=== design 1 ===
Fig. 1: design 1, placed cells, one color a class
The bar under the picture is 10 um long.
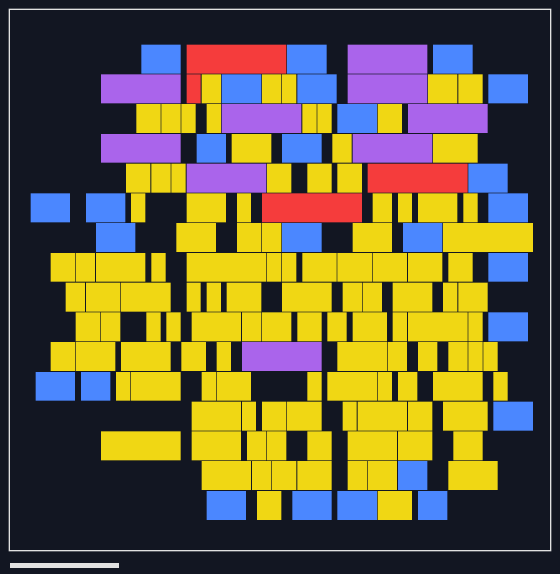

[config.mk]
export PLATFORM = sky130hd
export DESIGN_NAME = alu_seq_n
export DESIGN_NICKNAME = d
export VERILOG_FILES = /design/src/rtl/alu_seq_pkg.sv /design/src/rtl/alu_seq_core.sv /design/src/rtl/alu_seq_n.sv
export SDC_FILE = /design/constraint.sdc
export NUM_CORES = 1
export LEC_CHECK = 0
export CORE_MARGIN = 1.5
export CORE_UTILIZATION = 50
export CTS_BUF_LIST = sky130_fd_sc_hd__clkbuf_16
export CTS_CLUSTER_DIAMETER = 30
export DETAILED_ROUTE_END_ITERATION = 12
export PLACE_DENSITY = 0.86
export SYNTH_ARGS = -nofsm -noshare
export SYNTH_HDL_FRONTEND = slang
export SYNTH_SLANG_ARGS = --single-unit
[constraint.sdc]
create_clock -name clk -period 3.4 [get_ports clk]
set_clock_uncertainty 0.1 [all_clocks]
set_input_delay 0.51 -clock clk [delete_from_list [all_inputs] [get_ports clk]]
set_output_delay 0.51 -clock clk [all_outputs]
set_load 0.05 [all_outputs]
[src/rtl/alu_seq_pkg.sv]
// rtl/alu_seq_pkg.sv - op-code and width constants shared by the alu_seq blocks
package alu_seq_pkg;

    localparam int OP_W = 3;

    localparam logic [OP_W-1:0] OP_AND  = 3'b000;
    localparam logic [OP_W-1:0] OP_OR   = 3'b001;
    localparam logic [OP_W-1:0] OP_XOR  = 3'b010;
    localparam logic [OP_W-1:0] OP_NOR  = 3'b011;
    localparam logic [OP_W-1:0] OP_ADD  = 3'b100;
    localparam logic [OP_W-1:0] OP_SUB  = 3'b101;
    localparam logic [OP_W-1:0] OP_INC  = 3'b110;
    localparam logic [OP_W-1:0] OP_PASS = 3'b111;

endpackage

[src/rtl/alu_seq_core.sv]
// rtl/alu_seq_core.sv - combinational eight-function unit with carry/no-borrow out
module alu_seq_core
    import alu_seq_pkg::*;
#(
    parameter int WIDTH = 4
) (
    input  logic [WIDTH-1:0] a_op,
    input  logic [WIDTH-1:0] b,
    input  logic [OP_W-1:0]  op,
    output logic [WIDTH-1:0] result,
    output logic             carry
);

    logic [WIDTH:0] sum_ext;

    // Select the function; arithmetic uses one extra bit so the carry falls out of the MSB.
    // SUB is A + ~b + 1, so carry = 1 means no borrow.
    always_comb begin
        result  = '0;
        carry   = 1'b0;
        sum_ext = '0;
        case (op)
            OP_AND: result = a_op & b;
            OP_OR:  result = a_op | b;
            OP_XOR: result = a_op ^ b;
            OP_NOR: result = ~(a_op | b);
            OP_ADD: begin
                sum_ext = {1'b0, a_op} + {1'b0, b};
                result  = sum_ext[WIDTH-1:0];
                carry   = sum_ext[WIDTH];
            end
            OP_SUB: begin
                sum_ext = {1'b0, a_op} + {1'b0, ~b} + {{WIDTH{1'b0}}, 1'b1};
                result  = sum_ext[WIDTH-1:0];
                carry   = sum_ext[WIDTH];
            end
            OP_INC: begin
                sum_ext = {1'b0, a_op} + {{WIDTH{1'b0}}, 1'b1};
                result  = sum_ext[WIDTH-1:0];
                carry   = sum_ext[WIDTH];
            end
            default: result = b;
        endcase
    end

endmodule

[src/rtl/alu_seq_n.sv]
// rtl/alu_seq_n.sv - registered ALU with accumulator and valid/ready output; flags under ALU_SEQ_FLAGS_EN
module alu_seq_n
    import alu_seq_pkg::*;
#(
    parameter int WIDTH = 4
) (
    input  logic             clk,
    input  logic             reset,
    input  logic             in_valid,
    output logic             in_ready,
    input  logic [WIDTH-1:0] a,
    input  logic [WIDTH-1:0] b,
    input  logic [OP_W-1:0]  op,
    input  logic             acc_sel,
    input  logic             acc_wr,
    output logic             out_valid,
    input  logic             out_ready,
`ifdef ALU_SEQ_FLAGS_EN
    output logic             zero,
    output logic             cout,
`endif
    output logic [WIDTH-1:0] y
);

    logic [WIDTH-1:0] acc;
    logic [WIDTH-1:0] a_op;
    logic [WIDTH-1:0] core_result;
    logic             core_carry;
    logic             accept;

    // Single-entry stage: a new bundle may enter whenever the held result leaves this cycle.
    assign in_ready = !out_valid || out_ready;
    assign accept   = in_valid && in_ready;
    assign a_op     = acc_sel ? acc : a;

    alu_seq_core #(
        .WIDTH (WIDTH)
    ) u_core (
        .a_op   (a_op),
        .b      (b),
        .op     (op),
        .result (core_result),
        .carry  (core_carry)
    );

    // Output register, valid bit and accumulator; reset wins over an accept in the same cycle.
    always_ff @(posedge clk) begin
        if (reset) begin
            out_valid <= 1'b0;
            y         <= '0;
            acc       <= '0;
        end else if (accept) begin
            out_valid <= 1'b1;
            y         <= core_result;
            if (acc_wr) begin
                acc <= core_result;
            end
        end else if (out_ready) begin
            out_valid <= 1'b0;
        end
    end

`ifdef ALU_SEQ_FLAGS_EN
    // Flags are captured alongside y so they always describe the presented result.
    always_ff @(posedge clk) begin
        if (reset) begin
            zero <= 1'b0;
            cout <= 1'b0;
        end else if (accept) begin
            zero <= (core_result == '0);
            cout <= core_carry;
        end
    end
`else
    logic unused_carry;
    assign unused_carry = core_carry;
`endif

endmodule

=== design 2 ===
--- config.mk ---
export PLATFORM = sky130hd
export DESIGN_NAME = id_stage_pipe
export DESIGN_NICKNAME = d
export VERILOG_FILES = /design/src/rtl/id_stage_pipe_pkg.sv /design/src/rtl/id_stage_pipe_regfile.sv /design/src/rtl/id_stage_pipe.sv
export SDC_FILE = /design/constraint.sdc
export NUM_CORES = 2
export LEC_CHECK = 0
export ABC_AREA = 1
export CAP_MARGIN = 40
export CORE_MARGIN = 8
export CORE_UTILIZATION = 42
export CTS_BUF_LIST = sky130_fd_sc_hd__clkbuf_2 sky130_fd_sc_hd__clkbuf_4 sky130_fd_sc_hd__clkbuf_8
export CTS_CLUSTER_SIZE = 10
export DETAILED_ROUTE_END_ITERATION = 16
export SYNTH_ARGS = -nofsm -noshare
export SYNTH_HDL_FRONTEND = slang
export SYNTH_SLANG_ARGS = --single-unit
--- constraint.sdc ---
create_clock -name clk -period 66.2 [get_ports clk]
set_clock_uncertainty 0.15 [all_clocks]
set_input_delay 6.62 -clock clk [delete_from_list [all_inputs] [get_ports clk]]
set_output_delay 6.62 -clock clk [all_outputs]
set_load 0.1 [all_outputs]
--- src/rtl/id_stage_pipe_pkg.sv ---
// Shared MIPS decode definitions: opcodes, ALU/load encodings, control bundle.
package mips_pkg;

    localparam logic [5:0] OP_RTYPE = 6'b000000;
    localparam logic [5:0] OP_LW    = 6'b100011;
    localparam logic [5:0] OP_LH    = 6'b100001;
    localparam logic [5:0] OP_LB    = 6'b100000;
    localparam logic [5:0] OP_SW    = 6'b101011;
    localparam logic [5:0] OP_BEQ   = 6'b000100;
    localparam logic [5:0] OP_ADDI  = 6'b001000;
    localparam logic [5:0] OP_ANDI  = 6'b001100;
    localparam logic [5:0] OP_ORI   = 6'b001101;
    localparam logic [5:0] OP_SLTI  = 6'b001010;

    localparam logic [2:0] ALU_OP_ADD   = 3'b000;
    localparam logic [2:0] ALU_OP_SUB   = 3'b001;
    localparam logic [2:0] ALU_OP_FUNCT = 3'b010;
    localparam logic [2:0] ALU_OP_AND   = 3'b011;
    localparam logic [2:0] ALU_OP_OR    = 3'b100;
    localparam logic [2:0] ALU_OP_SLT   = 3'b101;

    localparam logic [1:0] LOAD_WORD = 2'b00;
    localparam logic [1:0] LOAD_HALF = 2'b01;
    localparam logic [1:0] LOAD_BYTE = 2'b10;

    typedef struct packed {
        logic       reg_dst;
        logic       reg_write;
        logic       alu_src;
        logic       mem_write;
        logic       mem_read;
        logic       mem_to_reg;
        logic       branch;
        logic [1:0] load_mode;
        logic [2:0] alu_op;
    } ctrl_t;

    localparam ctrl_t CTRL_NOP = '0;

    function automatic ctrl_t decode_op(input logic [5:0] op);
        ctrl_t c;
        c = CTRL_NOP;
        case (op)
            OP_RTYPE: begin c.reg_dst = 1'b1; c.reg_write = 1'b1; c.alu_op = ALU_OP_FUNCT; end
            OP_LW, OP_LH, OP_LB: begin
                c.alu_src    = 1'b1;
                c.mem_read   = 1'b1;
                c.mem_to_reg = 1'b1;
                c.reg_write  = 1'b1;
                c.alu_op     = ALU_OP_ADD;
                c.load_mode  = (op == OP_LW) ? LOAD_WORD : ((op == OP_LH) ? LOAD_HALF : LOAD_BYTE);
            end
            OP_SW:   begin c.alu_src = 1'b1; c.mem_write = 1'b1; c.alu_op = ALU_OP_ADD; end
            OP_BEQ:  begin c.branch = 1'b1; c.alu_op = ALU_OP_SUB; end
            OP_ADDI: begin c.alu_src = 1'b1; c.reg_write = 1'b1; c.alu_op = ALU_OP_ADD; end
            OP_ANDI: begin c.alu_src = 1'b1; c.reg_write = 1'b1; c.alu_op = ALU_OP_AND; end
            OP_ORI:  begin c.alu_src = 1'b1; c.reg_write = 1'b1; c.alu_op = ALU_OP_OR; end
            OP_SLTI: begin c.alu_src = 1'b1; c.reg_write = 1'b1; c.alu_op = ALU_OP_SLT; end
            default: c = CTRL_NOP;
        endcase
        return c;
    endfunction

    // Only these formats use rt as a source; for the rest it is the destination.
    function automatic logic reads_rt(input logic [5:0] op);
        case (op)
            OP_RTYPE, OP_SW, OP_BEQ: reads_rt = 1'b1;
            default:                 reads_rt = 1'b0;
        endcase
    endfunction

endpackage

--- src/rtl/id_stage_pipe_regfile.sv ---
// NUM_REGS x XLEN register file, two read ports, one write port,
// hard-wired zero register and same-cycle write-through bypass.
module id_regfile #(
    parameter int XLEN     = 32,
    parameter int NUM_REGS = 32,
    localparam int RA_W    = $clog2(NUM_REGS)
) (
    input  logic            clk,
    input  logic            reset,
    input  logic            we_i,
    input  logic [RA_W-1:0] waddr_i,
    input  logic [XLEN-1:0] wdata_i,
    input  logic [RA_W-1:0] raddr_a_i,
    input  logic [RA_W-1:0] raddr_b_i,
    output logic [XLEN-1:0] rdata_a_o,
    output logic [XLEN-1:0] rdata_b_o
);

    logic [XLEN-1:0] regs_q [NUM_REGS];

    // Storage; entry 0 is never written so it stays at its reset value of zero.
    always_ff @(posedge clk or posedge reset) begin
        if (reset) begin
            for (int i = 0; i < NUM_REGS; i++) begin
                regs_q[i] <= '0;
            end
        end else if (we_i && (waddr_i != '0)) begin
            regs_q[waddr_i] <= wdata_i;
        end
    end

    always_comb begin
        rdata_a_o = '0;
        rdata_b_o = '0;
        if (raddr_a_i == '0) rdata_a_o = '0;
        else if (we_i && (waddr_i == raddr_a_i)) rdata_a_o = wdata_i;
        else rdata_a_o = regs_q[raddr_a_i];
        if (raddr_b_i == '0) rdata_b_o = '0;
        else if (we_i && (waddr_i == raddr_b_i)) rdata_b_o = wdata_i;
        else rdata_b_o = regs_q[raddr_b_i];
    end

endmodule

--- src/rtl/id_stage_pipe.sv ---
// MIPS decode stage with ID/EX register, load-use hazard stall and EX flush.
// Optional performance counters are enabled with `define ID_PERF_CNT_EN.
module id_stage_pipe
    import mips_pkg::*;
#(
    parameter int XLEN     = 32,
    parameter int NUM_REGS = 32,
    parameter int PC_W     = 32,
    localparam int RA_W    = $clog2(NUM_REGS)
) (
    input  logic            clk,
    input  logic            reset,
    input  logic            if_valid,
    input  logic [31:0]     if_instr,
    input  logic [PC_W-1:0] if_pc_plus4,
    input  logic            flush,
    input  logic            wb_we,
    input  logic [RA_W-1:0] wb_waddr,
    input  logic [XLEN-1:0] wb_wdata,
    output logic            stall,
    output logic            ex_valid,
    output logic [PC_W-1:0] ex_pc_plus4,
    output logic [XLEN-1:0] ex_rs_data,
    output logic [XLEN-1:0] ex_rt_data,
    output logic [XLEN-1:0] ex_imm,
    output logic [RA_W-1:0] ex_rs,
    output logic [RA_W-1:0] ex_rt,
    output logic [RA_W-1:0] ex_rd,
    output logic            ex_reg_dst,
    output logic            ex_reg_write,
    output logic            ex_alu_src,
    output logic            ex_mem_write,
    output logic            ex_mem_read,
    output logic            ex_mem_to_reg,
    output logic            ex_branch,
    output logic [1:0]      ex_load_mode,
    output logic [2:0]      ex_alu_op
`ifdef ID_PERF_CNT_EN
    ,
    output logic [31:0]     stall_count,
    output logic [31:0]     flush_count
`endif
);

    logic [5:0]      opcode_s;
    logic [RA_W-1:0] rs_s, rt_s, rd_s;
    logic [XLEN-1:0] rs_data_s, rt_data_s, imm_s;
    ctrl_t           dec_s, ctrl_d, ctrl_q;
    logic            valid_d, ex_valid_q, stall_s;
    logic [PC_W-1:0] pc_q;
    logic [XLEN-1:0] rs_data_q, rt_data_q, imm_q;
    logic [RA_W-1:0] rs_q, rt_q, rd_q;
    logic            unused_s;

    assign opcode_s = if_instr[31:26];
    assign rs_s     = if_instr[21 +: RA_W];
    assign rt_s     = if_instr[16 +: RA_W];
    assign rd_s     = if_instr[11 +: RA_W];
    assign imm_s    = {{(XLEN-16){if_instr[15]}}, if_instr[15:0]};
    assign dec_s    = decode_op(opcode_s);
    assign unused_s = ^if_instr;

    id_regfile #(.XLEN(XLEN), .NUM_REGS(NUM_REGS)) u_regfile (
        .clk       (clk),
        .reset     (reset),
        .we_i      (wb_we),
        .waddr_i   (wb_waddr),
        .wdata_i   (wb_wdata),
        .raddr_a_i (rs_s),
        .raddr_b_i (rt_s),
        .rdata_a_o (rs_data_s),
        .rdata_b_o (rt_data_s)
    );

    // A load in EX whose destination feeds this instruction holds IF for one cycle.
    assign stall_s = if_valid & ex_valid_q & ctrl_q.mem_read & (rt_q != '0)
                   & ((rt_q == rs_s) | (reads_rt(opcode_s) & (rt_q == rt_s)))
                   & ~flush;
    assign stall   = stall_s;

    always_comb begin
        valid_d = 1'b0;
        ctrl_d  = CTRL_NOP;
        if (flush || stall_s || !if_valid) begin
            valid_d = 1'b0;
            ctrl_d  = CTRL_NOP;
        end else begin
            valid_d = 1'b1;
            ctrl_d  = dec_s;
        end
    end

    // ID/EX register; data fields load every cycle, bubbles only clear valid/control.
    always_ff @(posedge clk or posedge reset) begin
        if (reset) begin
            ex_valid_q <= 1'b0;
            ctrl_q     <= CTRL_NOP;
            pc_q       <= '0;
            rs_data_q  <= '0;
            rt_data_q  <= '0;
            imm_q      <= '0;
            rs_q       <= '0;
            rt_q       <= '0;
            rd_q       <= '0;
        end else begin
            ex_valid_q <= valid_d;
            ctrl_q     <= ctrl_d;
            pc_q       <= if_pc_plus4;
            rs_data_q  <= rs_data_s;
            rt_data_q  <= rt_data_s;
            imm_q      <= imm_s;
            rs_q       <= rs_s;
            rt_q       <= rt_s;
            rd_q       <= rd_s;
        end
    end

    assign ex_valid      = ex_valid_q;
    assign ex_pc_plus4   = pc_q;
    assign ex_rs_data    = rs_data_q;
    assign ex_rt_data    = rt_data_q;
    assign ex_imm        = imm_q;
    assign ex_rs         = rs_q;
    assign ex_rt         = rt_q;
    assign ex_rd         = rd_q;
    assign ex_reg_dst    = ctrl_q.reg_dst;
    assign ex_reg_write  = ctrl_q.reg_write;
    assign ex_alu_src    = ctrl_q.alu_src;
    assign ex_mem_write  = ctrl_q.mem_write;
    assign ex_mem_read   = ctrl_q.mem_read;
    assign ex_mem_to_reg = ctrl_q.mem_to_reg;
    assign ex_branch     = ctrl_q.branch;
    assign ex_load_mode  = ctrl_q.load_mode;
    assign ex_alu_op     = ctrl_q.alu_op;

`ifdef ID_PERF_CNT_EN
    logic [31:0] stall_cnt_q, flush_cnt_q;

    // Free-running event counters, wrapping at 2^32.
    always_ff @(posedge clk or posedge reset) begin
        if (reset) begin
            stall_cnt_q <= 32'd0;
            flush_cnt_q <= 32'd0;
        end else begin
            if (stall_s) stall_cnt_q <= stall_cnt_q + 32'd1;
            if (flush && if_valid) flush_cnt_q <= flush_cnt_q + 32'd1;
        end
    end

    assign stall_count = stall_cnt_q;
    assign flush_count = flush_cnt_q;
`endif

endmodule

Fig. 2: design 1, PDN straps and rails
The bar under the picture is 10 um long. Pins as bars on the die edge.
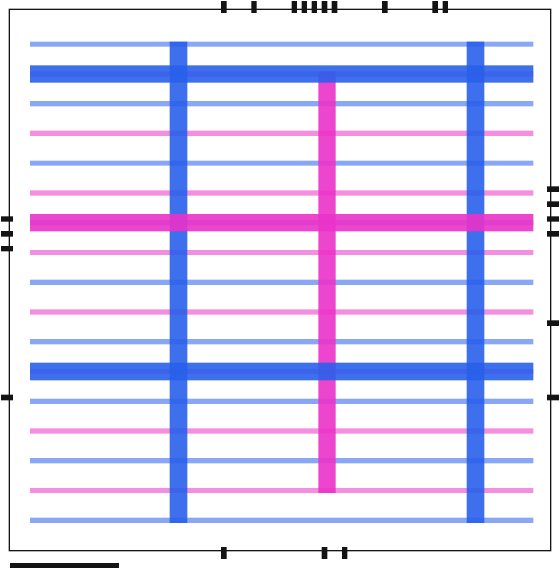
- VDD: magenta
- VSS: blue
- signal pins: 23
- met4 straps: 3
- met1 rails: 17
- rows: 16

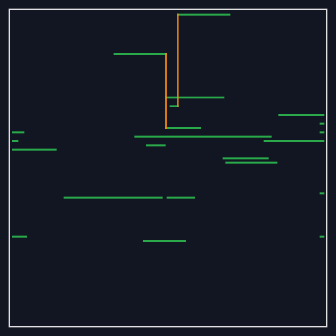
Fig. 3. Routed metal, one color a layer (design 1).
Only two layers are drawn.
- met4: orange (wire length 25.8 um)
- met3: green (wire length 125 um)

About Fig. 1:
- other buffers and delay cells: blue (cells 26)
- all other logic: yellow (cells 116)
- clock drivers and dummy loads: red (cells 4)
- flops: purple (cells 9)

==> Slide: Implementation Results, design 1 <==
Physical Implementation Snapshot

Final layout
  – Ant diodes: 0
  – Most common logic cell in the routed design: clkdlybuf4s50_1
  – # fillers: 167

Global routing
  – Met3 GRT Util: 3.37%
  – Met2 Track Usage GR: 44.8%
  – GRT busiest layer: met2
  – Initial antenna violation count: 0
  – Routing usage on met1: 31.3%
  – Grt ovf: 0
  – Number of global-route vias before repair: 1,024

Logic synthesis
  – Mapped cell area: 1070 um2
  – Post-synth top area cell: dfxtp_1
  – Post-Syn Nets: 165
  – Unique masters post-synth: 42
  – Asr flop ratio synth: 0%
  – Flops after synth: 9
  – Syn avg cell area: 8.14 um2
  – Xor/xnor share: 1.63%
  – Ys flop type: dfxtp_1
  – Cells after Synth: 132
  – Yosys cell count: 132
  – Dominant comb cell: simple AND/OR/NAND/NOR gates
  – Simple-gate portion of the synthesized area: 25.5%

STA
  – RSZ-0062 raised after global routing: false
  – Final worst setup slack: 378 ps
  – Fmax: 331 MHz
  – Min Hold Slack: 362 ps
  – Relative slew slack: 66.0%
  – Crit share post-route: 88.9%

Worst setup path
  – Worst setup path class: input port to flip-flop
  – Startpoint types: input port
  – Max FO, Critical Path: 4
  – Critical Path Source: acc_sel
  – R2r startpoint: acc[0]
  – Critical path required time: 3460 ps
  – Worst R2R Setup Slack: 1100 ps

Routing
  – Via/cell ratio: 5.68
  – Iter 0 DRT Violations: 17
  – Vias: 1,033
  – DRC viols: 0
  – WL met2: 1380 um
  – Routed Antenna Nets: 0

Die
  – Die area: 2440 um2
  – Area of the core: 2000 um2
  – Die Y: 49.4 um

CTS
  – Num CTS Buffers: 3
  – Clk root buf: clkbuf_16
  – Post-CTS Repair Setup Buffers: 0
  – CTS tree: done
  – Max clock buf depth: 2

Power
  – Logic power comb: 174 uW
  – Post-layout power: 500 uW
  – P_sw: 152 uW
  – Clock Power: 207 uW
  – Clock share of power: 41.4%
  – Net Sw Frac: 30.4%
  – Seq pwr: 119 uW

Job
  – Max-cap viol count: 0

Run status
  – Outcome: complete, no violations

Placement
  – Routability cong.: 0.864
  – Post-DP HPWL: 2040 um
-- design 1: registers in the layout, indices dropped and copies added (netlist names) --
name / count
acc: 4
out_valid: 1
y: 4
-- design 1: final timing paths --
path	endpoint	depth (start not counted)
setup / recovery	y[1]	11
hold / removal	y[0]	2
hold reg to reg	y[0]	2
setup reg to reg	y[1]	10
-- design 1: cell type report --
type	count	area (um2)	area share, %
flip-flops and latches	9	180	13.0
well taps	27	33.8	2.44
multi-input cells	103	793	57.3
inverters	13	48.8	3.52
clock buffers	3	75.1	5.42
clock inverters	1	3.75	0.271
repair buffers	26	250	18.1
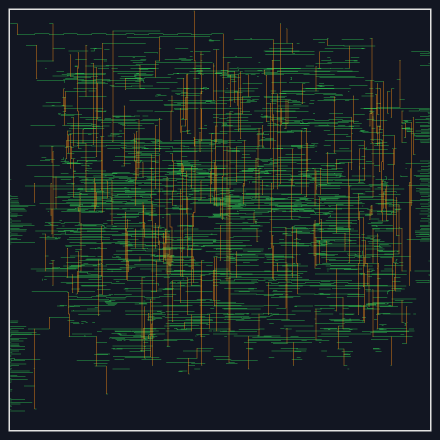
Fig. 4. Routed metal, one color a layer (design 2).
Only two layers are drawn.
- met3: green (wire length 30.4 mm)
- met4: orange (wire length 11,100 um)

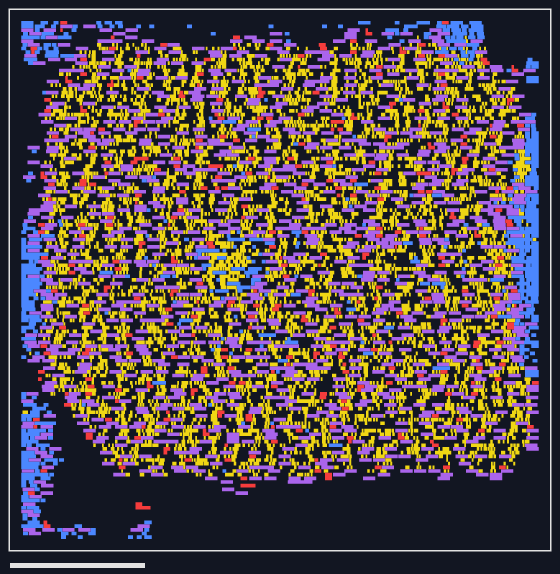
Fig. 5. Placed cells, one color a class (design 2).
The bar under the picture is 100 um long.
- clock drivers and dummy loads: red (cells 357)
- all other logic: yellow (cells 6,728)
- other buffers and delay cells: blue (cells 553)
- flops: purple (cells 1,158)

==> Slide: Implementation Results, design 2 <==
Physical Implementation Snapshot

Run status
  – Outcome: complete, no violations

STA
  – Fmax: 62.5 MHz
  – Final setup TNS: 0 ps
  – Final Hold Violating Endpoints: 0

Global routing
  – Initial antenna violation count: 17
  – Met3 GRT Util: 7.17%
  – First-pass GRT wire length: 375,000 um
  – Largest net degree at the start of global routing: 242

Final layout
  – Util after Layout: 49.9%

Logic synthesis
  – Syn avg cell area: 7.16 um2
  – Unique masters post-synth: 29
  – Yosys cell count: 8,643

Worst setup path
  – Worst reg2reg endpoint: ex_mem_read

Job
  – Max-cap viol count: 0

Power
  – Logic power comb: 488 uW
## design 2: registers in the layout, indices dropped and copies added, names as in the netlist, 2 cells and up
register / count
ex_alu_op: 3
ex_rt: 5
ex_rs_data: 32
u_regfile.regs_q: 1024
ex_rd: 4
ex_pc_plus4: 32
ex_rs: 5
ex_rt_data: 32
ex_imm: 12
ex_load_mode: 2
## design 2: cell type report
cell class,instances,share of cell area (%)
Sequential cell,1158,39.5
Multi-Input combinational cell,6085,37.7
Timing Repair Buffer,553,10.2
Clock buffer,316,5.41
Inverter,643,3.34
Tap cell,1930,3.29
Clock inverter,41,0.514
Antenna cell,13,0.0444

==> notes/layouts.md <==
Pictures saved along the way, in no particular order.

Clock distribution.
(a)
The bar under the picture is 10 um long.
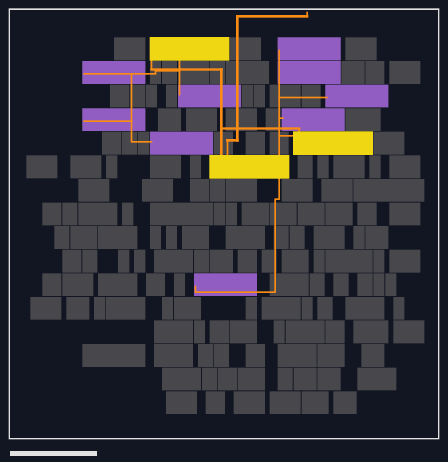
(b)
The bar under the picture is 100 um long.
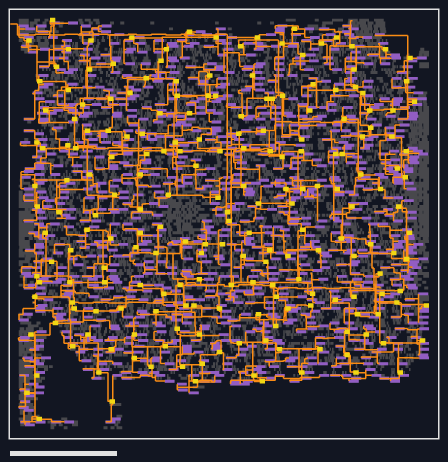
Design 2 is (b).
Design 1 is (a).
- most sequential cells: (b)
- largest die: (b)

Key to (a):
- flip-flops: purple (count 9)
- cells driving clock nets: yellow (count 3)
- clock wires: orange (length 157 um)
- routed clock nets: 4


=== design 3 ===
Fig. 6: design 3, routed metal, one color a layer
Only two layers are drawn.
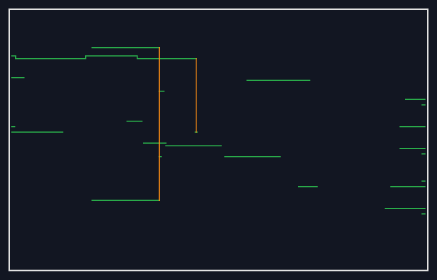

===== src/rtl/hsk_io_port_if.sv =====
// Signal bundle for hsk_io_port: the external four-phase handshake pins plus
// the controller-side FIFO read and output-write channels.
interface hsk_io_port_if #(
  parameter int WIDTH = 8
);
  logic [WIDTH-1:0] bus_in;
  logic             hsk_in;
  logic [WIDTH-1:0] bus_out;
  logic             hsk_out;
  logic             rd_req;
  logic [WIDTH-1:0] rd_data;
  logic             rd_valid;
  logic             in_full;
  logic             wr_req;
  logic [WIDTH-1:0] wr_data;
  logic             wr_busy;

  modport slave (
    input  bus_in, hsk_in, rd_req, wr_req, wr_data,
    output bus_out, hsk_out, rd_data, rd_valid, in_full, wr_busy
  );

  modport master (
    output bus_in, hsk_in, rd_req, wr_req, wr_data,
    input  bus_out, hsk_out, rd_data, rd_valid, in_full, wr_busy
  );
endinterface


===== src/rtl/hsk_io_port.sv =====
// Byte-wide I/O port: four-phase handshake FSM, show-ahead input FIFO and a
// single-entry output holding register behind simple valid/busy flags.
module hsk_io_port #(
  parameter int WIDTH = 8,
  parameter int DEPTH = 4
) (
  input logic          g_clk,
  input logic          g_clr,
  hsk_io_port_if.slave io
);

  localparam int PW = $clog2(DEPTH);
  localparam int CW = $clog2(DEPTH + 1);

  localparam logic [1:0] IDLE    = 2'd0;
  localparam logic [1:0] IN_ACK  = 2'd1;
  localparam logic [1:0] OUT_REQ = 2'd2;
  localparam logic [1:0] OUT_REL = 2'd3;

  logic             sync1;
  logic             hs;
  logic [1:0]       state;
  logic             hsk_q;
  logic [WIDTH-1:0] bus_q;
  logic             busy;
  logic [WIDTH-1:0] hold;
  logic [WIDTH-1:0] mem [DEPTH];
  logic [PW-1:0]    wr_ptr;
  logic [PW-1:0]    rd_ptr;
  logic [CW-1:0]    count;
  logic             full;
  logic             valid;
  logic             push;
  logic             pop;
  logic             out_start;
  logic             ack_seen;

  // hsk_in is asynchronous to g_clk; only the second flop is ever used.
  always_ff @(posedge g_clk or posedge g_clr) begin
    if (g_clr) begin
      sync1 <= 1'b0;
      hs    <= 1'b0;
    end else begin
      sync1 <= io.hsk_in;
      hs    <= sync1;
    end
  end

  assign full      = (count == CW'(DEPTH));
  assign valid     = (count != '0);
  assign push      = (state == IDLE) && hs && !full;
  assign pop       = io.rd_req && valid;
  assign out_start = (state == IDLE) && !hs && busy;
  assign ack_seen  = (state == OUT_REQ) && hs;

  always_ff @(posedge g_clk or posedge g_clr) begin
    if (g_clr) begin
      state <= IDLE;
      hsk_q <= 1'b0;
      bus_q <= '0;
    end else begin
      case (state)
        IDLE: begin
          if (push) begin
            state <= IN_ACK;
            hsk_q <= 1'b1;
          end else if (out_start) begin
            state <= OUT_REQ;
            hsk_q <= 1'b1;
            bus_q <= hold;
          end
        end
        IN_ACK: begin
          if (!hs) begin
            state <= IDLE;
            hsk_q <= 1'b0;
          end
        end
        OUT_REQ: begin
          if (hs) begin
            state <= OUT_REL;
            hsk_q <= 1'b0;
          end
        end
        default: begin
          if (!hs) state <= IDLE;
        end
      endcase
    end
  end

  // Set and clear never collide: set needs busy low, the ack needs it high.
  always_ff @(posedge g_clk or posedge g_clr) begin
    if (g_clr) begin
      busy <= 1'b0;
      hold <= '0;
    end else if (ack_seen) begin
      busy <= 1'b0;
    end else if (io.wr_req && !busy) begin
      busy <= 1'b1;
      hold <= io.wr_data;
    end
  end

  always_ff @(posedge g_clk) begin
    if (push) mem[wr_ptr] <= io.bus_in;
  end

  always_ff @(posedge g_clk or posedge g_clr) begin
    if (g_clr) begin
      wr_ptr <= '0;
      rd_ptr <= '0;
      count  <= '0;
    end else begin
      if (push) wr_ptr <= wr_ptr + 1'b1;
      if (pop)  rd_ptr <= rd_ptr + 1'b1;
      case ({push, pop})
        2'b10:   count <= count + 1'b1;
        2'b01:   count <= count - 1'b1;
        default: count <= count;
      endcase
    end
  end

  assign io.rd_data  = valid ? mem[rd_ptr] : '0;
  assign io.rd_valid = valid;
  assign io.in_full  = full;
  assign io.wr_busy  = busy;
  assign io.hsk_out  = hsk_q;
  assign io.bus_out  = bus_q;

endmodule


===== src/flat_wrapper.sv =====
// flat-port wrapper written by rule: the top's interface ports become plain ports
module hsk_io_port_flat 
#(
  parameter int WIDTH = 8,
  parameter int DEPTH = 4
)
  (g_clk, g_clr, io_bus_in, io_hsk_in, io_rd_req, io_wr_req, io_wr_data, io_bus_out, io_hsk_out, io_rd_data, io_rd_valid, io_in_full, io_wr_busy);
  hsk_io_port_if #(.WIDTH(WIDTH)) io_i ();
  input logic g_clk;
  input logic g_clr;
  input wire logic [$bits(io_i.bus_in)-1:0] io_bus_in;
  input wire logic [$bits(io_i.hsk_in)-1:0] io_hsk_in;
  input wire logic [$bits(io_i.rd_req)-1:0] io_rd_req;
  input wire logic [$bits(io_i.wr_req)-1:0] io_wr_req;
  input wire logic [$bits(io_i.wr_data)-1:0] io_wr_data;
  output wire logic [$bits(io_i.bus_out)-1:0] io_bus_out;
  output wire logic [$bits(io_i.hsk_out)-1:0] io_hsk_out;
  output wire logic [$bits(io_i.rd_data)-1:0] io_rd_data;
  output wire logic [$bits(io_i.rd_valid)-1:0] io_rd_valid;
  output wire logic [$bits(io_i.in_full)-1:0] io_in_full;
  output wire logic [$bits(io_i.wr_busy)-1:0] io_wr_busy;
  assign io_i.bus_in = io_bus_in;
  assign io_i.hsk_in = io_hsk_in;
  assign io_i.rd_req = io_rd_req;
  assign io_i.wr_req = io_wr_req;
  assign io_i.wr_data = io_wr_data;
  assign io_bus_out = io_i.bus_out;
  assign io_hsk_out = io_i.hsk_out;
  assign io_rd_data = io_i.rd_data;
  assign io_rd_valid = io_i.rd_valid;
  assign io_in_full = io_i.in_full;
  assign io_wr_busy = io_i.wr_busy;
  hsk_io_port #(.WIDTH(WIDTH), .DEPTH(DEPTH)) u_core (.g_clk(g_clk), .g_clr(g_clr), .io(io_i));
endmodule

===== config.mk =====
export PLATFORM = sky130hd
export DESIGN_NAME = hsk_io_port_flat
export DESIGN_NICKNAME = d
export VERILOG_FILES = /design/src/rtl/hsk_io_port_if.sv /design/src/rtl/hsk_io_port.sv /design/src/flat_wrapper.sv
export SDC_FILE = /design/constraint.sdc
export NUM_CORES = 1
export LEC_CHECK = 0
export CAP_MARGIN = 20
export CORE_ASPECT_RATIO = 0.6
export CORE_MARGIN = 3
export CORE_UTILIZATION = 45
export DETAILED_ROUTE_END_ITERATION = 7
export GPL_TIMING_DRIVEN = 0
export PLACE_DENSITY = 0.69
export SLEW_MARGIN = 20
export SYNTH_ARGS = -nofsm -noshare
export SYNTH_HDL_FRONTEND = slang
export SYNTH_SLANG_ARGS = --single-unit

===== constraint.sdc =====
create_clock -name g_clk -period 3.8 [get_ports g_clk]
set_clock_uncertainty 0.05 [all_clocks]
set_input_delay 0.95 -clock g_clk [delete_from_list [all_inputs] [get_ports g_clk]]
set_output_delay 0.95 -clock g_clk [all_outputs]
set_load 0.05 [all_outputs]

=== design 4 ===
<file path="src/rtl/demux_1_8_pkg.sv">
// -----------------------------------------------------------------------------
// demux_1_8_pkg
// Shared constants and types for the registered 1:8 demultiplexer.
//   NUM_OUTPUTS : number of routed outputs (8)
//   SEL_WIDTH   : width of the output-select code (3)
//   sel_t       : select code type
//   SEL_OUT0..7 : select codes naming each output
// -----------------------------------------------------------------------------
package demux_1_8_pkg;

   localparam int NUM_OUTPUTS = 8;
   localparam int SEL_WIDTH   = 3;

   typedef logic [SEL_WIDTH-1:0] sel_t;

   localparam sel_t SEL_OUT0 = 3'd0;
   localparam sel_t SEL_OUT1 = 3'd1;
   localparam sel_t SEL_OUT2 = 3'd2;
   localparam sel_t SEL_OUT3 = 3'd3;
   localparam sel_t SEL_OUT4 = 3'd4;
   localparam sel_t SEL_OUT5 = 3'd5;
   localparam sel_t SEL_OUT6 = 3'd6;
   localparam sel_t SEL_OUT7 = 3'd7;

endpackage

</file>
<file path="src/rtl/demux_1_8_decoder.sv">
// -----------------------------------------------------------------------------
// demux_1_8_decoder
// Combinational 3-to-8 one-hot decoder with enable.
// Ports:
//   i_enable : decoder enable; 0 forces an all-zero output
//   i_select : output index 0..7
//   o_onehot : one-hot vector, bit k set when enabled and i_select == k
// -----------------------------------------------------------------------------
module demux_1_8_decoder
   import demux_1_8_pkg::*;
(
   input  logic                   i_enable,
   input  sel_t                   i_select,
   output logic [NUM_OUTPUTS-1:0] o_onehot
);

   logic [NUM_OUTPUTS-1:0] w_onehot;

   always_comb begin
      w_onehot = '0;
      if (i_enable) begin
         case (i_select)
            SEL_OUT0: w_onehot = 8'b0000_0001;
            SEL_OUT1: w_onehot = 8'b0000_0010;
            SEL_OUT2: w_onehot = 8'b0000_0100;
            SEL_OUT3: w_onehot = 8'b0000_1000;
            SEL_OUT4: w_onehot = 8'b0001_0000;
            SEL_OUT5: w_onehot = 8'b0010_0000;
            SEL_OUT6: w_onehot = 8'b0100_0000;
            SEL_OUT7: w_onehot = 8'b1000_0000;
            default:  w_onehot = '0;
         endcase
      end
   end

   assign o_onehot = w_onehot;

endmodule

</file>
<file path="src/rtl/demux_1_8.sv">
// -----------------------------------------------------------------------------
// demux_1_8
// Registered 1:8 demultiplexer. Data_In is routed to Data_<Select_In>_Out on
// the rising edge of Clock_In when Enable_In is high; one cycle of latency.
// Ports:
//   Clock_In               : system clock, rising-edge active
//   Reset_N_In             : asynchronous active-low reset, clears all outputs
//   Enable_In              : routing enable
//   Data_In                : data to route (DATA_WIDTH bits)
//   Select_In              : output index 0..7
//   Data_0_Out..Data_7_Out : registered routed outputs (DATA_WIDTH bits each)
// Configuration macro DEMUX_1_8_HOLD_EN:
//   undefined : every non-selected output (and all outputs when disabled)
//               clears to 0 at each edge
//   defined   : non-selected outputs, and all outputs when disabled, keep
//               their previous values
// -----------------------------------------------------------------------------
module demux_1_8
   import demux_1_8_pkg::*;
#(
   parameter int DATA_WIDTH = 1
) (
   input  logic                  Clock_In,
   input  logic                  Reset_N_In,
   input  logic                  Enable_In,
   input  logic [DATA_WIDTH-1:0] Data_In,
   input  logic [SEL_WIDTH-1:0]  Select_In,
   output logic [DATA_WIDTH-1:0] Data_0_Out,
   output logic [DATA_WIDTH-1:0] Data_1_Out,
   output logic [DATA_WIDTH-1:0] Data_2_Out,
   output logic [DATA_WIDTH-1:0] Data_3_Out,
   output logic [DATA_WIDTH-1:0] Data_4_Out,
   output logic [DATA_WIDTH-1:0] Data_5_Out,
   output logic [DATA_WIDTH-1:0] Data_6_Out,
   output logic [DATA_WIDTH-1:0] Data_7_Out
);

   logic [NUM_OUTPUTS-1:0] w_onehot;
   logic [DATA_WIDTH-1:0]  r_data [NUM_OUTPUTS];

   demux_1_8_decoder u_decoder (
      .i_enable (Enable_In),
      .i_select (Select_In),
      .o_onehot (w_onehot)
   );

   always_ff @(posedge Clock_In or negedge Reset_N_In) begin
      if (!Reset_N_In) begin
         for (int k = 0; k < NUM_OUTPUTS; k++) begin
            r_data[k] <= '0;
         end
      end else begin
         for (int k = 0; k < NUM_OUTPUTS; k++) begin
`ifdef DEMUX_1_8_HOLD_EN
            // Only the selected register loads; the rest keep their contents.
            if (w_onehot[k]) begin
               r_data[k] <= Data_In;
            end
`else
            // Each register takes Data_In when selected, otherwise clears.
            r_data[k] <= w_onehot[k] ? Data_In : '0;
`endif
         end
      end
   end

   assign Data_0_Out = r_data[0];
   assign Data_1_Out = r_data[1];
   assign Data_2_Out = r_data[2];
   assign Data_3_Out = r_data[3];
   assign Data_4_Out = r_data[4];
   assign Data_5_Out = r_data[5];
   assign Data_6_Out = r_data[6];
   assign Data_7_Out = r_data[7];

endmodule

</file>
<file path="config.mk">
export PLATFORM = sky130hd
export DESIGN_NAME = demux_1_8
export DESIGN_NICKNAME = d
export VERILOG_FILES = /design/src/rtl/demux_1_8_pkg.sv /design/src/rtl/demux_1_8_decoder.sv /design/src/rtl/demux_1_8.sv
export SDC_FILE = /design/constraint.sdc
export NUM_CORES = 1
export LEC_CHECK = 0
export ABC_CLOCK_PERIOD_IN_PS = 800
export CAP_MARGIN = 20
export CORE_AREA = 4 4 41 43
export CTS_CLUSTER_SIZE = 28
export DETAILED_ROUTE_END_ITERATION = 8
export DIE_AREA = 0 0 45 47
export GPL_TIMING_DRIVEN = 0
export PLACE_DENSITY_LB_ADDON = 0.12
export SLEW_MARGIN = 40
export SYNTH_ARGS = -nofsm -noshare
export SYNTH_HDL_FRONTEND = slang
export SYNTH_SLANG_ARGS = --single-unit
</file>
<file path="constraint.sdc">
create_clock -name Clock_In -period 0.8 [get_ports Clock_In]
set_clock_uncertainty 0.05 [all_clocks]
set_input_delay 0.16 -clock Clock_In [delete_from_list [all_inputs] [get_ports Clock_In]]
set_output_delay 0.16 -clock Clock_In [all_outputs]
set_load 0.05 [all_outputs]
</file>
=== design 5 ===
**src/rtl/btn_edge_encoder.sv**
```systemverilog
// Turns debounced buttons into single-cycle digit presses. A press is a
// rising edge on exactly one button; simultaneous edges are discarded.
module btn_edge_encoder #(
    parameter int NUM_BTNS = 3,
    parameter int IDX_W    = 2
) (
    input  logic                clk,
    input  logic                rst,
    input  logic [NUM_BTNS-1:0] btn,
    output logic                press_valid,
    output logic [IDX_W-1:0]    press_idx
);

    logic [NUM_BTNS-1:0] btn_prev_q, btn_prev_d;
    logic [NUM_BTNS-1:0] rise;
    logic                press_valid_q, press_valid_d;
    logic [IDX_W-1:0]    press_idx_q, press_idx_d;

    // Find new rising edges and encode the single active one as a digit
    always_comb begin
        btn_prev_d    = btn;
        rise          = btn & ~btn_prev_q;
        press_valid_d = $onehot(rise);
        press_idx_d   = '0;
        for (int i = 0; i < NUM_BTNS; i++) begin
            if (rise[i]) begin
                press_idx_d = IDX_W'(i);
            end
        end
    end

    // History tracks the live buttons during reset so held keys are not presses
    always_ff @(posedge clk) begin
        if (rst) begin
            btn_prev_q    <= btn;
            press_valid_q <= 1'b0;
            press_idx_q   <= '0;
        end else begin
            btn_prev_q    <= btn_prev_d;
            press_valid_q <= press_valid_d;
            press_idx_q   <= press_idx_d;
        end
    end

    assign press_valid = press_valid_q;
    assign press_idx   = press_idx_q;

endmodule

```
**config.mk**
```make
export PLATFORM = sky130hd
export DESIGN_NAME = btn_edge_encoder
export DESIGN_NICKNAME = d
export VERILOG_FILES = /design/src/rtl/btn_edge_encoder.sv
export SDC_FILE = /design/constraint.sdc
export NUM_CORES = 1
export LEC_CHECK = 0
export ABC_CLOCK_PERIOD_IN_PS = 3200
export CORE_AREA = 2 2 39 41
export CTS_CLUSTER_SIZE = 8
export DETAILED_ROUTE_END_ITERATION = 6
export DIE_AREA = 0 0 41 43
export GPL_TIMING_DRIVEN = 0
export HOLD_SLACK_MARGIN = 0.06
export SYNTH_ARGS = -nofsm -noshare
export SYNTH_HDL_FRONTEND = slang
export SYNTH_SLANG_ARGS = --single-unit
```
**constraint.sdc**
```tcl
create_clock -name clk -period 3.2 [get_ports clk]
set_input_delay 0.64 -clock clk [delete_from_list [all_inputs] [get_ports clk]]
set_output_delay 0.64 -clock clk [all_outputs]
set_load 0.005 [all_outputs]
```
Fig. 7: design 5, routed metal, one color a layer
Only two layers are drawn.
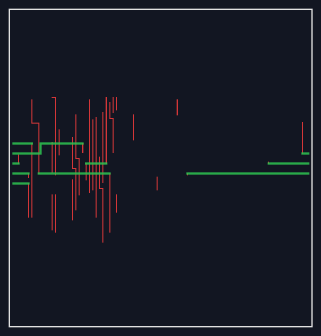
- met3: green (wire length 53.2 um)
- met2: red (wire length 186 um)

==> Slide: Implementation Results, design 5 <==
Physical Implementation Snapshot

Worst setup path
  – Worst setup path class: input port to flip-flop
  – Max incr delay on CP: 480 ps
  – Reg2Reg Depth: 3
  – Critical Path AT: 1910 ps
  – R2r startpoint: btn_prev_q[1]

Power
  – Seq pwr share: 48.3%
  – Net Sw Frac: 20.1%
  – Post-layout power: 167 uW

CTS
  – Max clock buf depth: 2
  – CTS tree: done
  – Post-CTS Repair Setup Buffers: 0
  – Num CTS Buffers: 3
  – H-tree depth: 1

Logic synthesis
  – Mapped cell area: 190 um2
  – Synth top cell by count: dfxtp_1
  – Aoi share: 0%
  – Dominant comb cell: simple AND/OR/NAND/NOR gates
  – Unique masters post-synth: 7
  – Post-synth top area share: 63.2%
  – Asr flop ratio synth: 0%
  – Flops after synth: 6

Routing
  – WL met2: 185 um
  – DRT Wirelength: 375 um
  – Via/cell ratio: 3.44
  – Top sig layer: met3

STA
  – Setup Viol. Count Final: 0
  – Crit share post-route: 54.6%
  – Max Transition Viols Final: 0

Global routing
  – Met3 GRT Util: 5.24%
  – Largest net degree at the start of global routing: 4
  – Total Routing Usage GR: 6.65%

Run status
  – Outcome: complete, no violations

Final layout
  – Clock buf/inv share: 7.44%
  – Dominant kind of cell: flip-flops and latches
  – Comb. cell area: 70.1 um2
  – Non-clock buffer share: 23.1%
  – Sequential share of cell area: 39.7%
design 5: cell usage in the layout (no fill, tap or decap):
master           count
nor3b_2              1
fa_1                 1
nand2b_1             2
nor3b_1              1
clkdlybuf4s50_1      7
nor2_1               1
clkbuf_4             3
dfxtp_1              6
nand2b_4             1
design 5: worst register-to-register path: cells and delay by family (launching register included):
kind,cells,cell delay [ps]
adder cells (fa/ha/maj),1,480
flip-flops,1,290
AND/OR/NAND/NOR,2,380
design 5: flip-flops by register name, indices dropped and copies added, names as in the netlist:
signal / flops
btn_prev_q: 3
press_idx: 2
press_valid: 1
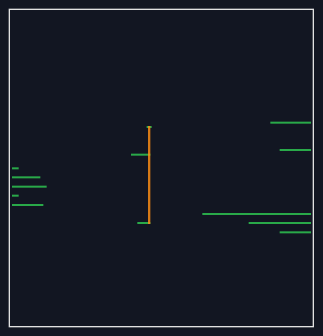
Fig. 8. Routed metal, one color a layer (design 4).
Only two layers are drawn.
- met3: green (wire length 58.2 um)
- met4: orange (wire length 14.3 um)

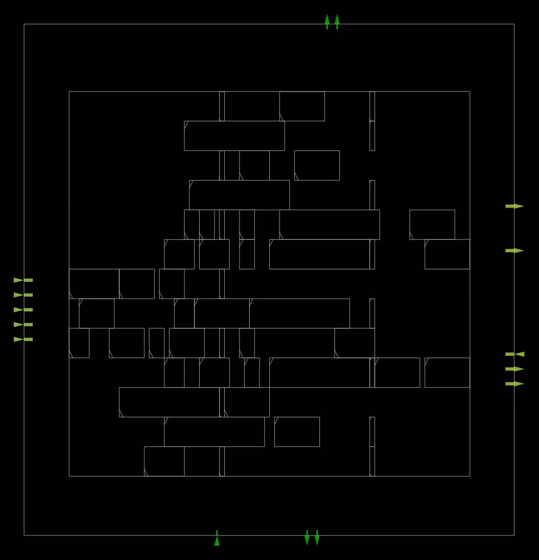
Fig. 9. Placed standard cells (design 4).
n_taps: 15
num rows: 13
# fillers: 148
Util after Layout: 36.0%
FF+latch count: 8

==> Slide: Implementation Results, design 4 <==
Physical Implementation Snapshot

Logic synthesis
  – Synth Seq Share: 74.8%
  – Cells after Synth: 22
  – Fa+ha+maj area frac: 0%
  – Top cells by count: dfrtp_1 (8), nor2_1 (6), nand2_1 (2), nor3_1 (2)

STA
  – Max Transition Viols Final: 0
  – Final worst setup slack: -188 ps
  – Min cycle time layout: 988 ps
  – Crit share post-route: 124%
  – Relative slew slack: 77.1%
  – Min Hold Slack: 87.2 ps
  – Setup Viol. Count Final: 8

Worst setup path
  – Worst setup path class: flip-flop to output pin
  – CP Capture Point: Data_0_Out
  – CP Capture Type: output pin
  – Cells along the critical path: buf_6
  – Startpoint types: flip-flop
  – Max FO, Critical Path: 1

Routing
  – WL met2: 253 um
  – Vias: 217
  – Via/cell ratio: 4.02

Global routing
  – Routing usage on met1: 6.81%

Placement
  – Routability cong.: 0.694

Final layout
  – Area Overhead vs Synth: 74.8%
  – Most common logic cells in the final layout: dfrtp_1 (8), buf_6 (8), nor2_1 (6)

CTS
  – CTS clk-pin slew, worst paths: 50 ps

Hold path
  – WHS Endpoint: Data_2_Out

Run status
  – Violated checks: setup timing
  – Outcome: finished with violations

Die
  – Area of the core: 1300 um2
[design 4: per-stage QoR]
step	std cells	area [um2]	total power, mW	util [%]
6_report	54	468	0.810	36.0
5_1_grt	54	468	0.843	36.0
4_1_cts	54	465	0.817	35.8
3_5_place_dp	51	427	0.519	32.8
3_3_place_gp	51	427	0.517	32.8
2_1_floorplan	22	268	0.460	-
[design 4: final cells by class]
class	instances	area, um2
tap	15	18.8
sequential	8	200
timing repair buffer	14	144
clock buffer	3	22.5
multi-input combinational	14	82.6
fill	148	833
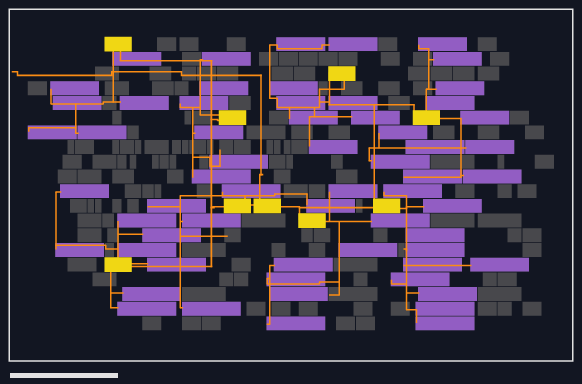
Fig. 10. Clock distribution (design 3).
The bar under the picture is 20 um long.
- flip-flops: purple (count 61)
- clock wires: orange (length 689 um)
- cells driving clock nets: yellow (count 9)
- routed clock nets: 10

Notes on Fig. 6 above:
- met4: orange (wire length 56.4 um)
- met3: green (wire length 195 um)

==> Slide: Implementation Results, design 3 <==
Physical Implementation Snapshot

Logic synthesis
  – Cells after Synth: 157
  – Dominant comb cell: multiplexers
  – Syn avg cell area: 16.5 um2
  – Synth warn: 0
  – Simple-gate portion of the synthesized area: 6.56%

STA
  – Crit share post-route: 88.4%

Run status
  – Outcome: complete, no violations

Global routing
  – Routing usage on met1: 18.9%

CTS
  – Post-CTS sizing: 0

Power
  – Net Sw Frac: 39.9%

Worst setup path
  – Worst path slowest cell: clkdlybuf4s50_1
  – Cells along the critical path: clkbuf_1 -> mux4_2 -> and2_2 -> clkdlybuf4s50_1
  – Max incr delay on CP: 690 ps

Final layout
  – Sequential share of cell area: 51.5%

Job
  – Max-cap viol count: 0

Routing
  – DRT Pass-1 Iters: 4
  – DRT Wirelength: 4470 um

Die
  – Die W: 104 um
[design 3: worst paths after layout]
| check | start | end | slack (ps) | cells past startpoint |
|---|---|---|---|---|
| worst max-delay path | u_core.rd_ptr[1] | io_rd_data[7] | 440 | 4 |
| min in group asynchronous | g_clr | u_core.io.bus_out[0] | 960 | 2 |
| worst max register to register | u_core.state[0] | u_core.count[2] | 1350 | 12 |
| worst min-delay path | u_core.sync1 | u_core.hs | 310 | 0 |
| max in group asynchronous | g_clr | u_core.state[1] | 2350 | 2 |
| worst min register to register | u_core.sync1 | u_core.hs | 310 | 0 |

=== design 6 ===
Fig. 11: design 6, routed metal, one color a layer
Only two layers are drawn.
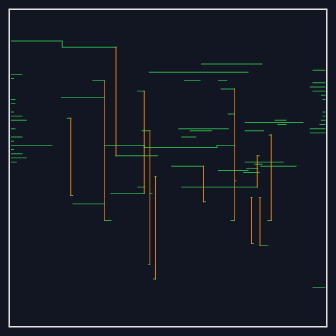

===== config.mk =====
export PLATFORM = sky130hd
export DESIGN_NAME = alu_core
export DESIGN_NICKNAME = d
export VERILOG_FILES = /design/src/rtl/alu_core_pkg.sv /design/src/rtl/alu_core_mul.sv /design/src/rtl/alu_core.sv
export SDC_FILE = /design/constraint.sdc
export NUM_CORES = 1
export LEC_CHECK = 0
export CAP_MARGIN = 10
export CELL_PAD_IN_SITES_DETAIL_PLACEMENT = 0
export CELL_PAD_IN_SITES_GLOBAL_PLACEMENT = 1
export CORE_UTILIZATION = 49
export DETAILED_ROUTE_END_ITERATION = 8
export PLACE_DENSITY = 0.91
export SYNTH_ARGS = -nofsm -noshare
export SYNTH_HDL_FRONTEND = slang
export SYNTH_HIERARCHICAL = 1
export SYNTH_SLANG_ARGS = --single-unit

===== constraint.sdc =====
create_clock -name clk -period 4.15 [get_ports clk]
set_clock_uncertainty 0.15 [all_clocks]
set_input_delay 0.415 -clock clk [delete_from_list [all_inputs] [get_ports clk]]
set_output_delay 0.415 -clock clk [all_outputs]
set_load 0.01 [all_outputs]

===== src/rtl/alu_core_pkg.sv =====
// Shared types, op codes and simple-op helpers for alu_core.
// The command struct width ALU_DATA_W must match the alu_core DATA_W parameter.
package alu_core_pkg;

    localparam int ALU_DATA_W = 8;

    localparam logic [2:0] OPC_NOP = 3'd0;
    localparam logic [2:0] OPC_ADD = 3'd1;
    localparam logic [2:0] OPC_AND = 3'd2;
    localparam logic [2:0] OPC_XOR = 3'd3;
    localparam logic [2:0] OPC_MUL = 3'd4;
    localparam logic [2:0] OPC_RST = 3'd7;

    typedef enum logic [2:0] {
        NO_OP  = OPC_NOP,
        ADD_OP = OPC_ADD,
        AND_OP = OPC_AND,
        XOR_OP = OPC_XOR,
        MUL_OP = OPC_MUL,
        RST_OP = OPC_RST
    } alu_op_t;

    typedef enum logic [1:0] {
        IDLE = 2'd0,
        EXEC = 2'd1,
        DONE = 2'd2
    } alu_state_t;

    typedef struct packed {
        alu_op_t                 op;
        logic [ALU_DATA_W-1:0]   a;
        logic [ALU_DATA_W-1:0]   b;
    } alu_cmd_t;

    // Reserved codes 5 and 6 collapse to NO_OP so no illegal enum value is ever stored.
    function automatic alu_op_t decode_op(logic [2:0] code);
        alu_op_t op;
        case (code)
            OPC_ADD: op = ADD_OP;
            OPC_AND: op = AND_OP;
            OPC_XOR: op = XOR_OP;
            OPC_MUL: op = MUL_OP;
            OPC_RST: op = RST_OP;
            default: op = NO_OP;
        endcase
        return op;
    endfunction

    function automatic logic is_exec_op(alu_op_t op);
        return op inside {ADD_OP, AND_OP, XOR_OP, MUL_OP};
    endfunction

    function automatic logic [2*ALU_DATA_W-1:0] simple_result(alu_cmd_t cmd);
        logic [2*ALU_DATA_W-1:0] r;
        r = '0;
        case (cmd.op)
            ADD_OP:  r = {{(ALU_DATA_W-1){1'b0}}, {1'b0, cmd.a} + {1'b0, cmd.b}};
            AND_OP:  r = {{ALU_DATA_W{1'b0}}, cmd.a & cmd.b};
            XOR_OP:  r = {{ALU_DATA_W{1'b0}}, cmd.a ^ cmd.b};
            default: r = '0;
        endcase
        return r;
    endfunction

endpackage


===== src/rtl/alu_core_mul.sv =====
// Iterative shift-add multiplier: one partial product per cycle, product ready MUL_LAT
// cycles after start. MUL_LAT below DATA_W truncates the product.
module alu_mul_seq #(
    parameter int DATA_W  = 8,
    parameter int MUL_LAT = DATA_W
) (
    input  logic                  clk,
    input  logic                  rst_n,
    input  logic                  start_i,
    input  logic [DATA_W-1:0]     a_i,
    input  logic [DATA_W-1:0]     b_i,
    output logic                  busy_o,
    output logic                  done_o,
    output logic [2*DATA_W-1:0]   product_o
);

    localparam int CNT_W = $clog2(MUL_LAT);

    logic [2*DATA_W-1:0] acc_q;
    logic [2*DATA_W-1:0] acc_d;
    logic [2*DATA_W-1:0] mcand_q;
    logic [DATA_W-1:0]   mplier_q;
    logic [CNT_W-1:0]    cnt_q;
    logic                busy_q;

    assign acc_d     = acc_q + (mplier_q[0] ? mcand_q : '0);
    // done_o flags the final step, so the product is presented combinationally that cycle.
    assign done_o    = busy_q && (cnt_q == CNT_W'(MUL_LAT - 1));
    assign product_o = acc_d;
    assign busy_o    = busy_q;

    // NOTE: sequential state uses non-blocking assignments so every register samples pre-edge values.
    always_ff @(posedge clk or negedge rst_n) begin
        if (!rst_n) begin
            acc_q    <= '0;
            mcand_q  <= '0;
            mplier_q <= '0;
            cnt_q    <= '0;
            busy_q   <= 1'b0;
        end else if (start_i) begin
            acc_q    <= '0;
            mcand_q  <= {{DATA_W{1'b0}}, a_i};
            mplier_q <= b_i;
            cnt_q    <= '0;
            busy_q   <= 1'b1;
        end else if (busy_q) begin
            acc_q    <= acc_d;
            mcand_q  <= mcand_q << 1;
            mplier_q <= mplier_q >> 1;
            cnt_q    <= cnt_q + 1'b1;
            if (done_o) begin
                busy_q <= 1'b0;
            end
        end
    end

endmodule


===== src/rtl/alu_core.sv =====
// ALU command endpoint: valid/ready command intake, IDLE/EXEC/DONE FSM, done/result return.
// Optional one-entry command buffer enabled by defining ALU_CMD_BUFFER_EN.
module alu_core
    import alu_core_pkg::*;
#(
    parameter int DATA_W  = ALU_DATA_W,
    parameter int MUL_LAT = DATA_W
) (
    input  logic                  clk,
    input  logic                  rst_n,
    input  logic [2:0]            alu_op,
    input  logic [DATA_W-1:0]     a,
    input  logic [DATA_W-1:0]     b,
    input  logic                  valid,
    output logic                  ready,
    output logic                  done,
    output logic [2*DATA_W-1:0]   result
);

    alu_state_t           state_q, state_d;
    alu_cmd_t             cmd_q, cmd_d;
    alu_cmd_t             in_cmd, launch_cmd;
    logic [2*DATA_W-1:0]  result_q, result_d;
    logic                 ready_q, ready_d;
    logic                 done_q;
    logic                 accept, launch;
    logic                 mul_start, mul_busy, mul_done;
    logic [2*DATA_W-1:0]  mul_product;

`ifdef ALU_CMD_BUFFER_EN
    alu_cmd_t             buf_q, buf_d;
    logic                 buf_valid_q, buf_valid_d;
`endif

    assign accept = valid && ready_q;
    assign ready  = ready_q;
    assign done   = done_q;
    assign result = result_q;

    always_comb begin
        in_cmd.op = decode_op(alu_op);
        in_cmd.a  = a;
        in_cmd.b  = b;
    end

    // NOTE: every output of this block gets a default first, so no path can infer a latch.
    always_comb begin
        state_d    = state_q;
        cmd_d      = cmd_q;
        result_d   = result_q;
        launch     = 1'b0;
        launch_cmd = in_cmd;
`ifdef ALU_CMD_BUFFER_EN
        buf_d       = buf_q;
        buf_valid_d = buf_valid_q;
`endif
        unique case (state_q)
            IDLE: launch = accept;
            EXEC: begin
                if (cmd_q.op != MUL_OP || mul_done) begin
                    state_d  = DONE;
                    result_d = (cmd_q.op == MUL_OP) ? mul_product : simple_result(cmd_q);
                end
`ifdef ALU_CMD_BUFFER_EN
                if (accept && (is_exec_op(in_cmd.op) || in_cmd.op == RST_OP)) begin
                    buf_d       = in_cmd;
                    buf_valid_d = 1'b1;
                end
`endif
            end
            DONE: begin
                state_d = IDLE;
`ifdef ALU_CMD_BUFFER_EN
                if (buf_valid_q) begin
                    launch      = 1'b1;
                    launch_cmd  = buf_q;
                    buf_valid_d = 1'b0;
                end else begin
                    launch = accept;
                end
`else
                launch = accept;
`endif
            end
            default: state_d = IDLE;
        endcase

        // no_op and reserved codes are consumed here with no effect.
        if (launch) begin
            if (is_exec_op(launch_cmd.op)) begin
                state_d = EXEC;
                cmd_d   = launch_cmd;
            end else if (launch_cmd.op == RST_OP) begin
                result_d = '0;
            end
        end

`ifdef ALU_CMD_BUFFER_EN
        ready_d = (state_d == IDLE) || !buf_valid_d;
`else
        ready_d = (state_d != EXEC);
`endif
    end

    assign mul_start = launch && (launch_cmd.op == MUL_OP) && !mul_busy;

    always_ff @(posedge clk or negedge rst_n) begin
        if (!rst_n) begin
            state_q  <= IDLE;
            cmd_q    <= '{op: NO_OP, a: '0, b: '0};
            result_q <= '0;
            ready_q  <= 1'b1;
            done_q   <= 1'b0;
        end else begin
            state_q  <= state_d;
            cmd_q    <= cmd_d;
            result_q <= result_d;
            ready_q  <= ready_d;
            done_q   <= (state_d == DONE);
        end
    end

`ifdef ALU_CMD_BUFFER_EN
    always_ff @(posedge clk or negedge rst_n) begin
        if (!rst_n) begin
            buf_q       <= '{op: NO_OP, a: '0, b: '0};
            buf_valid_q <= 1'b0;
        end else begin
            buf_q       <= buf_d;
            buf_valid_q <= buf_valid_d;
        end
    end
`endif

    alu_mul_seq #(
        .DATA_W  (DATA_W),
        .MUL_LAT (MUL_LAT)
    ) u_mul (
        .clk       (clk),
        .rst_n     (rst_n),
        .start_i   (mul_start),
        .a_i       (launch_cmd.a),
        .b_i       (launch_cmd.b),
        .busy_o    (mul_busy),
        .done_o    (mul_done),
        .product_o (mul_product)
    );

endmodule


=== design 7 ===
`config.mk`:
```
export PLATFORM = sky130hd
export DESIGN_NAME = pipelined_barrel_shifter
export DESIGN_NICKNAME = d
export VERILOG_FILES = /design/src/rtl/pipelined_barrel_shifter.sv
export SDC_FILE = /design/constraint.sdc
export NUM_CORES = 1
export LEC_CHECK = 0
export CAP_MARGIN = 0
export CELL_PAD_IN_SITES_DETAIL_PLACEMENT = 0
export CELL_PAD_IN_SITES_GLOBAL_PLACEMENT = 1
export CORE_MARGIN = 5
export CORE_UTILIZATION = 43
export CTS_BUF_LIST = sky130_fd_sc_hd__clkbuf_16
export CTS_CLUSTER_SIZE = 12
export DETAILED_ROUTE_END_ITERATION = 6
export GPL_ROUTABILITY_DRIVEN = 0
export HOLD_SLACK_MARGIN = 0.06
export PLACE_DENSITY_LB_ADDON = 0.1
export SLEW_MARGIN = 40
export SYNTH_ARGS = -nofsm -noshare
export SYNTH_HDL_FRONTEND = slang
export SYNTH_SLANG_ARGS = --single-unit
```
`constraint.sdc`:
```
create_clock -name clk -period 1.9 [get_ports clk]
set_input_delay 0.38 -clock clk [delete_from_list [all_inputs] [get_ports clk]]
set_output_delay 0.38 -clock clk [all_outputs]
set_load 0.05 [all_outputs]
```
`src/rtl/pipelined_barrel_shifter.sv`:
```
// -----------------------------------------------------------------------------
// pipelined_barrel_shifter
//
// Pipelined, bidirectional barrel shifter. It supports logical shift,
// arithmetic shift and rotate. The shifter is built as SHW binary stages, and
// each stage has a register after it. Stage k shifts by 2^(SHW-1-k), so the
// largest shift happens first. The shift amount, direction and mode travel
// down the pipe with the data, so every stage can decide on its own.
//
// Ports
//   clk        in   1      rising-edge clock
//   rst        in   1      synchronous, active-high reset; clears all stage valids
//   in_valid   in   1      operand present
//   in_ready   out  1      shifter can accept an operand this cycle
//   in_data    in   WIDTH  operand
//   shamt      in   SHW    shift amount, 0..WIDTH-1
//   dir        in   1      1 = left, 0 = right
//   mode       in   2      00 logical, 01 arithmetic, 10 rotate, 11 = logical
//   out_valid  out  1      result present
//   out_ready  in   1      consumer accepts the result
//   out_data   out  WIDTH  result (0 whenever out_valid is 0)
//
// Handshake: a transfer happens on a rising edge where valid && ready are both
// 1. Once out_valid is asserted, it stays high, and out_data stays stable,
// until out_ready is seen. The whole pipe moves as one unit. When the final
// stage holds a result that has not been taken, every stage freezes and
// in_ready drops. Bubbles are not squeezed out.
// -----------------------------------------------------------------------------
module pipelined_barrel_shifter #(
    parameter int WIDTH = 8,
    parameter int SHW   = $clog2(WIDTH)
) (
    input  logic             clk,
    input  logic             rst,
    input  logic             in_valid,
    output logic             in_ready,
    input  logic [WIDTH-1:0] in_data,
    input  logic [SHW-1:0]   shamt,
    input  logic             dir,
    input  logic [1:0]       mode,
    output logic             out_valid,
    input  logic             out_ready,
    output logic [WIDTH-1:0] out_data
);

    localparam logic [1:0] MODE_ARITH  = 2'b01;
    localparam logic [1:0] MODE_ROTATE = 2'b10;

    // Stage registers
    logic             r_valid [SHW];
    logic [WIDTH-1:0] r_data  [SHW];
    logic [SHW-1:0]   r_shamt [SHW];
    logic             r_dir   [SHW];
    logic [1:0]       r_mode  [SHW];

    // Per-stage inputs (previous stage register, or the ports for stage 0)
    logic             w_in_valid [SHW];
    logic [WIDTH-1:0] w_in_data  [SHW];
    logic [SHW-1:0]   w_in_shamt [SHW];
    logic             w_in_dir   [SHW];
    logic [1:0]       w_in_mode  [SHW];
    logic [WIDTH-1:0] w_out_data [SHW];

    logic             w_adv;

    // Fixed-distance shift used by one stage. Rotation is taken from the
    // doubled word, so the bits leaving one end come back in at the other end.
    // Arithmetic right keeps the MSB. Because of that, every later stage sees
    // the original sign bit.
    function automatic logic [WIDTH-1:0] stage_shift(
        input logic [WIDTH-1:0] d,
        input int               amt,
        input logic             left,
        input logic [1:0]       md
    );
        logic [2*WIDTH-1:0] dd;
        logic [WIDTH-1:0]   res;
        dd = {d, d};
        if (md == MODE_ROTATE) begin
            if (left) begin
                dd  = dd << amt;
                res = dd[2*WIDTH-1:WIDTH];
            end else begin
                dd  = dd >> amt;
                res = dd[WIDTH-1:0];
            end
        end else if (left) begin
            res = d << amt;
        end else if (md == MODE_ARITH) begin
            res = $signed(d) >>> amt;
        end else begin
            res = d >> amt;
        end
        return res;
    endfunction

    assign w_adv     = !r_valid[SHW-1] || out_ready;
    assign in_ready  = w_adv;
    assign out_valid = r_valid[SHW-1];
    assign out_data  = r_valid[SHW-1] ? r_data[SHW-1] : '0;

    always_comb begin
        w_in_valid[0] = in_valid;
        w_in_data[0]  = in_data;
        w_in_shamt[0] = shamt;
        w_in_dir[0]   = dir;
        w_in_mode[0]  = mode;
        for (int k = 1; k < SHW; k++) begin
            w_in_valid[k] = r_valid[k-1];
            w_in_data[k]  = r_data[k-1];
            w_in_shamt[k] = r_shamt[k-1];
            w_in_dir[k]   = r_dir[k-1];
            w_in_mode[k]  = r_mode[k-1];
        end
        for (int k = 0; k < SHW; k++) begin
            // Stage k looks at shamt bit SHW-1-k. The MSB goes first.
            if (w_in_shamt[k][SHW-1-k]) begin
                w_out_data[k] = stage_shift(w_in_data[k], 1 << (SHW - 1 - k),
                                            w_in_dir[k], w_in_mode[k]);
            end else begin
                w_out_data[k] = w_in_data[k];
            end
        end
    end

    always_ff @(posedge clk) begin
        if (rst) begin
            for (int k = 0; k < SHW; k++) begin
                r_valid[k] <= 1'b0;
                r_data[k]  <= '0;
                r_shamt[k] <= '0;
                r_dir[k]   <= 1'b0;
                r_mode[k]  <= '0;
            end
        end else if (w_adv) begin
            for (int k = 0; k < SHW; k++) begin
                r_valid[k] <= w_in_valid[k];
                // Payload loads only for a real operation. The registers of a
                // bubble keep their old contents.
                if (w_in_valid[k]) begin
                    r_data[k]  <= w_out_data[k];
                    r_shamt[k] <= w_in_shamt[k];
                    r_dir[k]   <= w_in_dir[k];
                    r_mode[k]  <= w_in_mode[k];
                end
            end
        end
    end

endmodule

```
Fig. 12: design 6, PDN straps and rails
The bar under the picture is 20 um long. Pins as bars on the die edge.
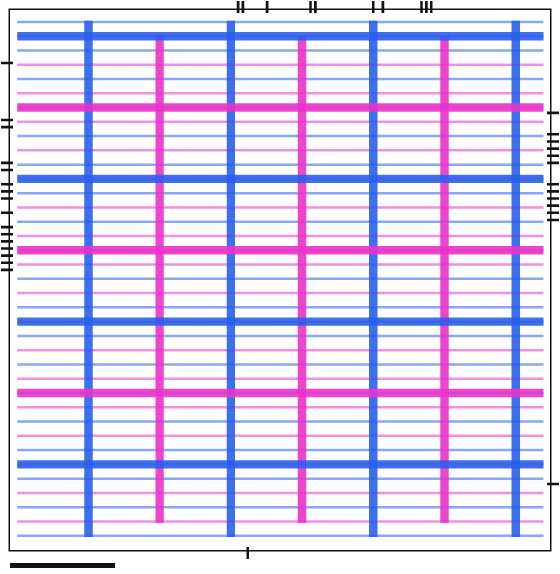
- VSS: blue
- VDD: magenta
- met5 straps: 7
- met1 rails: 37
- met4 straps: 7

Notes on Fig. 11 above:
- met3: green (wire length 439 um)
- met4: orange (wire length 339 um)

==> Slide: Implementation Results, design 6 <==
Physical Implementation Snapshot

Run status
  – Outcome: complete, no violations

CTS
  – Num CTS Buffers: 9
  – Clk latency of the worst-skew pair: 360 ps
  – CTS clk-pin slew, worst paths: 80 ps
  – Max clock buf depth: 2

Final layout
  – Final Cell Area: 5680 um2
  – Logic inverters: 12
  – Logic share of the area: 48.0%
  – Sequential share of cell area: 36.6%
  – Util after Layout: 57.8%
  – Register bank with the most flops: cmd_q
  – Clock buf/inv share: 4.03%
  – Comb. cell area: 2720 um2

Routing
  – Vias: 3,865
  – DRC viols: 0
  – DRT Pass-1 Iters: 5
  – Routed Antenna Nets: 0
  – M1 WL: 5180 um

STA
  – Final setup TNS: 0 ps
  – Crit share post-route: 72.9%
  – Min cycle time layout: 3030 ps
  – Final worst setup slack: 1120 ps

Global routing
  – Initial antenna violation count: 0
  – Met2 Track Usage GR: 36.6%

Power
  – Post-layout power: 1.53 mW

Logic synthesis
  – Aoi share: 17.0%
  – Post-Syn Nets: 566
  – Synth top cell by count: dfrtp_1
  – Xor/xnor share: 3.51%
  – Unique masters post-synth: 65
  – Post-synth top area cell: dfrtp_1
  – Mapped cell area: 4990 um2

Hold path
  – Hold Path Stages: 2
  – WHS Endpoint: u_mul/acc_q[9]
  – Hold_sp: u_mul/acc_q[9]

Worst setup path
  – Reg2Reg Depth: 11
  – Critical Path AT: 3130 ps
  – Worst setup path class: flip-flop to flip-flop
  – R2r startpoint: u_mul/mplier_q[0]
  – Cells along the critical path: and2_1 -> ha_1 -> fa_1 -> a21o_2 -> a31o_2 -> a211oi_1 -> a21oi_1 -> a22oi_1 -> o211ai_1 -> a31o_1 -> nor3b_2

Placement
  – DP Area: 5440 um2
  – Post-DP HPWL: 7970 um

Die
  – Die W: 103 um
  – Area of the core: 9820 um2
design 6: power by group:
group / total, mW / internal (mW) / switching [mW]
Clock: 0.673 / 0.372 / 0.300
Combinational: 0.0466 / 0.0207 / 0.0259
Sequential: 0.808 / 0.808 / 0
Total: 1.53 / 1.20 / 0.326
design 6: cell usage in the layout, fill, tap and decap left out, types with 16 or more instances in the layout:
cell type         n
clkdlybuf4s50_1  38
mux2i_1          30
nor2_1           43
ha_1             25
o21ai_0          28
nand2_1          49
mux2_2           16
dfrtp_1          81
and2_1           18
a21oi_1          31
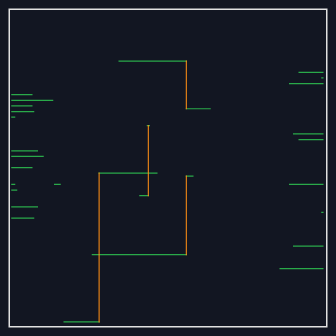
Fig. 13. Routed metal, one color a layer (design 7).
Only two layers are drawn.
- met4: orange (wire length 83.6 um)
- met3: green (wire length 183 um)

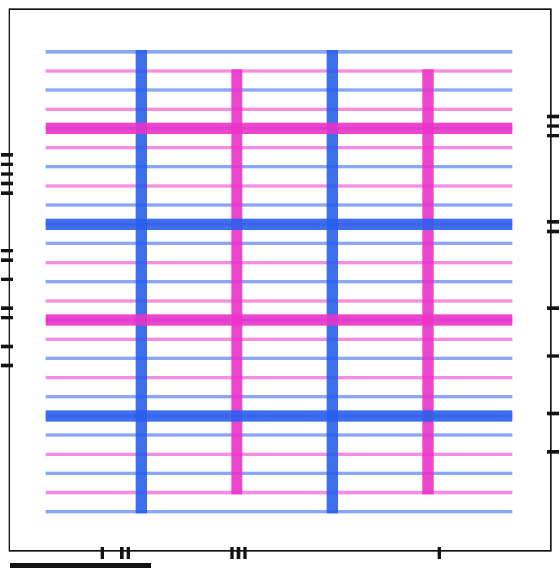
Fig. 14. PDN straps and rails (design 7).
The bar under the picture is 20 um long. Pins as bars on the die edge.
- VSS: blue
- VDD: magenta
- met4 straps: 4
- rows: 24
- signal pins: 28
- met5 straps: 4

==> Slide: Implementation Results, design 7 <==
Physical Implementation Snapshot

Final layout
  – Nonclk buf count: 37
  – Layout cells sized above 1: 16.0%

Die
  – Num rows: 24

Power
  – P_sw: 478 uW
  – Seq pwr share: 49.7%
  – P per Cell Area: 825 nW/um2

Routing
  – M1 WL: 1200 um

CTS
  – Max clock buf depth: 2

Global routing
  – First-pass GRT wire length: 6070 um
  – Total Routing Usage GR: 12.9%

STA
  – Fmax: 577 MHz
  – Final setup TNS: 0 ps

Worst setup path
  – Worst reg2reg endpoint: r_data[0][15]
  – Worst setup path class: input port to output pin

Hold path
  – Hold Path Class: flip-flop to flip-flop

Logic synthesis
  – Mapped cell area: 1910 um2

Run status
  – Outcome: complete, no violations
design 7: per-stage QoR:
step,cell area (um2),instances,util [%]
5_1_grt,2500,252,57.9
2_1_floorplan,1910,164,-
6_report,2500,252,57.9
3_3_place_gp,2370,244,54.7
3_5_place_dp,2370,244,54.7
4_1_cts,2500,252,57.9
design 7: worst max-delay path, stage by stage:
cell and delay, ps:
clkdlybuf4s50_1 400, nand2b_2 240, buf_4 190, buf_12 140

==> gallery <==
Clock distribution.
The bar under the picture is 20 um long.
shot_01.png
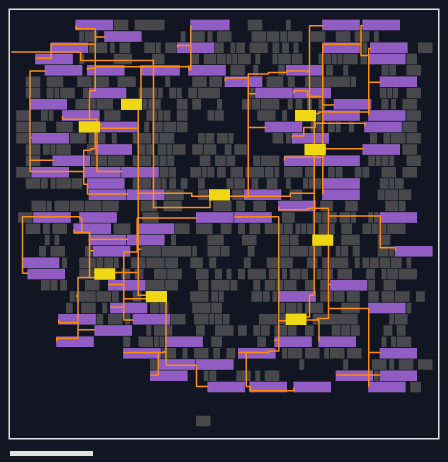
shot_02.png
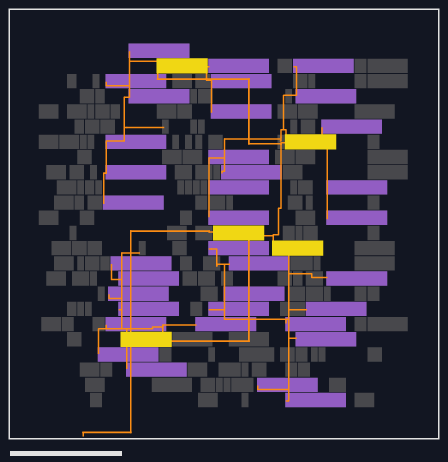
- most sequential cells: shot_01.png
- largest die: shot_01.png
shot_01.png -> design 6
shot_02.png -> design 7

Key to shot_01.png:
- clock wires: orange (length 1,110 um)
- cells driving clock nets: yellow (count 9)
- flip-flops: purple (count 83)
- routed clock nets: 10
- flops lie: widely spread


=== design 8 ===
Fig. 15: design 8, placed cells, one color a class
The bar under the picture is 20 um long.
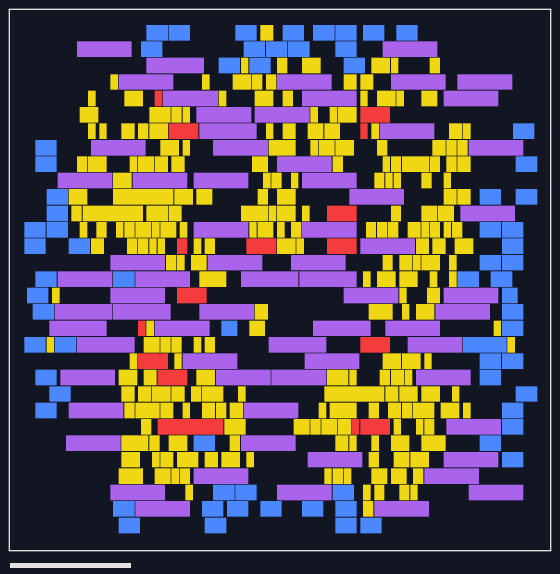

--- config.mk ---
export PLATFORM = sky130hd
export DESIGN_NAME = psec5_bank_position_counter
export DESIGN_NICKNAME = d
export VERILOG_FILES = /design/src/rtl/psec5_bank_position_counter.sv
export SDC_FILE = /design/constraint.sdc
export NUM_CORES = 1
export LEC_CHECK = 0
export CAP_MARGIN = 10
export CORE_MARGIN = 2
export CORE_UTILIZATION = 45
export CTS_CLUSTER_SIZE = 10
export DETAILED_ROUTE_END_ITERATION = 8
export PLACE_DENSITY = 0.71
export SLEW_MARGIN = 25
export SYNTH_ARGS = -nofsm -noshare
export SYNTH_HDL_FRONTEND = slang
export SYNTH_SLANG_ARGS = --single-unit
--- constraint.sdc ---
create_clock -name FCLK -period 2.8 [get_ports FCLK]
set_input_delay 0.56 -clock FCLK [delete_from_list [all_inputs] [get_ports FCLK]]
set_output_delay 0.56 -clock FCLK [all_outputs]
set_load 0.01 [all_outputs]
--- src/rtl/psec5_bank_position_counter.sv ---
// Per-bank 10-bit sample-position counters (A-D fast, E slow) advancing on FCLK
// while the bank's synchronized active-low TRIGGER strobe says it is sampling.
module psec5_bank_position_counter #(
  parameter int unsigned CNT_WIDTH   = 10,
  parameter int unsigned SYNC_STAGES = 2,
  parameter bit          SATURATE    = 1'b0
) (
  input  logic                 FCLK,
  input  logic                 RST,
  input  logic                 CLEAR,
  input  logic                 FREEZE,
  input  logic                 TRIGGERA,
  input  logic                 TRIGGERB,
  input  logic                 TRIGGERC,
  input  logic                 TRIGGERD,
  input  logic                 TRIGGERE,
  output logic [CNT_WIDTH-1:0] CA,
  output logic [CNT_WIDTH-1:0] CB,
  output logic [CNT_WIDTH-1:0] CC,
  output logic [CNT_WIDTH-1:0] CD,
  output logic [CNT_WIDTH-1:0] CE,
  output logic [4:0]           OVF,
  output logic [4:0]           RUNNING
);

  localparam int unsigned NB = 5;

  logic [NB-1:0]          trig_in;
  logic [SYNC_STAGES-1:0] trig_sync_q [NB];
  logic [SYNC_STAGES-1:0] trig_sync_d [NB];
  logic [SYNC_STAGES-1:0] clr_sync_q;
  logic [SYNC_STAGES-1:0] clr_sync_d;
  logic                   clr_hist_q;
  logic                   clr_hist_d;
  logic                   clr_p;
  logic [NB-1:0]          run;
  logic [CNT_WIDTH-1:0]   cnt_q [NB];
  logic [CNT_WIDTH-1:0]   cnt_d [NB];
  logic [NB-1:0]          ovf_q;
  logic [NB-1:0]          ovf_d;

  assign trig_in = {TRIGGERE, TRIGGERD, TRIGGERC, TRIGGERB, TRIGGERA};

  // Synchronizers shift unconditionally so FREEZE and clear never stall them.
  always_comb begin
    for (int unsigned i = 0; i < NB; i++) begin
      trig_sync_d[i] = {trig_sync_q[i][SYNC_STAGES-2:0], trig_in[i]};
      run[i]         = ~trig_sync_q[i][SYNC_STAGES-1];
    end
    clr_sync_d = {clr_sync_q[SYNC_STAGES-2:0], CLEAR};
    clr_hist_d = clr_sync_q[SYNC_STAGES-1];
    clr_p      = clr_sync_q[SYNC_STAGES-1] & ~clr_hist_q;
  end

  always_comb begin
    for (int unsigned i = 0; i < NB; i++) begin
      cnt_d[i] = cnt_q[i];
      ovf_d[i] = ovf_q[i];
      if (clr_p) begin
        cnt_d[i] = '0;
        ovf_d[i] = 1'b0;
      end else if (!FREEZE && run[i]) begin
        if (cnt_q[i] == '1) begin
          ovf_d[i] = 1'b1;
          cnt_d[i] = SATURATE ? cnt_q[i] : '0;
        end else begin
          cnt_d[i] = cnt_q[i] + CNT_WIDTH'(1);
        end
      end
    end
  end

  always_ff @(posedge FCLK or posedge RST) begin
    if (RST) begin
      for (int unsigned i = 0; i < NB; i++) begin
        trig_sync_q[i] <= '1;
        cnt_q[i]       <= '0;
      end
      clr_sync_q <= '0;
      clr_hist_q <= 1'b0;
      ovf_q      <= '0;
    end else begin
      for (int unsigned i = 0; i < NB; i++) begin
        trig_sync_q[i] <= trig_sync_d[i];
        cnt_q[i]       <= cnt_d[i];
      end
      clr_sync_q <= clr_sync_d;
      clr_hist_q <= clr_hist_d;
      ovf_q      <= ovf_d;
    end
  end

  assign CA      = cnt_q[0];
  assign CB      = cnt_q[1];
  assign CC      = cnt_q[2];
  assign CD      = cnt_q[3];
  assign CE      = cnt_q[4];
  assign OVF     = ovf_q;
  assign RUNNING = run;

endmodule

=== design 9 ===
**src/rtl/phase_gen.sv**
```systemverilog
// Multi-cycle instruction phase sequencer: one-hot P0..P4 phase register,
// class decode latched at decode exit, handshake-driven strobes and retire counter.
module phase_gen #(
  parameter int unsigned RETIRE_W = 16
) (
  input  logic                clk,
  input  logic                rst,
  input  logic                run,
  input  logic                mem_ready,
  input  logic [5:0]          op,
  input  logic [5:0]          irfunc,
  output logic [4:0]          p,
  output logic                mem_req,
  output logic                pc_write,
  output logic                ir_write,
  output logic                mem_write,
  output logic                reg_write,
  output logic                instr_done,
  output logic                illegal,
  output logic [RETIRE_W-1:0] retired
);

  localparam logic [5:0] OP_RTYPE = 6'b000000;
  localparam logic [5:0] FN_ADD   = 6'b100000;
  localparam logic [5:0] OP_LW    = 6'b100011;
  localparam logic [5:0] OP_SW    = 6'b101011;

  typedef enum logic [4:0] {
    P0 = 5'b00001,
    P1 = 5'b00010,
    P2 = 5'b00100,
    P3 = 5'b01000,
    P4 = 5'b10000
  } phase_t;

  // Cleared class value is ILLEGAL so a stale class can never retire anything.
  typedef enum logic [1:0] {
    CL_ILL = 2'd0,
    CL_ADD = 2'd1,
    CL_LW  = 2'd2,
    CL_SW  = 2'd3
  } cls_t;

  phase_t              phase_q, phase_d;
  cls_t                cls_q, dec_cls;
  logic [RETIRE_W-1:0] retired_q;
  logic                retire_inc;

  // Instruction class decode, meaningful only while in P1.
  always_comb begin
    dec_cls = CL_ILL;
    if (op == OP_RTYPE && irfunc == FN_ADD) begin
      dec_cls = CL_ADD;
    end else if (op == OP_LW) begin
      dec_cls = CL_LW;
    end else if (op == OP_SW) begin
      dec_cls = CL_SW;
    end
  end

  always_ff @(posedge clk) begin
    if (rst) begin
      phase_q   <= P0;
      cls_q     <= CL_ILL;
      retired_q <= '0;
    end else begin
      phase_q <= phase_d;
      if (phase_q == P1) begin
        cls_q <= dec_cls;
      end
      if (retire_inc) begin
        retired_q <= retired_q + RETIRE_W'(1);
      end
    end
  end

  // Next phase and strobes; strobes forced low while reset is asserted.
  always_comb begin
    phase_d    = phase_q;
    mem_req    = 1'b0;
    pc_write   = 1'b0;
    ir_write   = 1'b0;
    mem_write  = 1'b0;
    reg_write  = 1'b0;
    instr_done = 1'b0;
    illegal    = 1'b0;
    retire_inc = 1'b0;
    case (phase_q)
      P0: begin
        if (run) begin
          mem_req = 1'b1;
          if (mem_ready) begin
            pc_write = 1'b1;
            ir_write = 1'b1;
            phase_d  = P1;
          end
        end
      end
      P1: begin
        if (dec_cls == CL_ILL) begin
          illegal    = 1'b1;
          instr_done = 1'b1;
          phase_d    = P0;
        end else begin
          phase_d = P2;
        end
      end
      P2: begin
        phase_d = (cls_q == CL_ADD) ? P4 : P3;
      end
      P3: begin
        mem_req = 1'b1;
        if (mem_ready) begin
          if (cls_q == CL_SW) begin
            mem_write  = 1'b1;
            instr_done = 1'b1;
            retire_inc = 1'b1;
            phase_d    = P0;
          end else begin
            phase_d = P4;
          end
        end
      end
      P4: begin
        reg_write  = 1'b1;
        instr_done = 1'b1;
        retire_inc = 1'b1;
        phase_d    = P0;
      end
      default: phase_d = P0;
    endcase
    if (rst) begin
      mem_req    = 1'b0;
      pc_write   = 1'b0;
      ir_write   = 1'b0;
      mem_write  = 1'b0;
      reg_write  = 1'b0;
      instr_done = 1'b0;
      illegal    = 1'b0;
      retire_inc = 1'b0;
    end
  end

  assign p       = phase_q;
  assign retired = retired_q;

endmodule

```
**config.mk**
```make
export PLATFORM = sky130hd
export DESIGN_NAME = phase_gen
export DESIGN_NICKNAME = d
export VERILOG_FILES = /design/src/rtl/phase_gen.sv
export SDC_FILE = /design/constraint.sdc
export NUM_CORES = 1
export LEC_CHECK = 0
export ABC_CLOCK_PERIOD_IN_PS = 1810
export CAP_MARGIN = 20
export CORE_ASPECT_RATIO = 1.25
export CORE_UTILIZATION = 48
export CTS_BUF_LIST = sky130_fd_sc_hd__clkbuf_4 sky130_fd_sc_hd__clkbuf_8
export DETAILED_ROUTE_END_ITERATION = 10
export GPL_TIMING_DRIVEN = 0
export PLACE_DENSITY = 0.82
export SLEW_MARGIN = 10
export SYNTH_ARGS = -nofsm -noshare
export SYNTH_HDL_FRONTEND = slang
export SYNTH_SLANG_ARGS = --single-unit
```
**constraint.sdc**
```tcl
create_clock -name clk -period 1.81 [get_ports clk]
set_input_delay 0.362 -clock clk [delete_from_list [all_inputs] [get_ports clk]]
set_output_delay 0.362 -clock clk [all_outputs]
set_load 0.03 [all_outputs]
```
=== design 10 ===
**src/rtl/branch_ctrl.sv**
```systemverilog
// Branch resolution controller for the EX stage: resolves taken/not-taken, detects
// mispredicts, runs the redirect handshake and timed flush, and keeps statistics.
module branch_ctrl #(
    parameter int XLEN         = 32,
    parameter int FLUSH_CYCLES = 2,
    parameter int CNT_W        = 16
) (
    input  logic             clk_i,
    input  logic             rst_ni,
    input  logic             br_valid_i,
    input  logic             br_jump_i,
    input  logic [2:0]       br_funct3_i,
    input  logic             br_pred_taken_i,
    input  logic [XLEN-1:0]  br_pc_i,
    input  logic [XLEN-1:0]  br_target_i,
    input  logic             br_equal_i,
    input  logic             br_less_i,
    output logic             br_unsigned_o,
    output logic             redirect_valid_o,
    output logic [XLEN-1:0]  redirect_pc_o,
    input  logic             redirect_ready_i,
    output logic             stall_o,
    output logic             flush_o,
    input  logic             cnt_clr_i,
    output logic [CNT_W-1:0] branch_cnt_o,
    output logic [CNT_W-1:0] mispred_cnt_o
);

    typedef enum logic [1:0] {
        IDLE     = 2'b00,
        REDIRECT = 2'b01,
        FLUSH    = 2'b10
    } state_t;

    state_t            state_r;
    state_t            state_next_s;
    logic [3:0]        flush_cnt_r;
    logic [3:0]        flush_cnt_next_s;
    logic              taken_s;
    logic              legal_s;
    logic              accepted_s;
    logic              mispredict_s;
    logic [XLEN-1:0]   correct_pc_s;
    logic              redirect_valid_r;
    logic              stall_r;
    logic              flush_r;
    logic [XLEN-1:0]   redirect_pc_r;
    logic [CNT_W-1:0]  branch_cnt_r;
    logic [CNT_W-1:0]  mispred_cnt_r;

    function automatic logic [CNT_W-1:0] sat_inc(input logic [CNT_W-1:0] v);
        return (&v) ? v : v + CNT_W'(1);
    endfunction

    // The comparator is combinational, so the signedness select follows funct3 directly.
    assign br_unsigned_o = br_funct3_i[1];

    // Branch outcome decode; funct3 010/011 are not branches and are never accepted.
    always_comb begin
        legal_s = 1'b1;
        taken_s = 1'b0;
        if (br_jump_i) begin
            taken_s = 1'b1;
        end else begin
            case (br_funct3_i)
                3'b000:  taken_s = br_equal_i;
                3'b001:  taken_s = !br_equal_i;
                3'b100:  taken_s = br_less_i;
                3'b101:  taken_s = !br_less_i;
                3'b110:  taken_s = br_less_i;
                3'b111:  taken_s = !br_less_i;
                default: legal_s = 1'b0;
            endcase
        end
    end

    assign accepted_s   = br_valid_i && (state_r == IDLE) && legal_s;
    assign mispredict_s = accepted_s && (taken_s != br_pred_taken_i);
    assign correct_pc_s = taken_s ? br_target_i : br_pc_i + XLEN'(4);

    // Next-state logic for the redirect/flush sequencer.
    always_comb begin
        state_next_s     = state_r;
        flush_cnt_next_s = flush_cnt_r;
        case (state_r)
            IDLE: begin
                if (mispredict_s) state_next_s = REDIRECT;
                else              state_next_s = IDLE;
            end
            REDIRECT: begin
                if (redirect_ready_i) begin
                    if (FLUSH_CYCLES == 32'sd0) begin
                        state_next_s = IDLE;
                    end else begin
                        state_next_s     = FLUSH;
                        flush_cnt_next_s = 4'(FLUSH_CYCLES);
                    end
                end else begin
                    state_next_s = REDIRECT;
                end
            end
            FLUSH: begin
                if (flush_cnt_r <= 4'd1) begin
                    state_next_s     = IDLE;
                    flush_cnt_next_s = 4'd0;
                end else begin
                    state_next_s     = FLUSH;
                    flush_cnt_next_s = flush_cnt_r - 4'd1;
                end
            end
            default: begin
                state_next_s     = IDLE;
                flush_cnt_next_s = 4'd0;
            end
        endcase
    end

    // State register with outputs registered from the next state.
    always_ff @(posedge clk_i or negedge rst_ni) begin
        if (!rst_ni) begin
            state_r          <= IDLE;
            flush_cnt_r      <= 4'd0;
            redirect_valid_r <= 1'b0;
            stall_r          <= 1'b0;
            flush_r          <= 1'b0;
            redirect_pc_r    <= '0;
        end else begin
            state_r          <= state_next_s;
            flush_cnt_r      <= flush_cnt_next_s;
            redirect_valid_r <= (state_next_s == REDIRECT);
            stall_r          <= (state_next_s == REDIRECT);
            flush_r          <= (state_next_s == FLUSH);
            if (mispredict_s) redirect_pc_r <= correct_pc_s;
        end
    end

    // Saturating statistics; a clear overrides any same-cycle increment.
    always_ff @(posedge clk_i or negedge rst_ni) begin
        if (!rst_ni) begin
            branch_cnt_r  <= '0;
            mispred_cnt_r <= '0;
        end else if (cnt_clr_i) begin
            branch_cnt_r  <= '0;
            mispred_cnt_r <= '0;
        end else begin
            if (accepted_s)   branch_cnt_r  <= sat_inc(branch_cnt_r);
            if (mispredict_s) mispred_cnt_r <= sat_inc(mispred_cnt_r);
        end
    end

    assign redirect_valid_o = redirect_valid_r;
    assign redirect_pc_o    = redirect_pc_r;
    assign stall_o          = stall_r;
    assign flush_o          = flush_r;
    assign branch_cnt_o     = branch_cnt_r;
    assign mispred_cnt_o    = mispred_cnt_r;

endmodule

```
**config.mk**
```make
export PLATFORM = sky130hd
export DESIGN_NAME = branch_ctrl
export DESIGN_NICKNAME = d
export VERILOG_FILES = /design/src/rtl/branch_ctrl.sv
export SDC_FILE = /design/constraint.sdc
export NUM_CORES = 1
export LEC_CHECK = 0
export CORE_AREA = 2 2 102 104
export CTS_BUF_LIST = sky130_fd_sc_hd__clkbuf_8 sky130_fd_sc_hd__clkbuf_16
export DETAILED_ROUTE_END_ITERATION = 7
export DIE_AREA = 0 0 104 106
export PLACE_DENSITY = 0.82
export SYNTH_ARGS = -nofsm -noshare
export SYNTH_HDL_FRONTEND = slang
export SYNTH_SLANG_ARGS = --single-unit
```
**constraint.sdc**
```tcl
create_clock -name clk_i -period 3.8 [get_ports clk_i]
set_clock_uncertainty 0.05 [all_clocks]
set_input_delay 0.76 -clock clk_i [delete_from_list [all_inputs] [get_ports clk_i]]
set_output_delay 0.76 -clock clk_i [all_outputs]
set_load 0.005 [all_outputs]
```
=== design 11 ===
`config.mk`:
```
export PLATFORM = sky130hd
export DESIGN_NAME = apb_rr_arbiter
export DESIGN_NICKNAME = d
export VERILOG_FILES = /design/src/rtl/apb_rr_arbiter.sv
export SDC_FILE = /design/constraint.sdc
export NUM_CORES = 1
export LEC_CHECK = 0
export ABC_AREA = 1
export CAP_MARGIN = 5
export CELL_PAD_IN_SITES_DETAIL_PLACEMENT = 1
export CELL_PAD_IN_SITES_GLOBAL_PLACEMENT = 1
export CORE_ASPECT_RATIO = 0.5
export CORE_MARGIN = 5
export CORE_UTILIZATION = 25
export DETAILED_ROUTE_END_ITERATION = 8
export PLACE_DENSITY_LB_ADDON = 0.1
export SYNTH_ARGS = -nofsm -noshare
export SYNTH_HDL_FRONTEND = slang
export SYNTH_SLANG_ARGS = --single-unit
```
`constraint.sdc`:
```
create_clock -name PCLK -period 1.85 [get_ports PCLK]
set_clock_uncertainty 0.1 [all_clocks]
set_input_delay 0.37 -clock PCLK [delete_from_list [all_inputs] [get_ports PCLK]]
set_output_delay 0.37 -clock PCLK [all_outputs]
set_load 0.05 [all_outputs]
```
`src/rtl/apb_rr_arbiter.sv`:
```
// Round-robin arbiter that shares one APB master port between N requesters, with an optional wait-state timeout.
// Transfer: req sampled in IDLE -> SETUP -> ACCESS (waits on PREADY) -> IDLE with a one-cycle done pulse.
module apb_rr_arbiter #(
  parameter int N       = 4,
  parameter int AW      = 8,
  parameter int DW      = 32,
  parameter int TIMEOUT = 16
) (
  input  logic            PCLK,
  input  logic            PRESETn,
  input  logic [N-1:0]    req,
  input  logic [N-1:0]    req_write,
  input  logic [N*AW-1:0] req_addr,
  input  logic [N*DW-1:0] req_wdata,
  output logic [N-1:0]    gnt,
  output logic [N-1:0]    done,
  output logic            err,
  output logic [DW-1:0]   rdata,
  output logic            PSEL,
  output logic            PENABLE,
  output logic [AW-1:0]   PADDR,
  output logic [DW-1:0]   PWDATA,
  output logic            PWRITE,
  input  logic [DW-1:0]   PRDATA,
  input  logic            PREADY
);

  localparam int IW = (N > 1) ? $clog2(N) : 1;
  localparam int CW = (TIMEOUT < 2) ? 1 : $clog2(TIMEOUT + 1);
  localparam logic [CW-1:0] TO_LIM = CW'(TIMEOUT);

  typedef enum logic [1:0] {
    S_IDLE   = 2'd0,
    S_SETUP  = 2'd1,
    S_ACCESS = 2'd2
  } state_e;

  state_e          state_q;
  logic [IW-1:0]   ptr_q;
  logic [IW-1:0]   win_q;
  logic [CW-1:0]   cnt_q;
  logic [N-1:0]    gnt_q;
  logic [N-1:0]    done_q;
  logic            err_q;
  logic [DW-1:0]   rdata_q;
  logic            psel_q;
  logic            penable_q;
  logic [AW-1:0]   paddr_q;
  logic [DW-1:0]   pwdata_q;
  logic            pwrite_q;

  logic [IW-1:0]   win_d;
  logic            found_d;
  logic [CW-1:0]   cnt_d;
  logic            timeout_hit;
  logic [IW-1:0]   ptr_adv;

  // First requester at or above the pointer, wrapping N-1 -> 0.
  always_comb begin
    win_d   = ptr_q;
    found_d = 1'b0;
    for (int k = 0; k < N; k++) begin
      if (!found_d && req[(int'(ptr_q) + k) % N]) begin
        found_d = 1'b1;
        win_d   = IW'((int'(ptr_q) + k) % N);
      end
    end
  end

  assign cnt_d       = cnt_q + 1'b1;
  assign timeout_hit = (TIMEOUT != 0) && (cnt_d == TO_LIM);
  assign ptr_adv     = (win_q == IW'(N - 1)) ? '0 : win_q + 1'b1;

  always_ff @(posedge PCLK or negedge PRESETn) begin
    if (!PRESETn) begin
      state_q   <= S_IDLE;
      ptr_q     <= '0;
      win_q     <= '0;
      cnt_q     <= '0;
      gnt_q     <= '0;
      done_q    <= '0;
      err_q     <= 1'b0;
      rdata_q   <= '0;
      psel_q    <= 1'b0;
      penable_q <= 1'b0;
      paddr_q   <= '0;
      pwdata_q  <= '0;
      pwrite_q  <= 1'b0;
    end else begin
      done_q <= '0;
      case (state_q)
        S_IDLE: begin
          if (found_d) begin
            state_q   <= S_SETUP;
            win_q     <= win_d;
            gnt_q     <= N'(1) << win_d;
            cnt_q     <= '0;
            psel_q    <= 1'b1;
            penable_q <= 1'b0;
            paddr_q   <= req_addr[int'(win_d) * AW +: AW];
            pwdata_q  <= req_wdata[int'(win_d) * DW +: DW];
            pwrite_q  <= req_write[win_d];
          end
        end
        S_SETUP: begin
          state_q   <= S_ACCESS;
          penable_q <= 1'b1;
        end
        S_ACCESS: begin
          // A ready slave wins over a timeout landing on the same cycle.
          if (PREADY || timeout_hit) begin
            state_q   <= S_IDLE;
            psel_q    <= 1'b0;
            penable_q <= 1'b0;
            gnt_q     <= '0;
            done_q    <= gnt_q;
            err_q     <= !PREADY;
            ptr_q     <= ptr_adv;
            if (!PREADY) begin
              rdata_q <= '0;
            end else if (!pwrite_q) begin
              rdata_q <= PRDATA;
            end
          end else begin
            cnt_q <= cnt_d;
          end
        end
        default: state_q <= S_IDLE;
      endcase
    end
  end

  assign gnt     = gnt_q;
  assign done    = done_q;
  assign err     = err_q;
  assign rdata   = rdata_q;
  assign PSEL    = psel_q;
  assign PENABLE = penable_q;
  assign PADDR   = paddr_q;
  assign PWDATA  = pwdata_q;
  assign PWRITE  = pwrite_q;

endmodule
```
Fig. 16: design 11, PDN straps and rails
The bar under the picture is 50 um long. Pins as bars on the die edge.
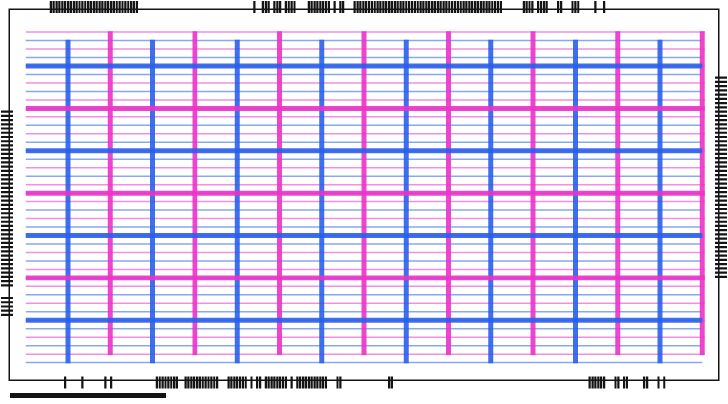
- VDD: magenta
- VSS: blue
- met5 straps: 7
- met1 rails: 40

==> Slide: Implementation Results, design 11 <==
Physical Implementation Snapshot

Run status
  – Outcome: finished with violations
  – Violated checks: setup timing

Power
  – Clock share of power: 9.3%
  – P_int: 9.13 mW
  – Net Sw Frac: 53.4%

Global routing
  – Routing usage on met1: 21.9%

Placement
  – Post-DP HPWL: 18,100 um
  – Pre-CTS setup slack: -621 ps
  – I/O Buffers: 286

STA
  – Setup Viol. Count Final: 63
  – Final worst setup slack: -334 ps

Worst setup path
  – Critical Path AT: 2380 ps

Final layout
  – # fillers: 2,891
  – Non-clock buffer share: 35.2%
  – Number of logic gates: 680

Routing
  – Drt wl/cell: 16.6 um

CTS
  – Post-CTS sizing: 25
  – CTS tree: done

Die
  – Die W: 227 um
  – Area of the core: 23,000 um2
==> design 11: power by group through the flow <==
| stage | clock network [mW] | registers, mW | logic, mW |
|---|---|---|---|
| 3_5_place_dp | 0 | 3.43 | 13.1 |
| 2_1_floorplan | 0 | 5.72 | 6.46 |
| 6_report | 1.82 | 3.39 | 14.4 |
| 4_1_cts | 1.91 | 3.41 | 13.7 |
| 5_1_grt | 2.00 | 3.50 | 15.8 |
| 3_3_place_gp | 0 | 3.41 | 12.9 |
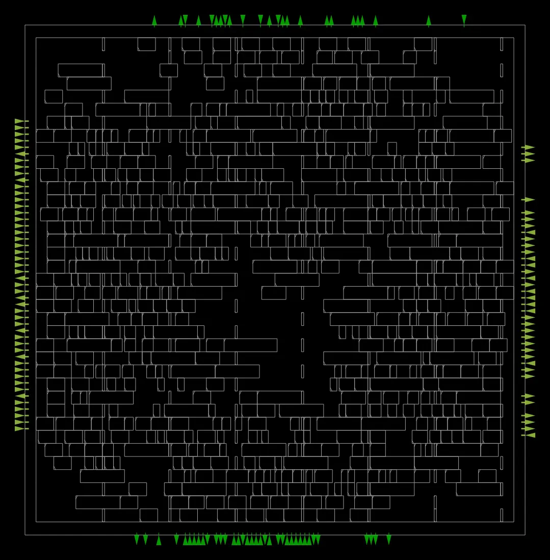
Fig. 17. Placed standard cells (design 10).
area of the core: 10000 um2
FF+latch count: 72
num rows: 37
Finished Layout Cells: 766
n_taps: 136

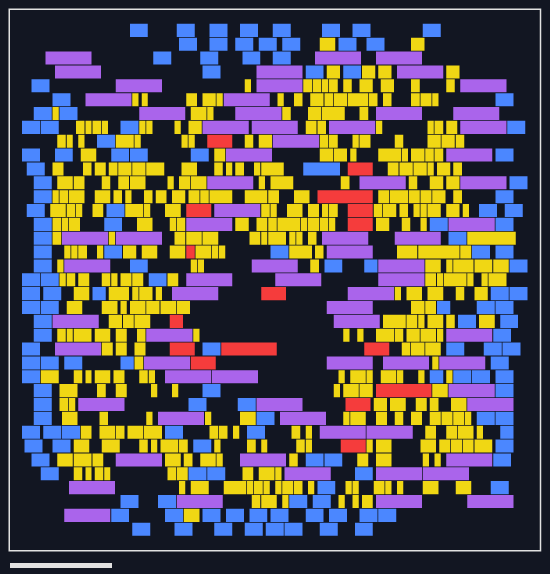
Fig. 18. Placed cells, one color a class (design 10).
The bar under the picture is 20 um long.
- clock drivers and dummy loads: red (cells 16)
- flops: purple (cells 72)
- all other logic: yellow (cells 393)
- other buffers and delay cells: blue (cells 149)

==> Slide: Implementation Results, design 10 <==
Physical Implementation Snapshot

Run status
  – Outcome: complete, no violations

CTS
  – Num CTS Buffers: 9
  – Clk root buf: clkbuf_8
  – CTS clk-pin slew, worst paths: 70 ps

Logic synthesis
  – Synth warn: 0
  – Top cells by count: dfrtp_1 (72), nand2_1 (61), nor2_1 (42)
  – Aoi share: 17.3%
  – Fa+ha+maj area frac: 2.57%
  – Flops after synth: 72

Global routing
  – Number of global-route vias before repair: 4,172
  – Largest net degree at the start of global routing: 73
  – Grt ovf: 0
  – First-pass GRT wire length: 20,000 um
  – GRT busiest layer: met2

Placement
  – Post-DP HPWL: 8960 um
  – Pre-CTS setup slack: 395 ps

Routing
  – Met3 routed WL: 816 um
  – DRC viols: 0

Worst setup path
  – Cells along the critical path: clkdlybuf4s50_1 -> nor3b_1 -> nor3_1 -> mux2i_4 -> buf_12 -> a211oi_1 -> a22o_1
  – CP Capture Point: redirect_pc_o[29]
  – Critical Path AT: 3260 ps
  – Worst path slowest cell: mux2i_4
  – Crit path max-delay family: buffers and inverters

Power
  – Worst VDD drop: 273 uV

Final layout
  – Util after Layout: 61.7%

Die
  – Die Y: 106 um
==> design 10: report_power, final <==
part,internal (mW),switching [mW]
Combinational,0.496,0.358
Sequential,0.940,0.115
Clock,0.471,0.291
==> design 10: final cells by class <==
cell class                 instances  area [um2]  area share (%)
clock buffer                      11         151            2.45
clock inverter                     5         103            1.66
inverter                          10        37.5           0.608
multi-input combinational        383        2420            39.2
sequential                        72        1800            29.2
tap                              136         170            2.76
timing repair buffer             149        1490            24.1
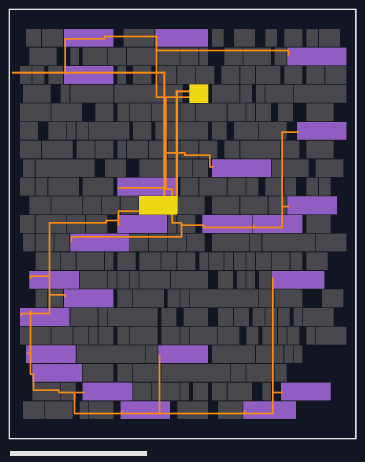
Fig. 19. Clock distribution (design 9).
The bar under the picture is 20 um long.
- cells driving clock nets: yellow (count 3)
- clock wires: orange (length 334 um)
- flip-flops: purple (count 23)
- flops lie: widely spread
- routed clock nets: 4

==> Slide: Implementation Results, design 9 <==
Physical Implementation Snapshot

STA
  – Final Hold Violating Endpoints: 0
  – Setup Viol. Count Final: 11
  – Min Hold Slack: 392 ps
  – Final worst setup slack: -235 ps
  – Slew @ Worst Pin: 555 ps
  – Fmax: 489 MHz
  – Worst Skew: 13.0 ps

Worst setup path
  – Worst setup path class: flip-flop to output pin
  – Cells along the critical path: or3_4 -> nor4_4 -> buf_4 -> buf_6
  – Max FO, Critical Path: 6
  – Startpoint types: flip-flop
  – CP Buf/Inv Count: 2
  – Critical Path Source: p[1]

Final layout
  – Most common logic cell in the routed design: buf_4
  – Net count reported at finish: 265
  – Finished Layout Cells: 281
  – Logic share of the area: 46.5%
  – Max FFs per register: 16
  – Nonclk buf count: 84
  – # fillers: 121
  – Area Overhead vs Synth: 72.2%

Global routing
  – Met2 Track Usage GR: 46.7%
  – Met3 GRT Util: 3.65%
  – Initial antenna violation count: 0

Placement
  – Routability cong.: 0.868

Power
  – Comb power frac: 29.6%
  – Net Sw Frac: 33.3%
  – Worst VDD drop: 487 uV
  – P_leak: 1.12 nW
  – Clock Power: 275 uW
  – P_sw: 386 uW
  – Logic power comb: 343 uW
  – Biggest consumer: sequential cells

Logic synthesis
  – Post-synth EDFFs: 0
  – Cells after Synth: 169
  – Syn avg cell area: 8.33 um2
  – Synth Seq Share: 32.7%
  – Yosys cell count: 169
  – Flops after synth: 23
  – Post-synth top area cell: dfxtp_1
  – Dominant comb cell: simple AND/OR/NAND/NOR gates

Job
  – OpenROAD warning count: 29
  – Max-cap viol count: 0

CTS
  – Num CTS Buffers: 3
  – CTS Hold Bufs: 0
  – Max clock buf depth: 2
  – H-tree depth: 1
  – CTS tree: done

Die
  – Die W: 50.4 um
  – Num ports: 44
  – Die Y: 62.5 um
  – N_taps: 34

Run status
  – Violated checks: setup timing
  – Outcome: finished with violations

Routing
  – M1 WL: 2180 um
  – Drt wl/cell: 20.1 um
  – Via/cell ratio: 6.28

Hold path
  – Hold Path Class: input port to flip-flop
design 9: stage by stage:
step	area, um2	util (%)	setup WS, ps	power, mW	TNS [ps]
after floorplan	1470	-	-106	0.702	-106
after global placement	1930	70.7	-769	0.793	-7560
after detailed placement	1930	70.7	-828	0.799	-8050
after CTS	2150	78.7	-198	1.09	-876
after global routing	2420	88.7	-279	1.20	-1980
final	2420	88.7	-235	1.16	-1330
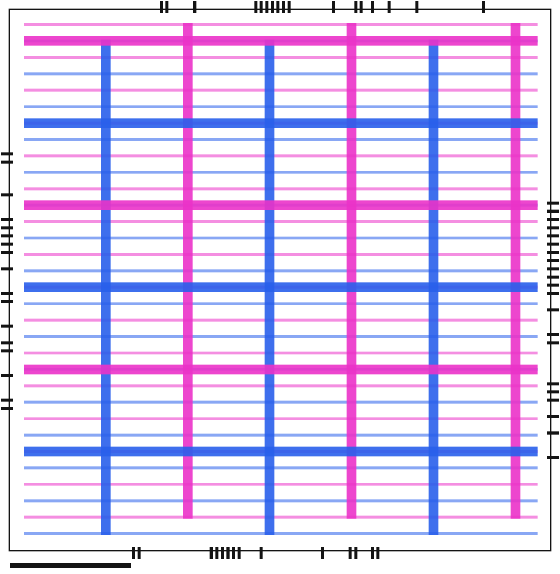
Fig. 20. PDN straps and rails (design 8).
The bar under the picture is 20 um long. Pins as bars on the die edge.
- VDD: magenta
- VSS: blue
- rows: 31
- met5 straps: 6
- signal pins: 69

About Fig. 15:
- all other logic: yellow (cells 241)
- clock drivers and dummy loads: red (cells 16)
- other buffers and delay cells: blue (cells 71)
- flops: purple (cells 68)

==> Slide: Implementation Results, design 8 <==
Physical Implementation Snapshot

Logic synthesis
  – Cells after Synth: 318
  – Dominant comb cell: simple AND/OR/NAND/NOR gates
  – Flops after synth: 68
  – Synthesis area per yosys: 3290 um2
  – Asr flop ratio synth: 100%
  – Post-synth EDFFs: 0
  – Post-Syn Nets: 332
  – Ys flop type: dfrtp_1
  – Synth warn: 0
  – Yosys cell count: 318
  – Xor/xnor share: 6.40%
  – Fa+ha+maj area frac: 1.90%

CTS
  – Max clock buf depth: 2
  – CTS Hold Bufs: 0
  – CTS tree: done
  – Post-CTS Repair Setup Buffers: 0

STA
  – Min Hold Slack: 353 ps
  – Final Hold Violating Endpoints: 0
  – Max Transition Viols Final: 0
  – Min cycle time layout: 1990 ps
  – RSZ-0062 raised after global routing: false
  – Final setup TNS: 0 ps
  – Final worst setup slack: 807 ps
  – Worst Skew: 8.16 ps

Power
  – Biggest consumer: sequential cells
  – Seq pwr share: 51.2%
  – P_sw: 564 uW
  – Clock Power: 780 uW
  – Net Sw Frac: 25.8%
  – P_leak: 1.76 nW
  – Comb power frac: 13.1%
  – Worst VDD drop: 244 uV

Global routing
  – Number of global-route vias before repair: 2,530
  – Grt ovf: 0
  – Initial antenna violation count: 0
  – Total Routing Usage GR: 19.3%
  – Largest net degree at the start of global routing: 69

Final layout
  – Finished Layout Cells: 495
  – Logic inverters: 9
  – Sequential share of cell area: 40.3%
  – # fillers: 604
  – Most common logic cells in the final layout: clkdlybuf4s50_1 (68), dfrtp_1 (58), nor2_1 (37)
  – Register Area: 1710 um2
  – Clock buf/inv share: 4.41%
  – Non-clock buffer share: 16.8%
  – Layout cells sized above 1: 9.60%

Placement
  – Pre-CTS setup slack: 471 ps
  – Cell Count Post-Placement: 479
  – Post-DP HPWL: 5010 um

Worst setup path
  – Reg2Reg Depth: 5
  – R2r startpoint: CC[0]
  – Critical path required time: 3020 ps
  – Max FO, Critical Path: 12
  – Max incr delay on CP: 430 ps
  – CP Capture Point: CD[7]

Routing
  – M1 WL: 3430 um
  – Routed Antenna Nets: 0
  – Met3 routed WL: 318 um
  – WL met2: 3350 um
  – Top sig layer: met4

Hold path
  – WHS Endpoint: clr_sync_q[1]
  – Hold Path Stages: 0

Die
  – Die Y: 89.5 um
  – Num rows: 31
  – Die W: 89.5 um

Run status
  – Outcome: complete, no violations
==> design 8: worst max-delay path, delay by kind of cell <==
family	cells	cell delay, ps
XOR/XNOR	1	160
AND/OR/NAND/NOR	2	460
AND-OR/OR-AND	1	430
buffers and inverters	2	600
==> design 8: per-stage QoR <==
stage                     instance area (um2)  util [%]
after floorplan                          3290         -
final                                    4260      59.3
after detailed placement                 4070      56.7
after global routing                     4260      59.3
after CTS                                4260      59.3
after global placement                   4070      56.7

=== design 12 ===
Fig. 21: design 12, PDN straps and rails
The bar under the picture is 10 um long. Pins as bars on the die edge.
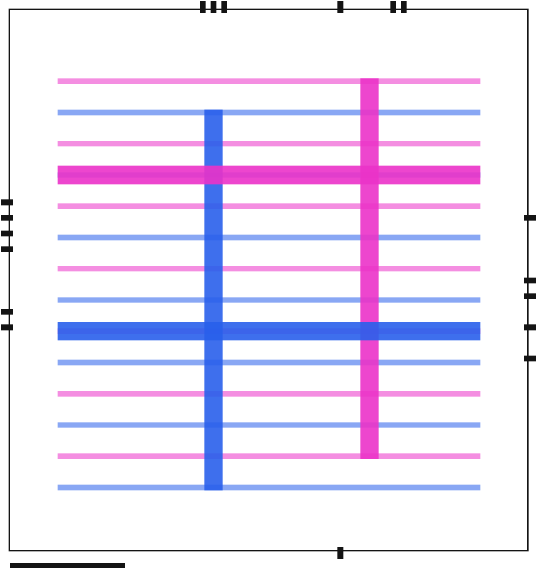
`src/rtl/bcd_adder.sv`:
```
// rtl/bcd_adder.sv - registered multi-digit packed-BCD adder; optional err output under BCD_ADDER_ERR_EN
module bcd_adder #(
    parameter int DIGITS = 1
) (
    input  logic                  clk,
    input  logic                  rst_n,
    input  logic                  in_valid,
    input  logic [4*DIGITS-1:0]   a,
    input  logic [4*DIGITS-1:0]   b,
    input  logic                  cin,
    output logic [4*DIGITS-1:0]   sum,
    output logic                  cout,
`ifdef BCD_ADDER_ERR_EN
    output logic                  err,
`endif
    output logic                  out_valid
);

    logic [4*DIGITS-1:0] r_sum;
    logic                r_cout;
    logic                r_out_valid;
    logic [4*DIGITS-1:0] w_sum;
    logic                w_cout;
    logic                w_carry;
    logic [4:0]          w_raw;

    // Ripple decimal carry digit by digit; digits above 9 use the same +6 correction
    always_comb begin
        w_sum   = '0;
        w_carry = cin;
        w_raw   = '0;
        for (int i = 0; i < DIGITS; i++) begin
            w_raw = {1'b0, a[4*i +: 4]} + {1'b0, b[4*i +: 4]} + {4'b0000, w_carry};
            if (w_raw > 5'd9) begin
                w_sum[4*i +: 4] = w_raw[3:0] + 4'd6;
                w_carry         = 1'b1;
            end else begin
                w_sum[4*i +: 4] = w_raw[3:0];
                w_carry         = 1'b0;
            end
        end
        w_cout = w_carry;
    end

    // Capture the result on in_valid; otherwise hold the sum and drop the valid flag
    always_ff @(posedge clk) begin
        if (!rst_n) begin
            r_sum       <= '0;
            r_cout      <= 1'b0;
            r_out_valid <= 1'b0;
        end else begin
            r_out_valid <= in_valid;
            if (in_valid) begin
                r_sum  <= w_sum;
                r_cout <= w_cout;
            end
        end
    end

    assign sum       = r_sum;
    assign cout      = r_cout;
    assign out_valid = r_out_valid;

`ifdef BCD_ADDER_ERR_EN
    logic r_err;
    logic w_err;

    // Flag any operand digit outside 0..9
    always_comb begin
        w_err = 1'b0;
        for (int i = 0; i < DIGITS; i++) begin
            if (a[4*i +: 4] > 4'd9 || b[4*i +: 4] > 4'd9) begin
                w_err = 1'b1;
            end
        end
    end

    // Register the error flag alongside the sum
    always_ff @(posedge clk) begin
        if (!rst_n) begin
            r_err <= 1'b0;
        end else if (in_valid) begin
            r_err <= w_err;
        end
    end

    assign err = r_err;
`endif

endmodule

```
`config.mk`:
```
export PLATFORM = sky130hd
export DESIGN_NAME = bcd_adder
export DESIGN_NICKNAME = d
export VERILOG_FILES = /design/src/rtl/bcd_adder.sv
export SDC_FILE = /design/constraint.sdc
export NUM_CORES = 1
export LEC_CHECK = 0
export CAP_MARGIN = 15
export CORE_AREA = 4 4 41 43
export CTS_CLUSTER_DIAMETER = 40
export CTS_CLUSTER_SIZE = 8
export DETAILED_ROUTE_END_ITERATION = 7
export DIE_AREA = 0 0 45 47
export PLACE_DENSITY = 0.6
export SYNTH_ARGS = -nofsm -noshare
export SYNTH_HDL_FRONTEND = slang
export SYNTH_SLANG_ARGS = --single-unit
```
`constraint.sdc`:
```
create_clock -name clk -period 6.4 [get_ports clk]
set_clock_uncertainty 0.1 [all_clocks]
set_input_delay 1.28 -clock clk [delete_from_list [all_inputs] [get_ports clk]]
set_output_delay 1.28 -clock clk [all_outputs]
set_load 0.03 [all_outputs]
```
==> Slide: Implementation Results <==
Physical Implementation Snapshot

Die
  – Core Util at FP: 31.8%
  – Die area: 2120 um2
  – Num ports: 18
  – Area of the core: 1300 um2
  – Die Y: 47 um

Logic synthesis
  – Aoi share: 25.1%
  – Post-synth top area share: 29.0%
  – Post-Syn Nets: 60
  – Xor/xnor share: 4.23%
  – Post-synth EDFFs: 0

Final layout
  – Dominant kind of cell: combinational gates
  – FF+latch count: 6
  – Layout cells sized above 1: 11.3%
  – Net count reported at finish: 82
  – Most common logic cell in the routed design: clkdlybuf4s50_1
  – Final Cell Area: 626 um2
  – Logic inverters: 3
  – Register Area: 120 um2

CTS
  – Post-CTS sizing: 0

Global routing
  – First-pass GRT wire length: 1320 um
  – Initial antenna violation count: 0

Routing
  – Via/cell ratio: 5.19
  – DRT Pass-1 Iters: 2
  – DRT Wirelength: 831 um
  – Drt wl/cell: 10.8 um

Run status
  – Outcome: complete, no violations

STA
  – Min cycle time layout: 3710 ps
  – Final Hold Violating Endpoints: 0
  – Crit share post-route: 57.9%
  – Fmax: 270 MHz
  – Relative slew slack: 74.3%

Power
  – Worst VDD drop: 66.6 uV

Hold path
  – Hold Path Stages: 2
  – WHS Endpoint: sum[0]

Placement
  – Post-DP HPWL: 691 um
  – Routability cong.: 0.666

Worst setup path
  – Critical Path AT: 3740 ps
  – CP most frequent cell: fa_1
  – Max FO, Critical Path: 6
  – CP Capture Type: flip-flop
  – Worst path slowest cell: fa_1
  – CP Capture Point: sum[2]
  – Levels on crit path: 7
  – Reg2Reg Depth: 3
About Fig. 21:
- VDD: magenta
- VSS: blue
- signal pins: 18
- rows: 13

[metrics by stage]
stage | utilization [%] | hold WS [ps] | std cells | setup slack [ps]
global route | 48.1 | 461 | 77 | 2550
CTS | 48.1 | 426 | 77 | 2680
detailed placement | 46.3 | 414 | 74 | 2440
floorplan | - | 540 | 42 | 3020
global placement | 46.3 | 408 | 74 | 2450
finish | 48.1 | 423 | 77 | 2690
[flip-flops by register name, indices dropped and copies added (netlist names)]
register	flops
cout	1
out_valid	1
sum	4
[where the power goes]
group	switching, mW	internal [mW]
Clock	0.0129	0.0212
Combinational	0.0307	0.0296
Sequential	0.00225	0.0428
Total	0.0459	0.0935


==> gallery <==
PDN straps and rails.
image #1
The bar under the picture is 10 um long. Pins as bars on the die edge.
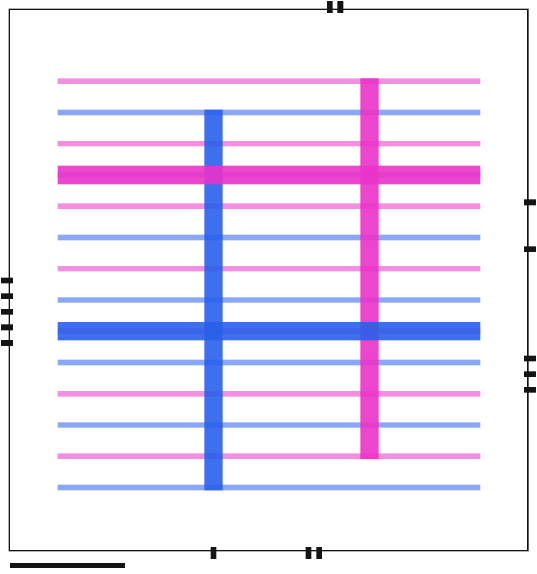
image #2
The bar under the picture is 100 um long. Pins as bars on the die edge.
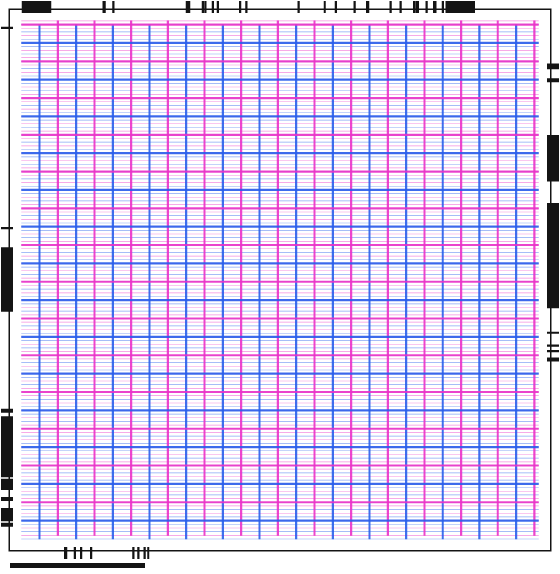
image #3
The bar under the picture is 10 um long. Pins as bars on the die edge.
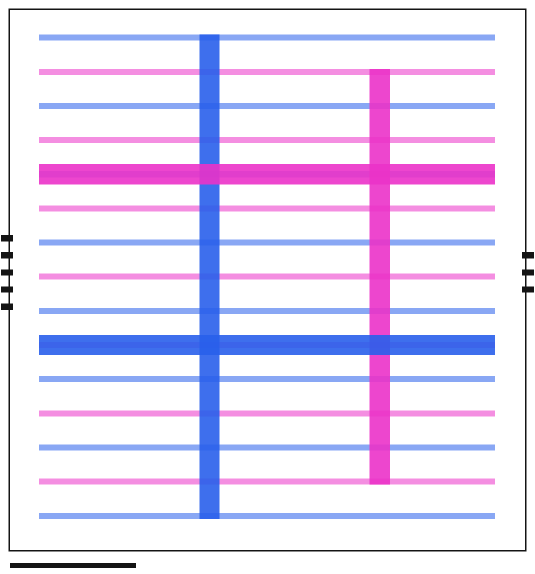
image #4
The bar under the picture is 20 um long. Pins as bars on the die edge.
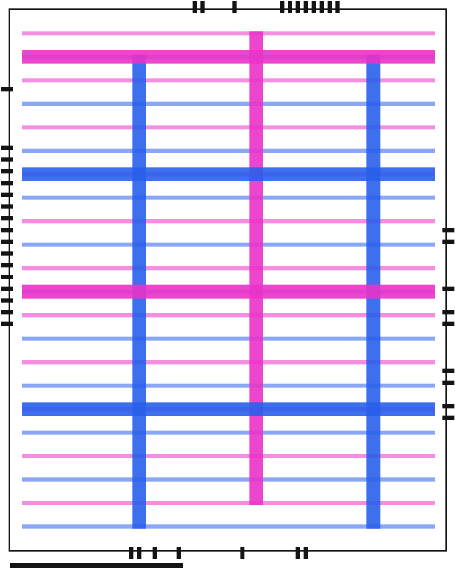
image #5
The bar under the picture is 20 um long. Pins as bars on the die edge.
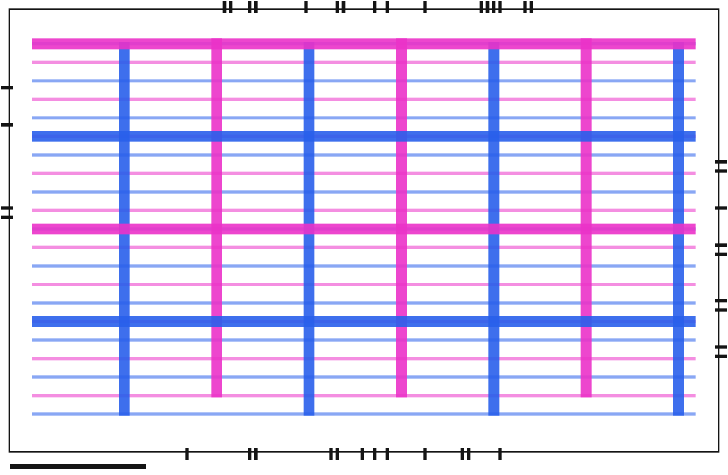
image #6
The bar under the picture is 20 um long. Pins as bars on the die edge.
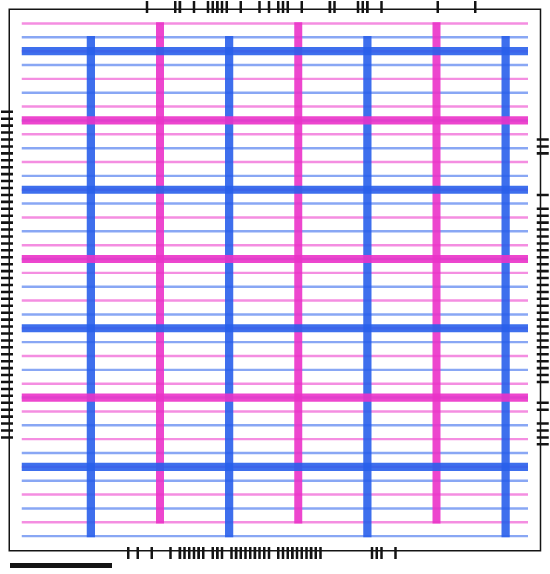
- design 5 = image #3
- design 3 = image #5
- design 4 = image #1
- design 10 = image #6
- design 2 = image #2
- design 9 = image #4


==> gallery <==
Clock distribution.
panel A
The bar under the picture is 10 um long.
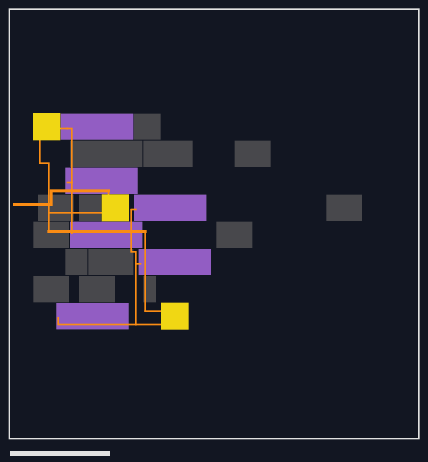
panel B
The bar under the picture is 20 um long.
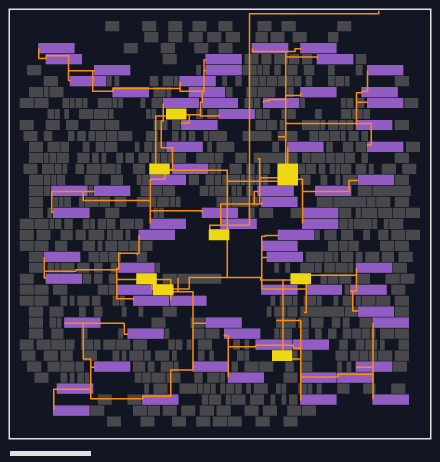
panel C
The bar under the picture is 10 um long.
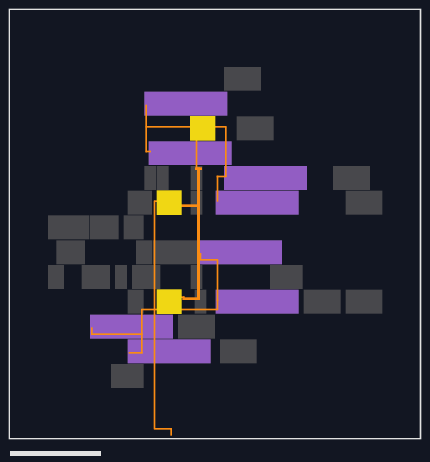
panel D
The bar under the picture is 50 um long.
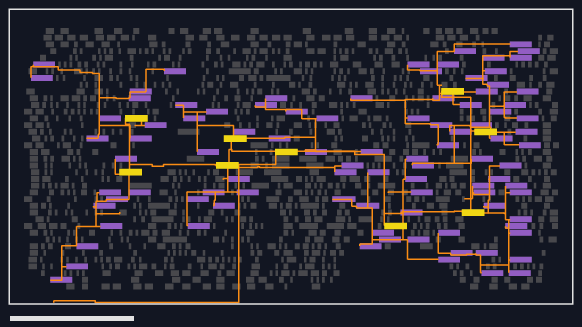
panel E
The bar under the picture is 20 um long.
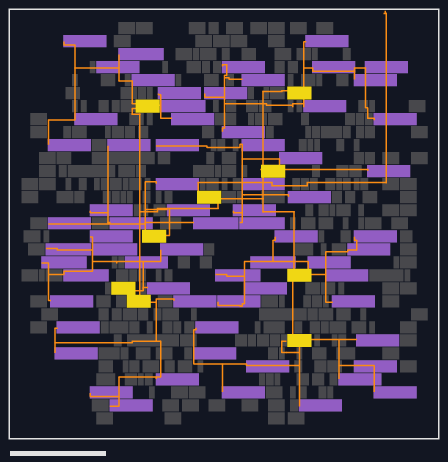
panel F
The bar under the picture is 10 um long.
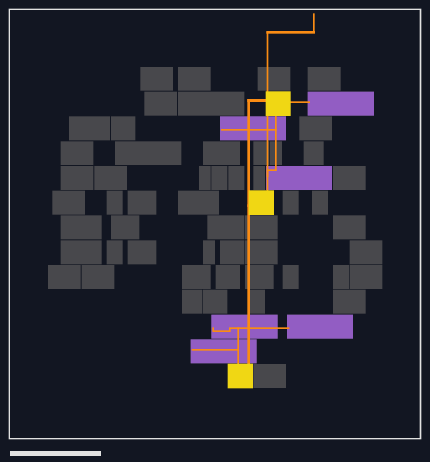
- design 11 = panel D
- design 5 = panel A
- design 4 = panel C
- design 10 = panel B
- design 8 = panel E
- design 12 = panel F
Of these, largest die: panel D
Of these, smallest die: panel A

Power is estimated from default activity; no workload was simulated.
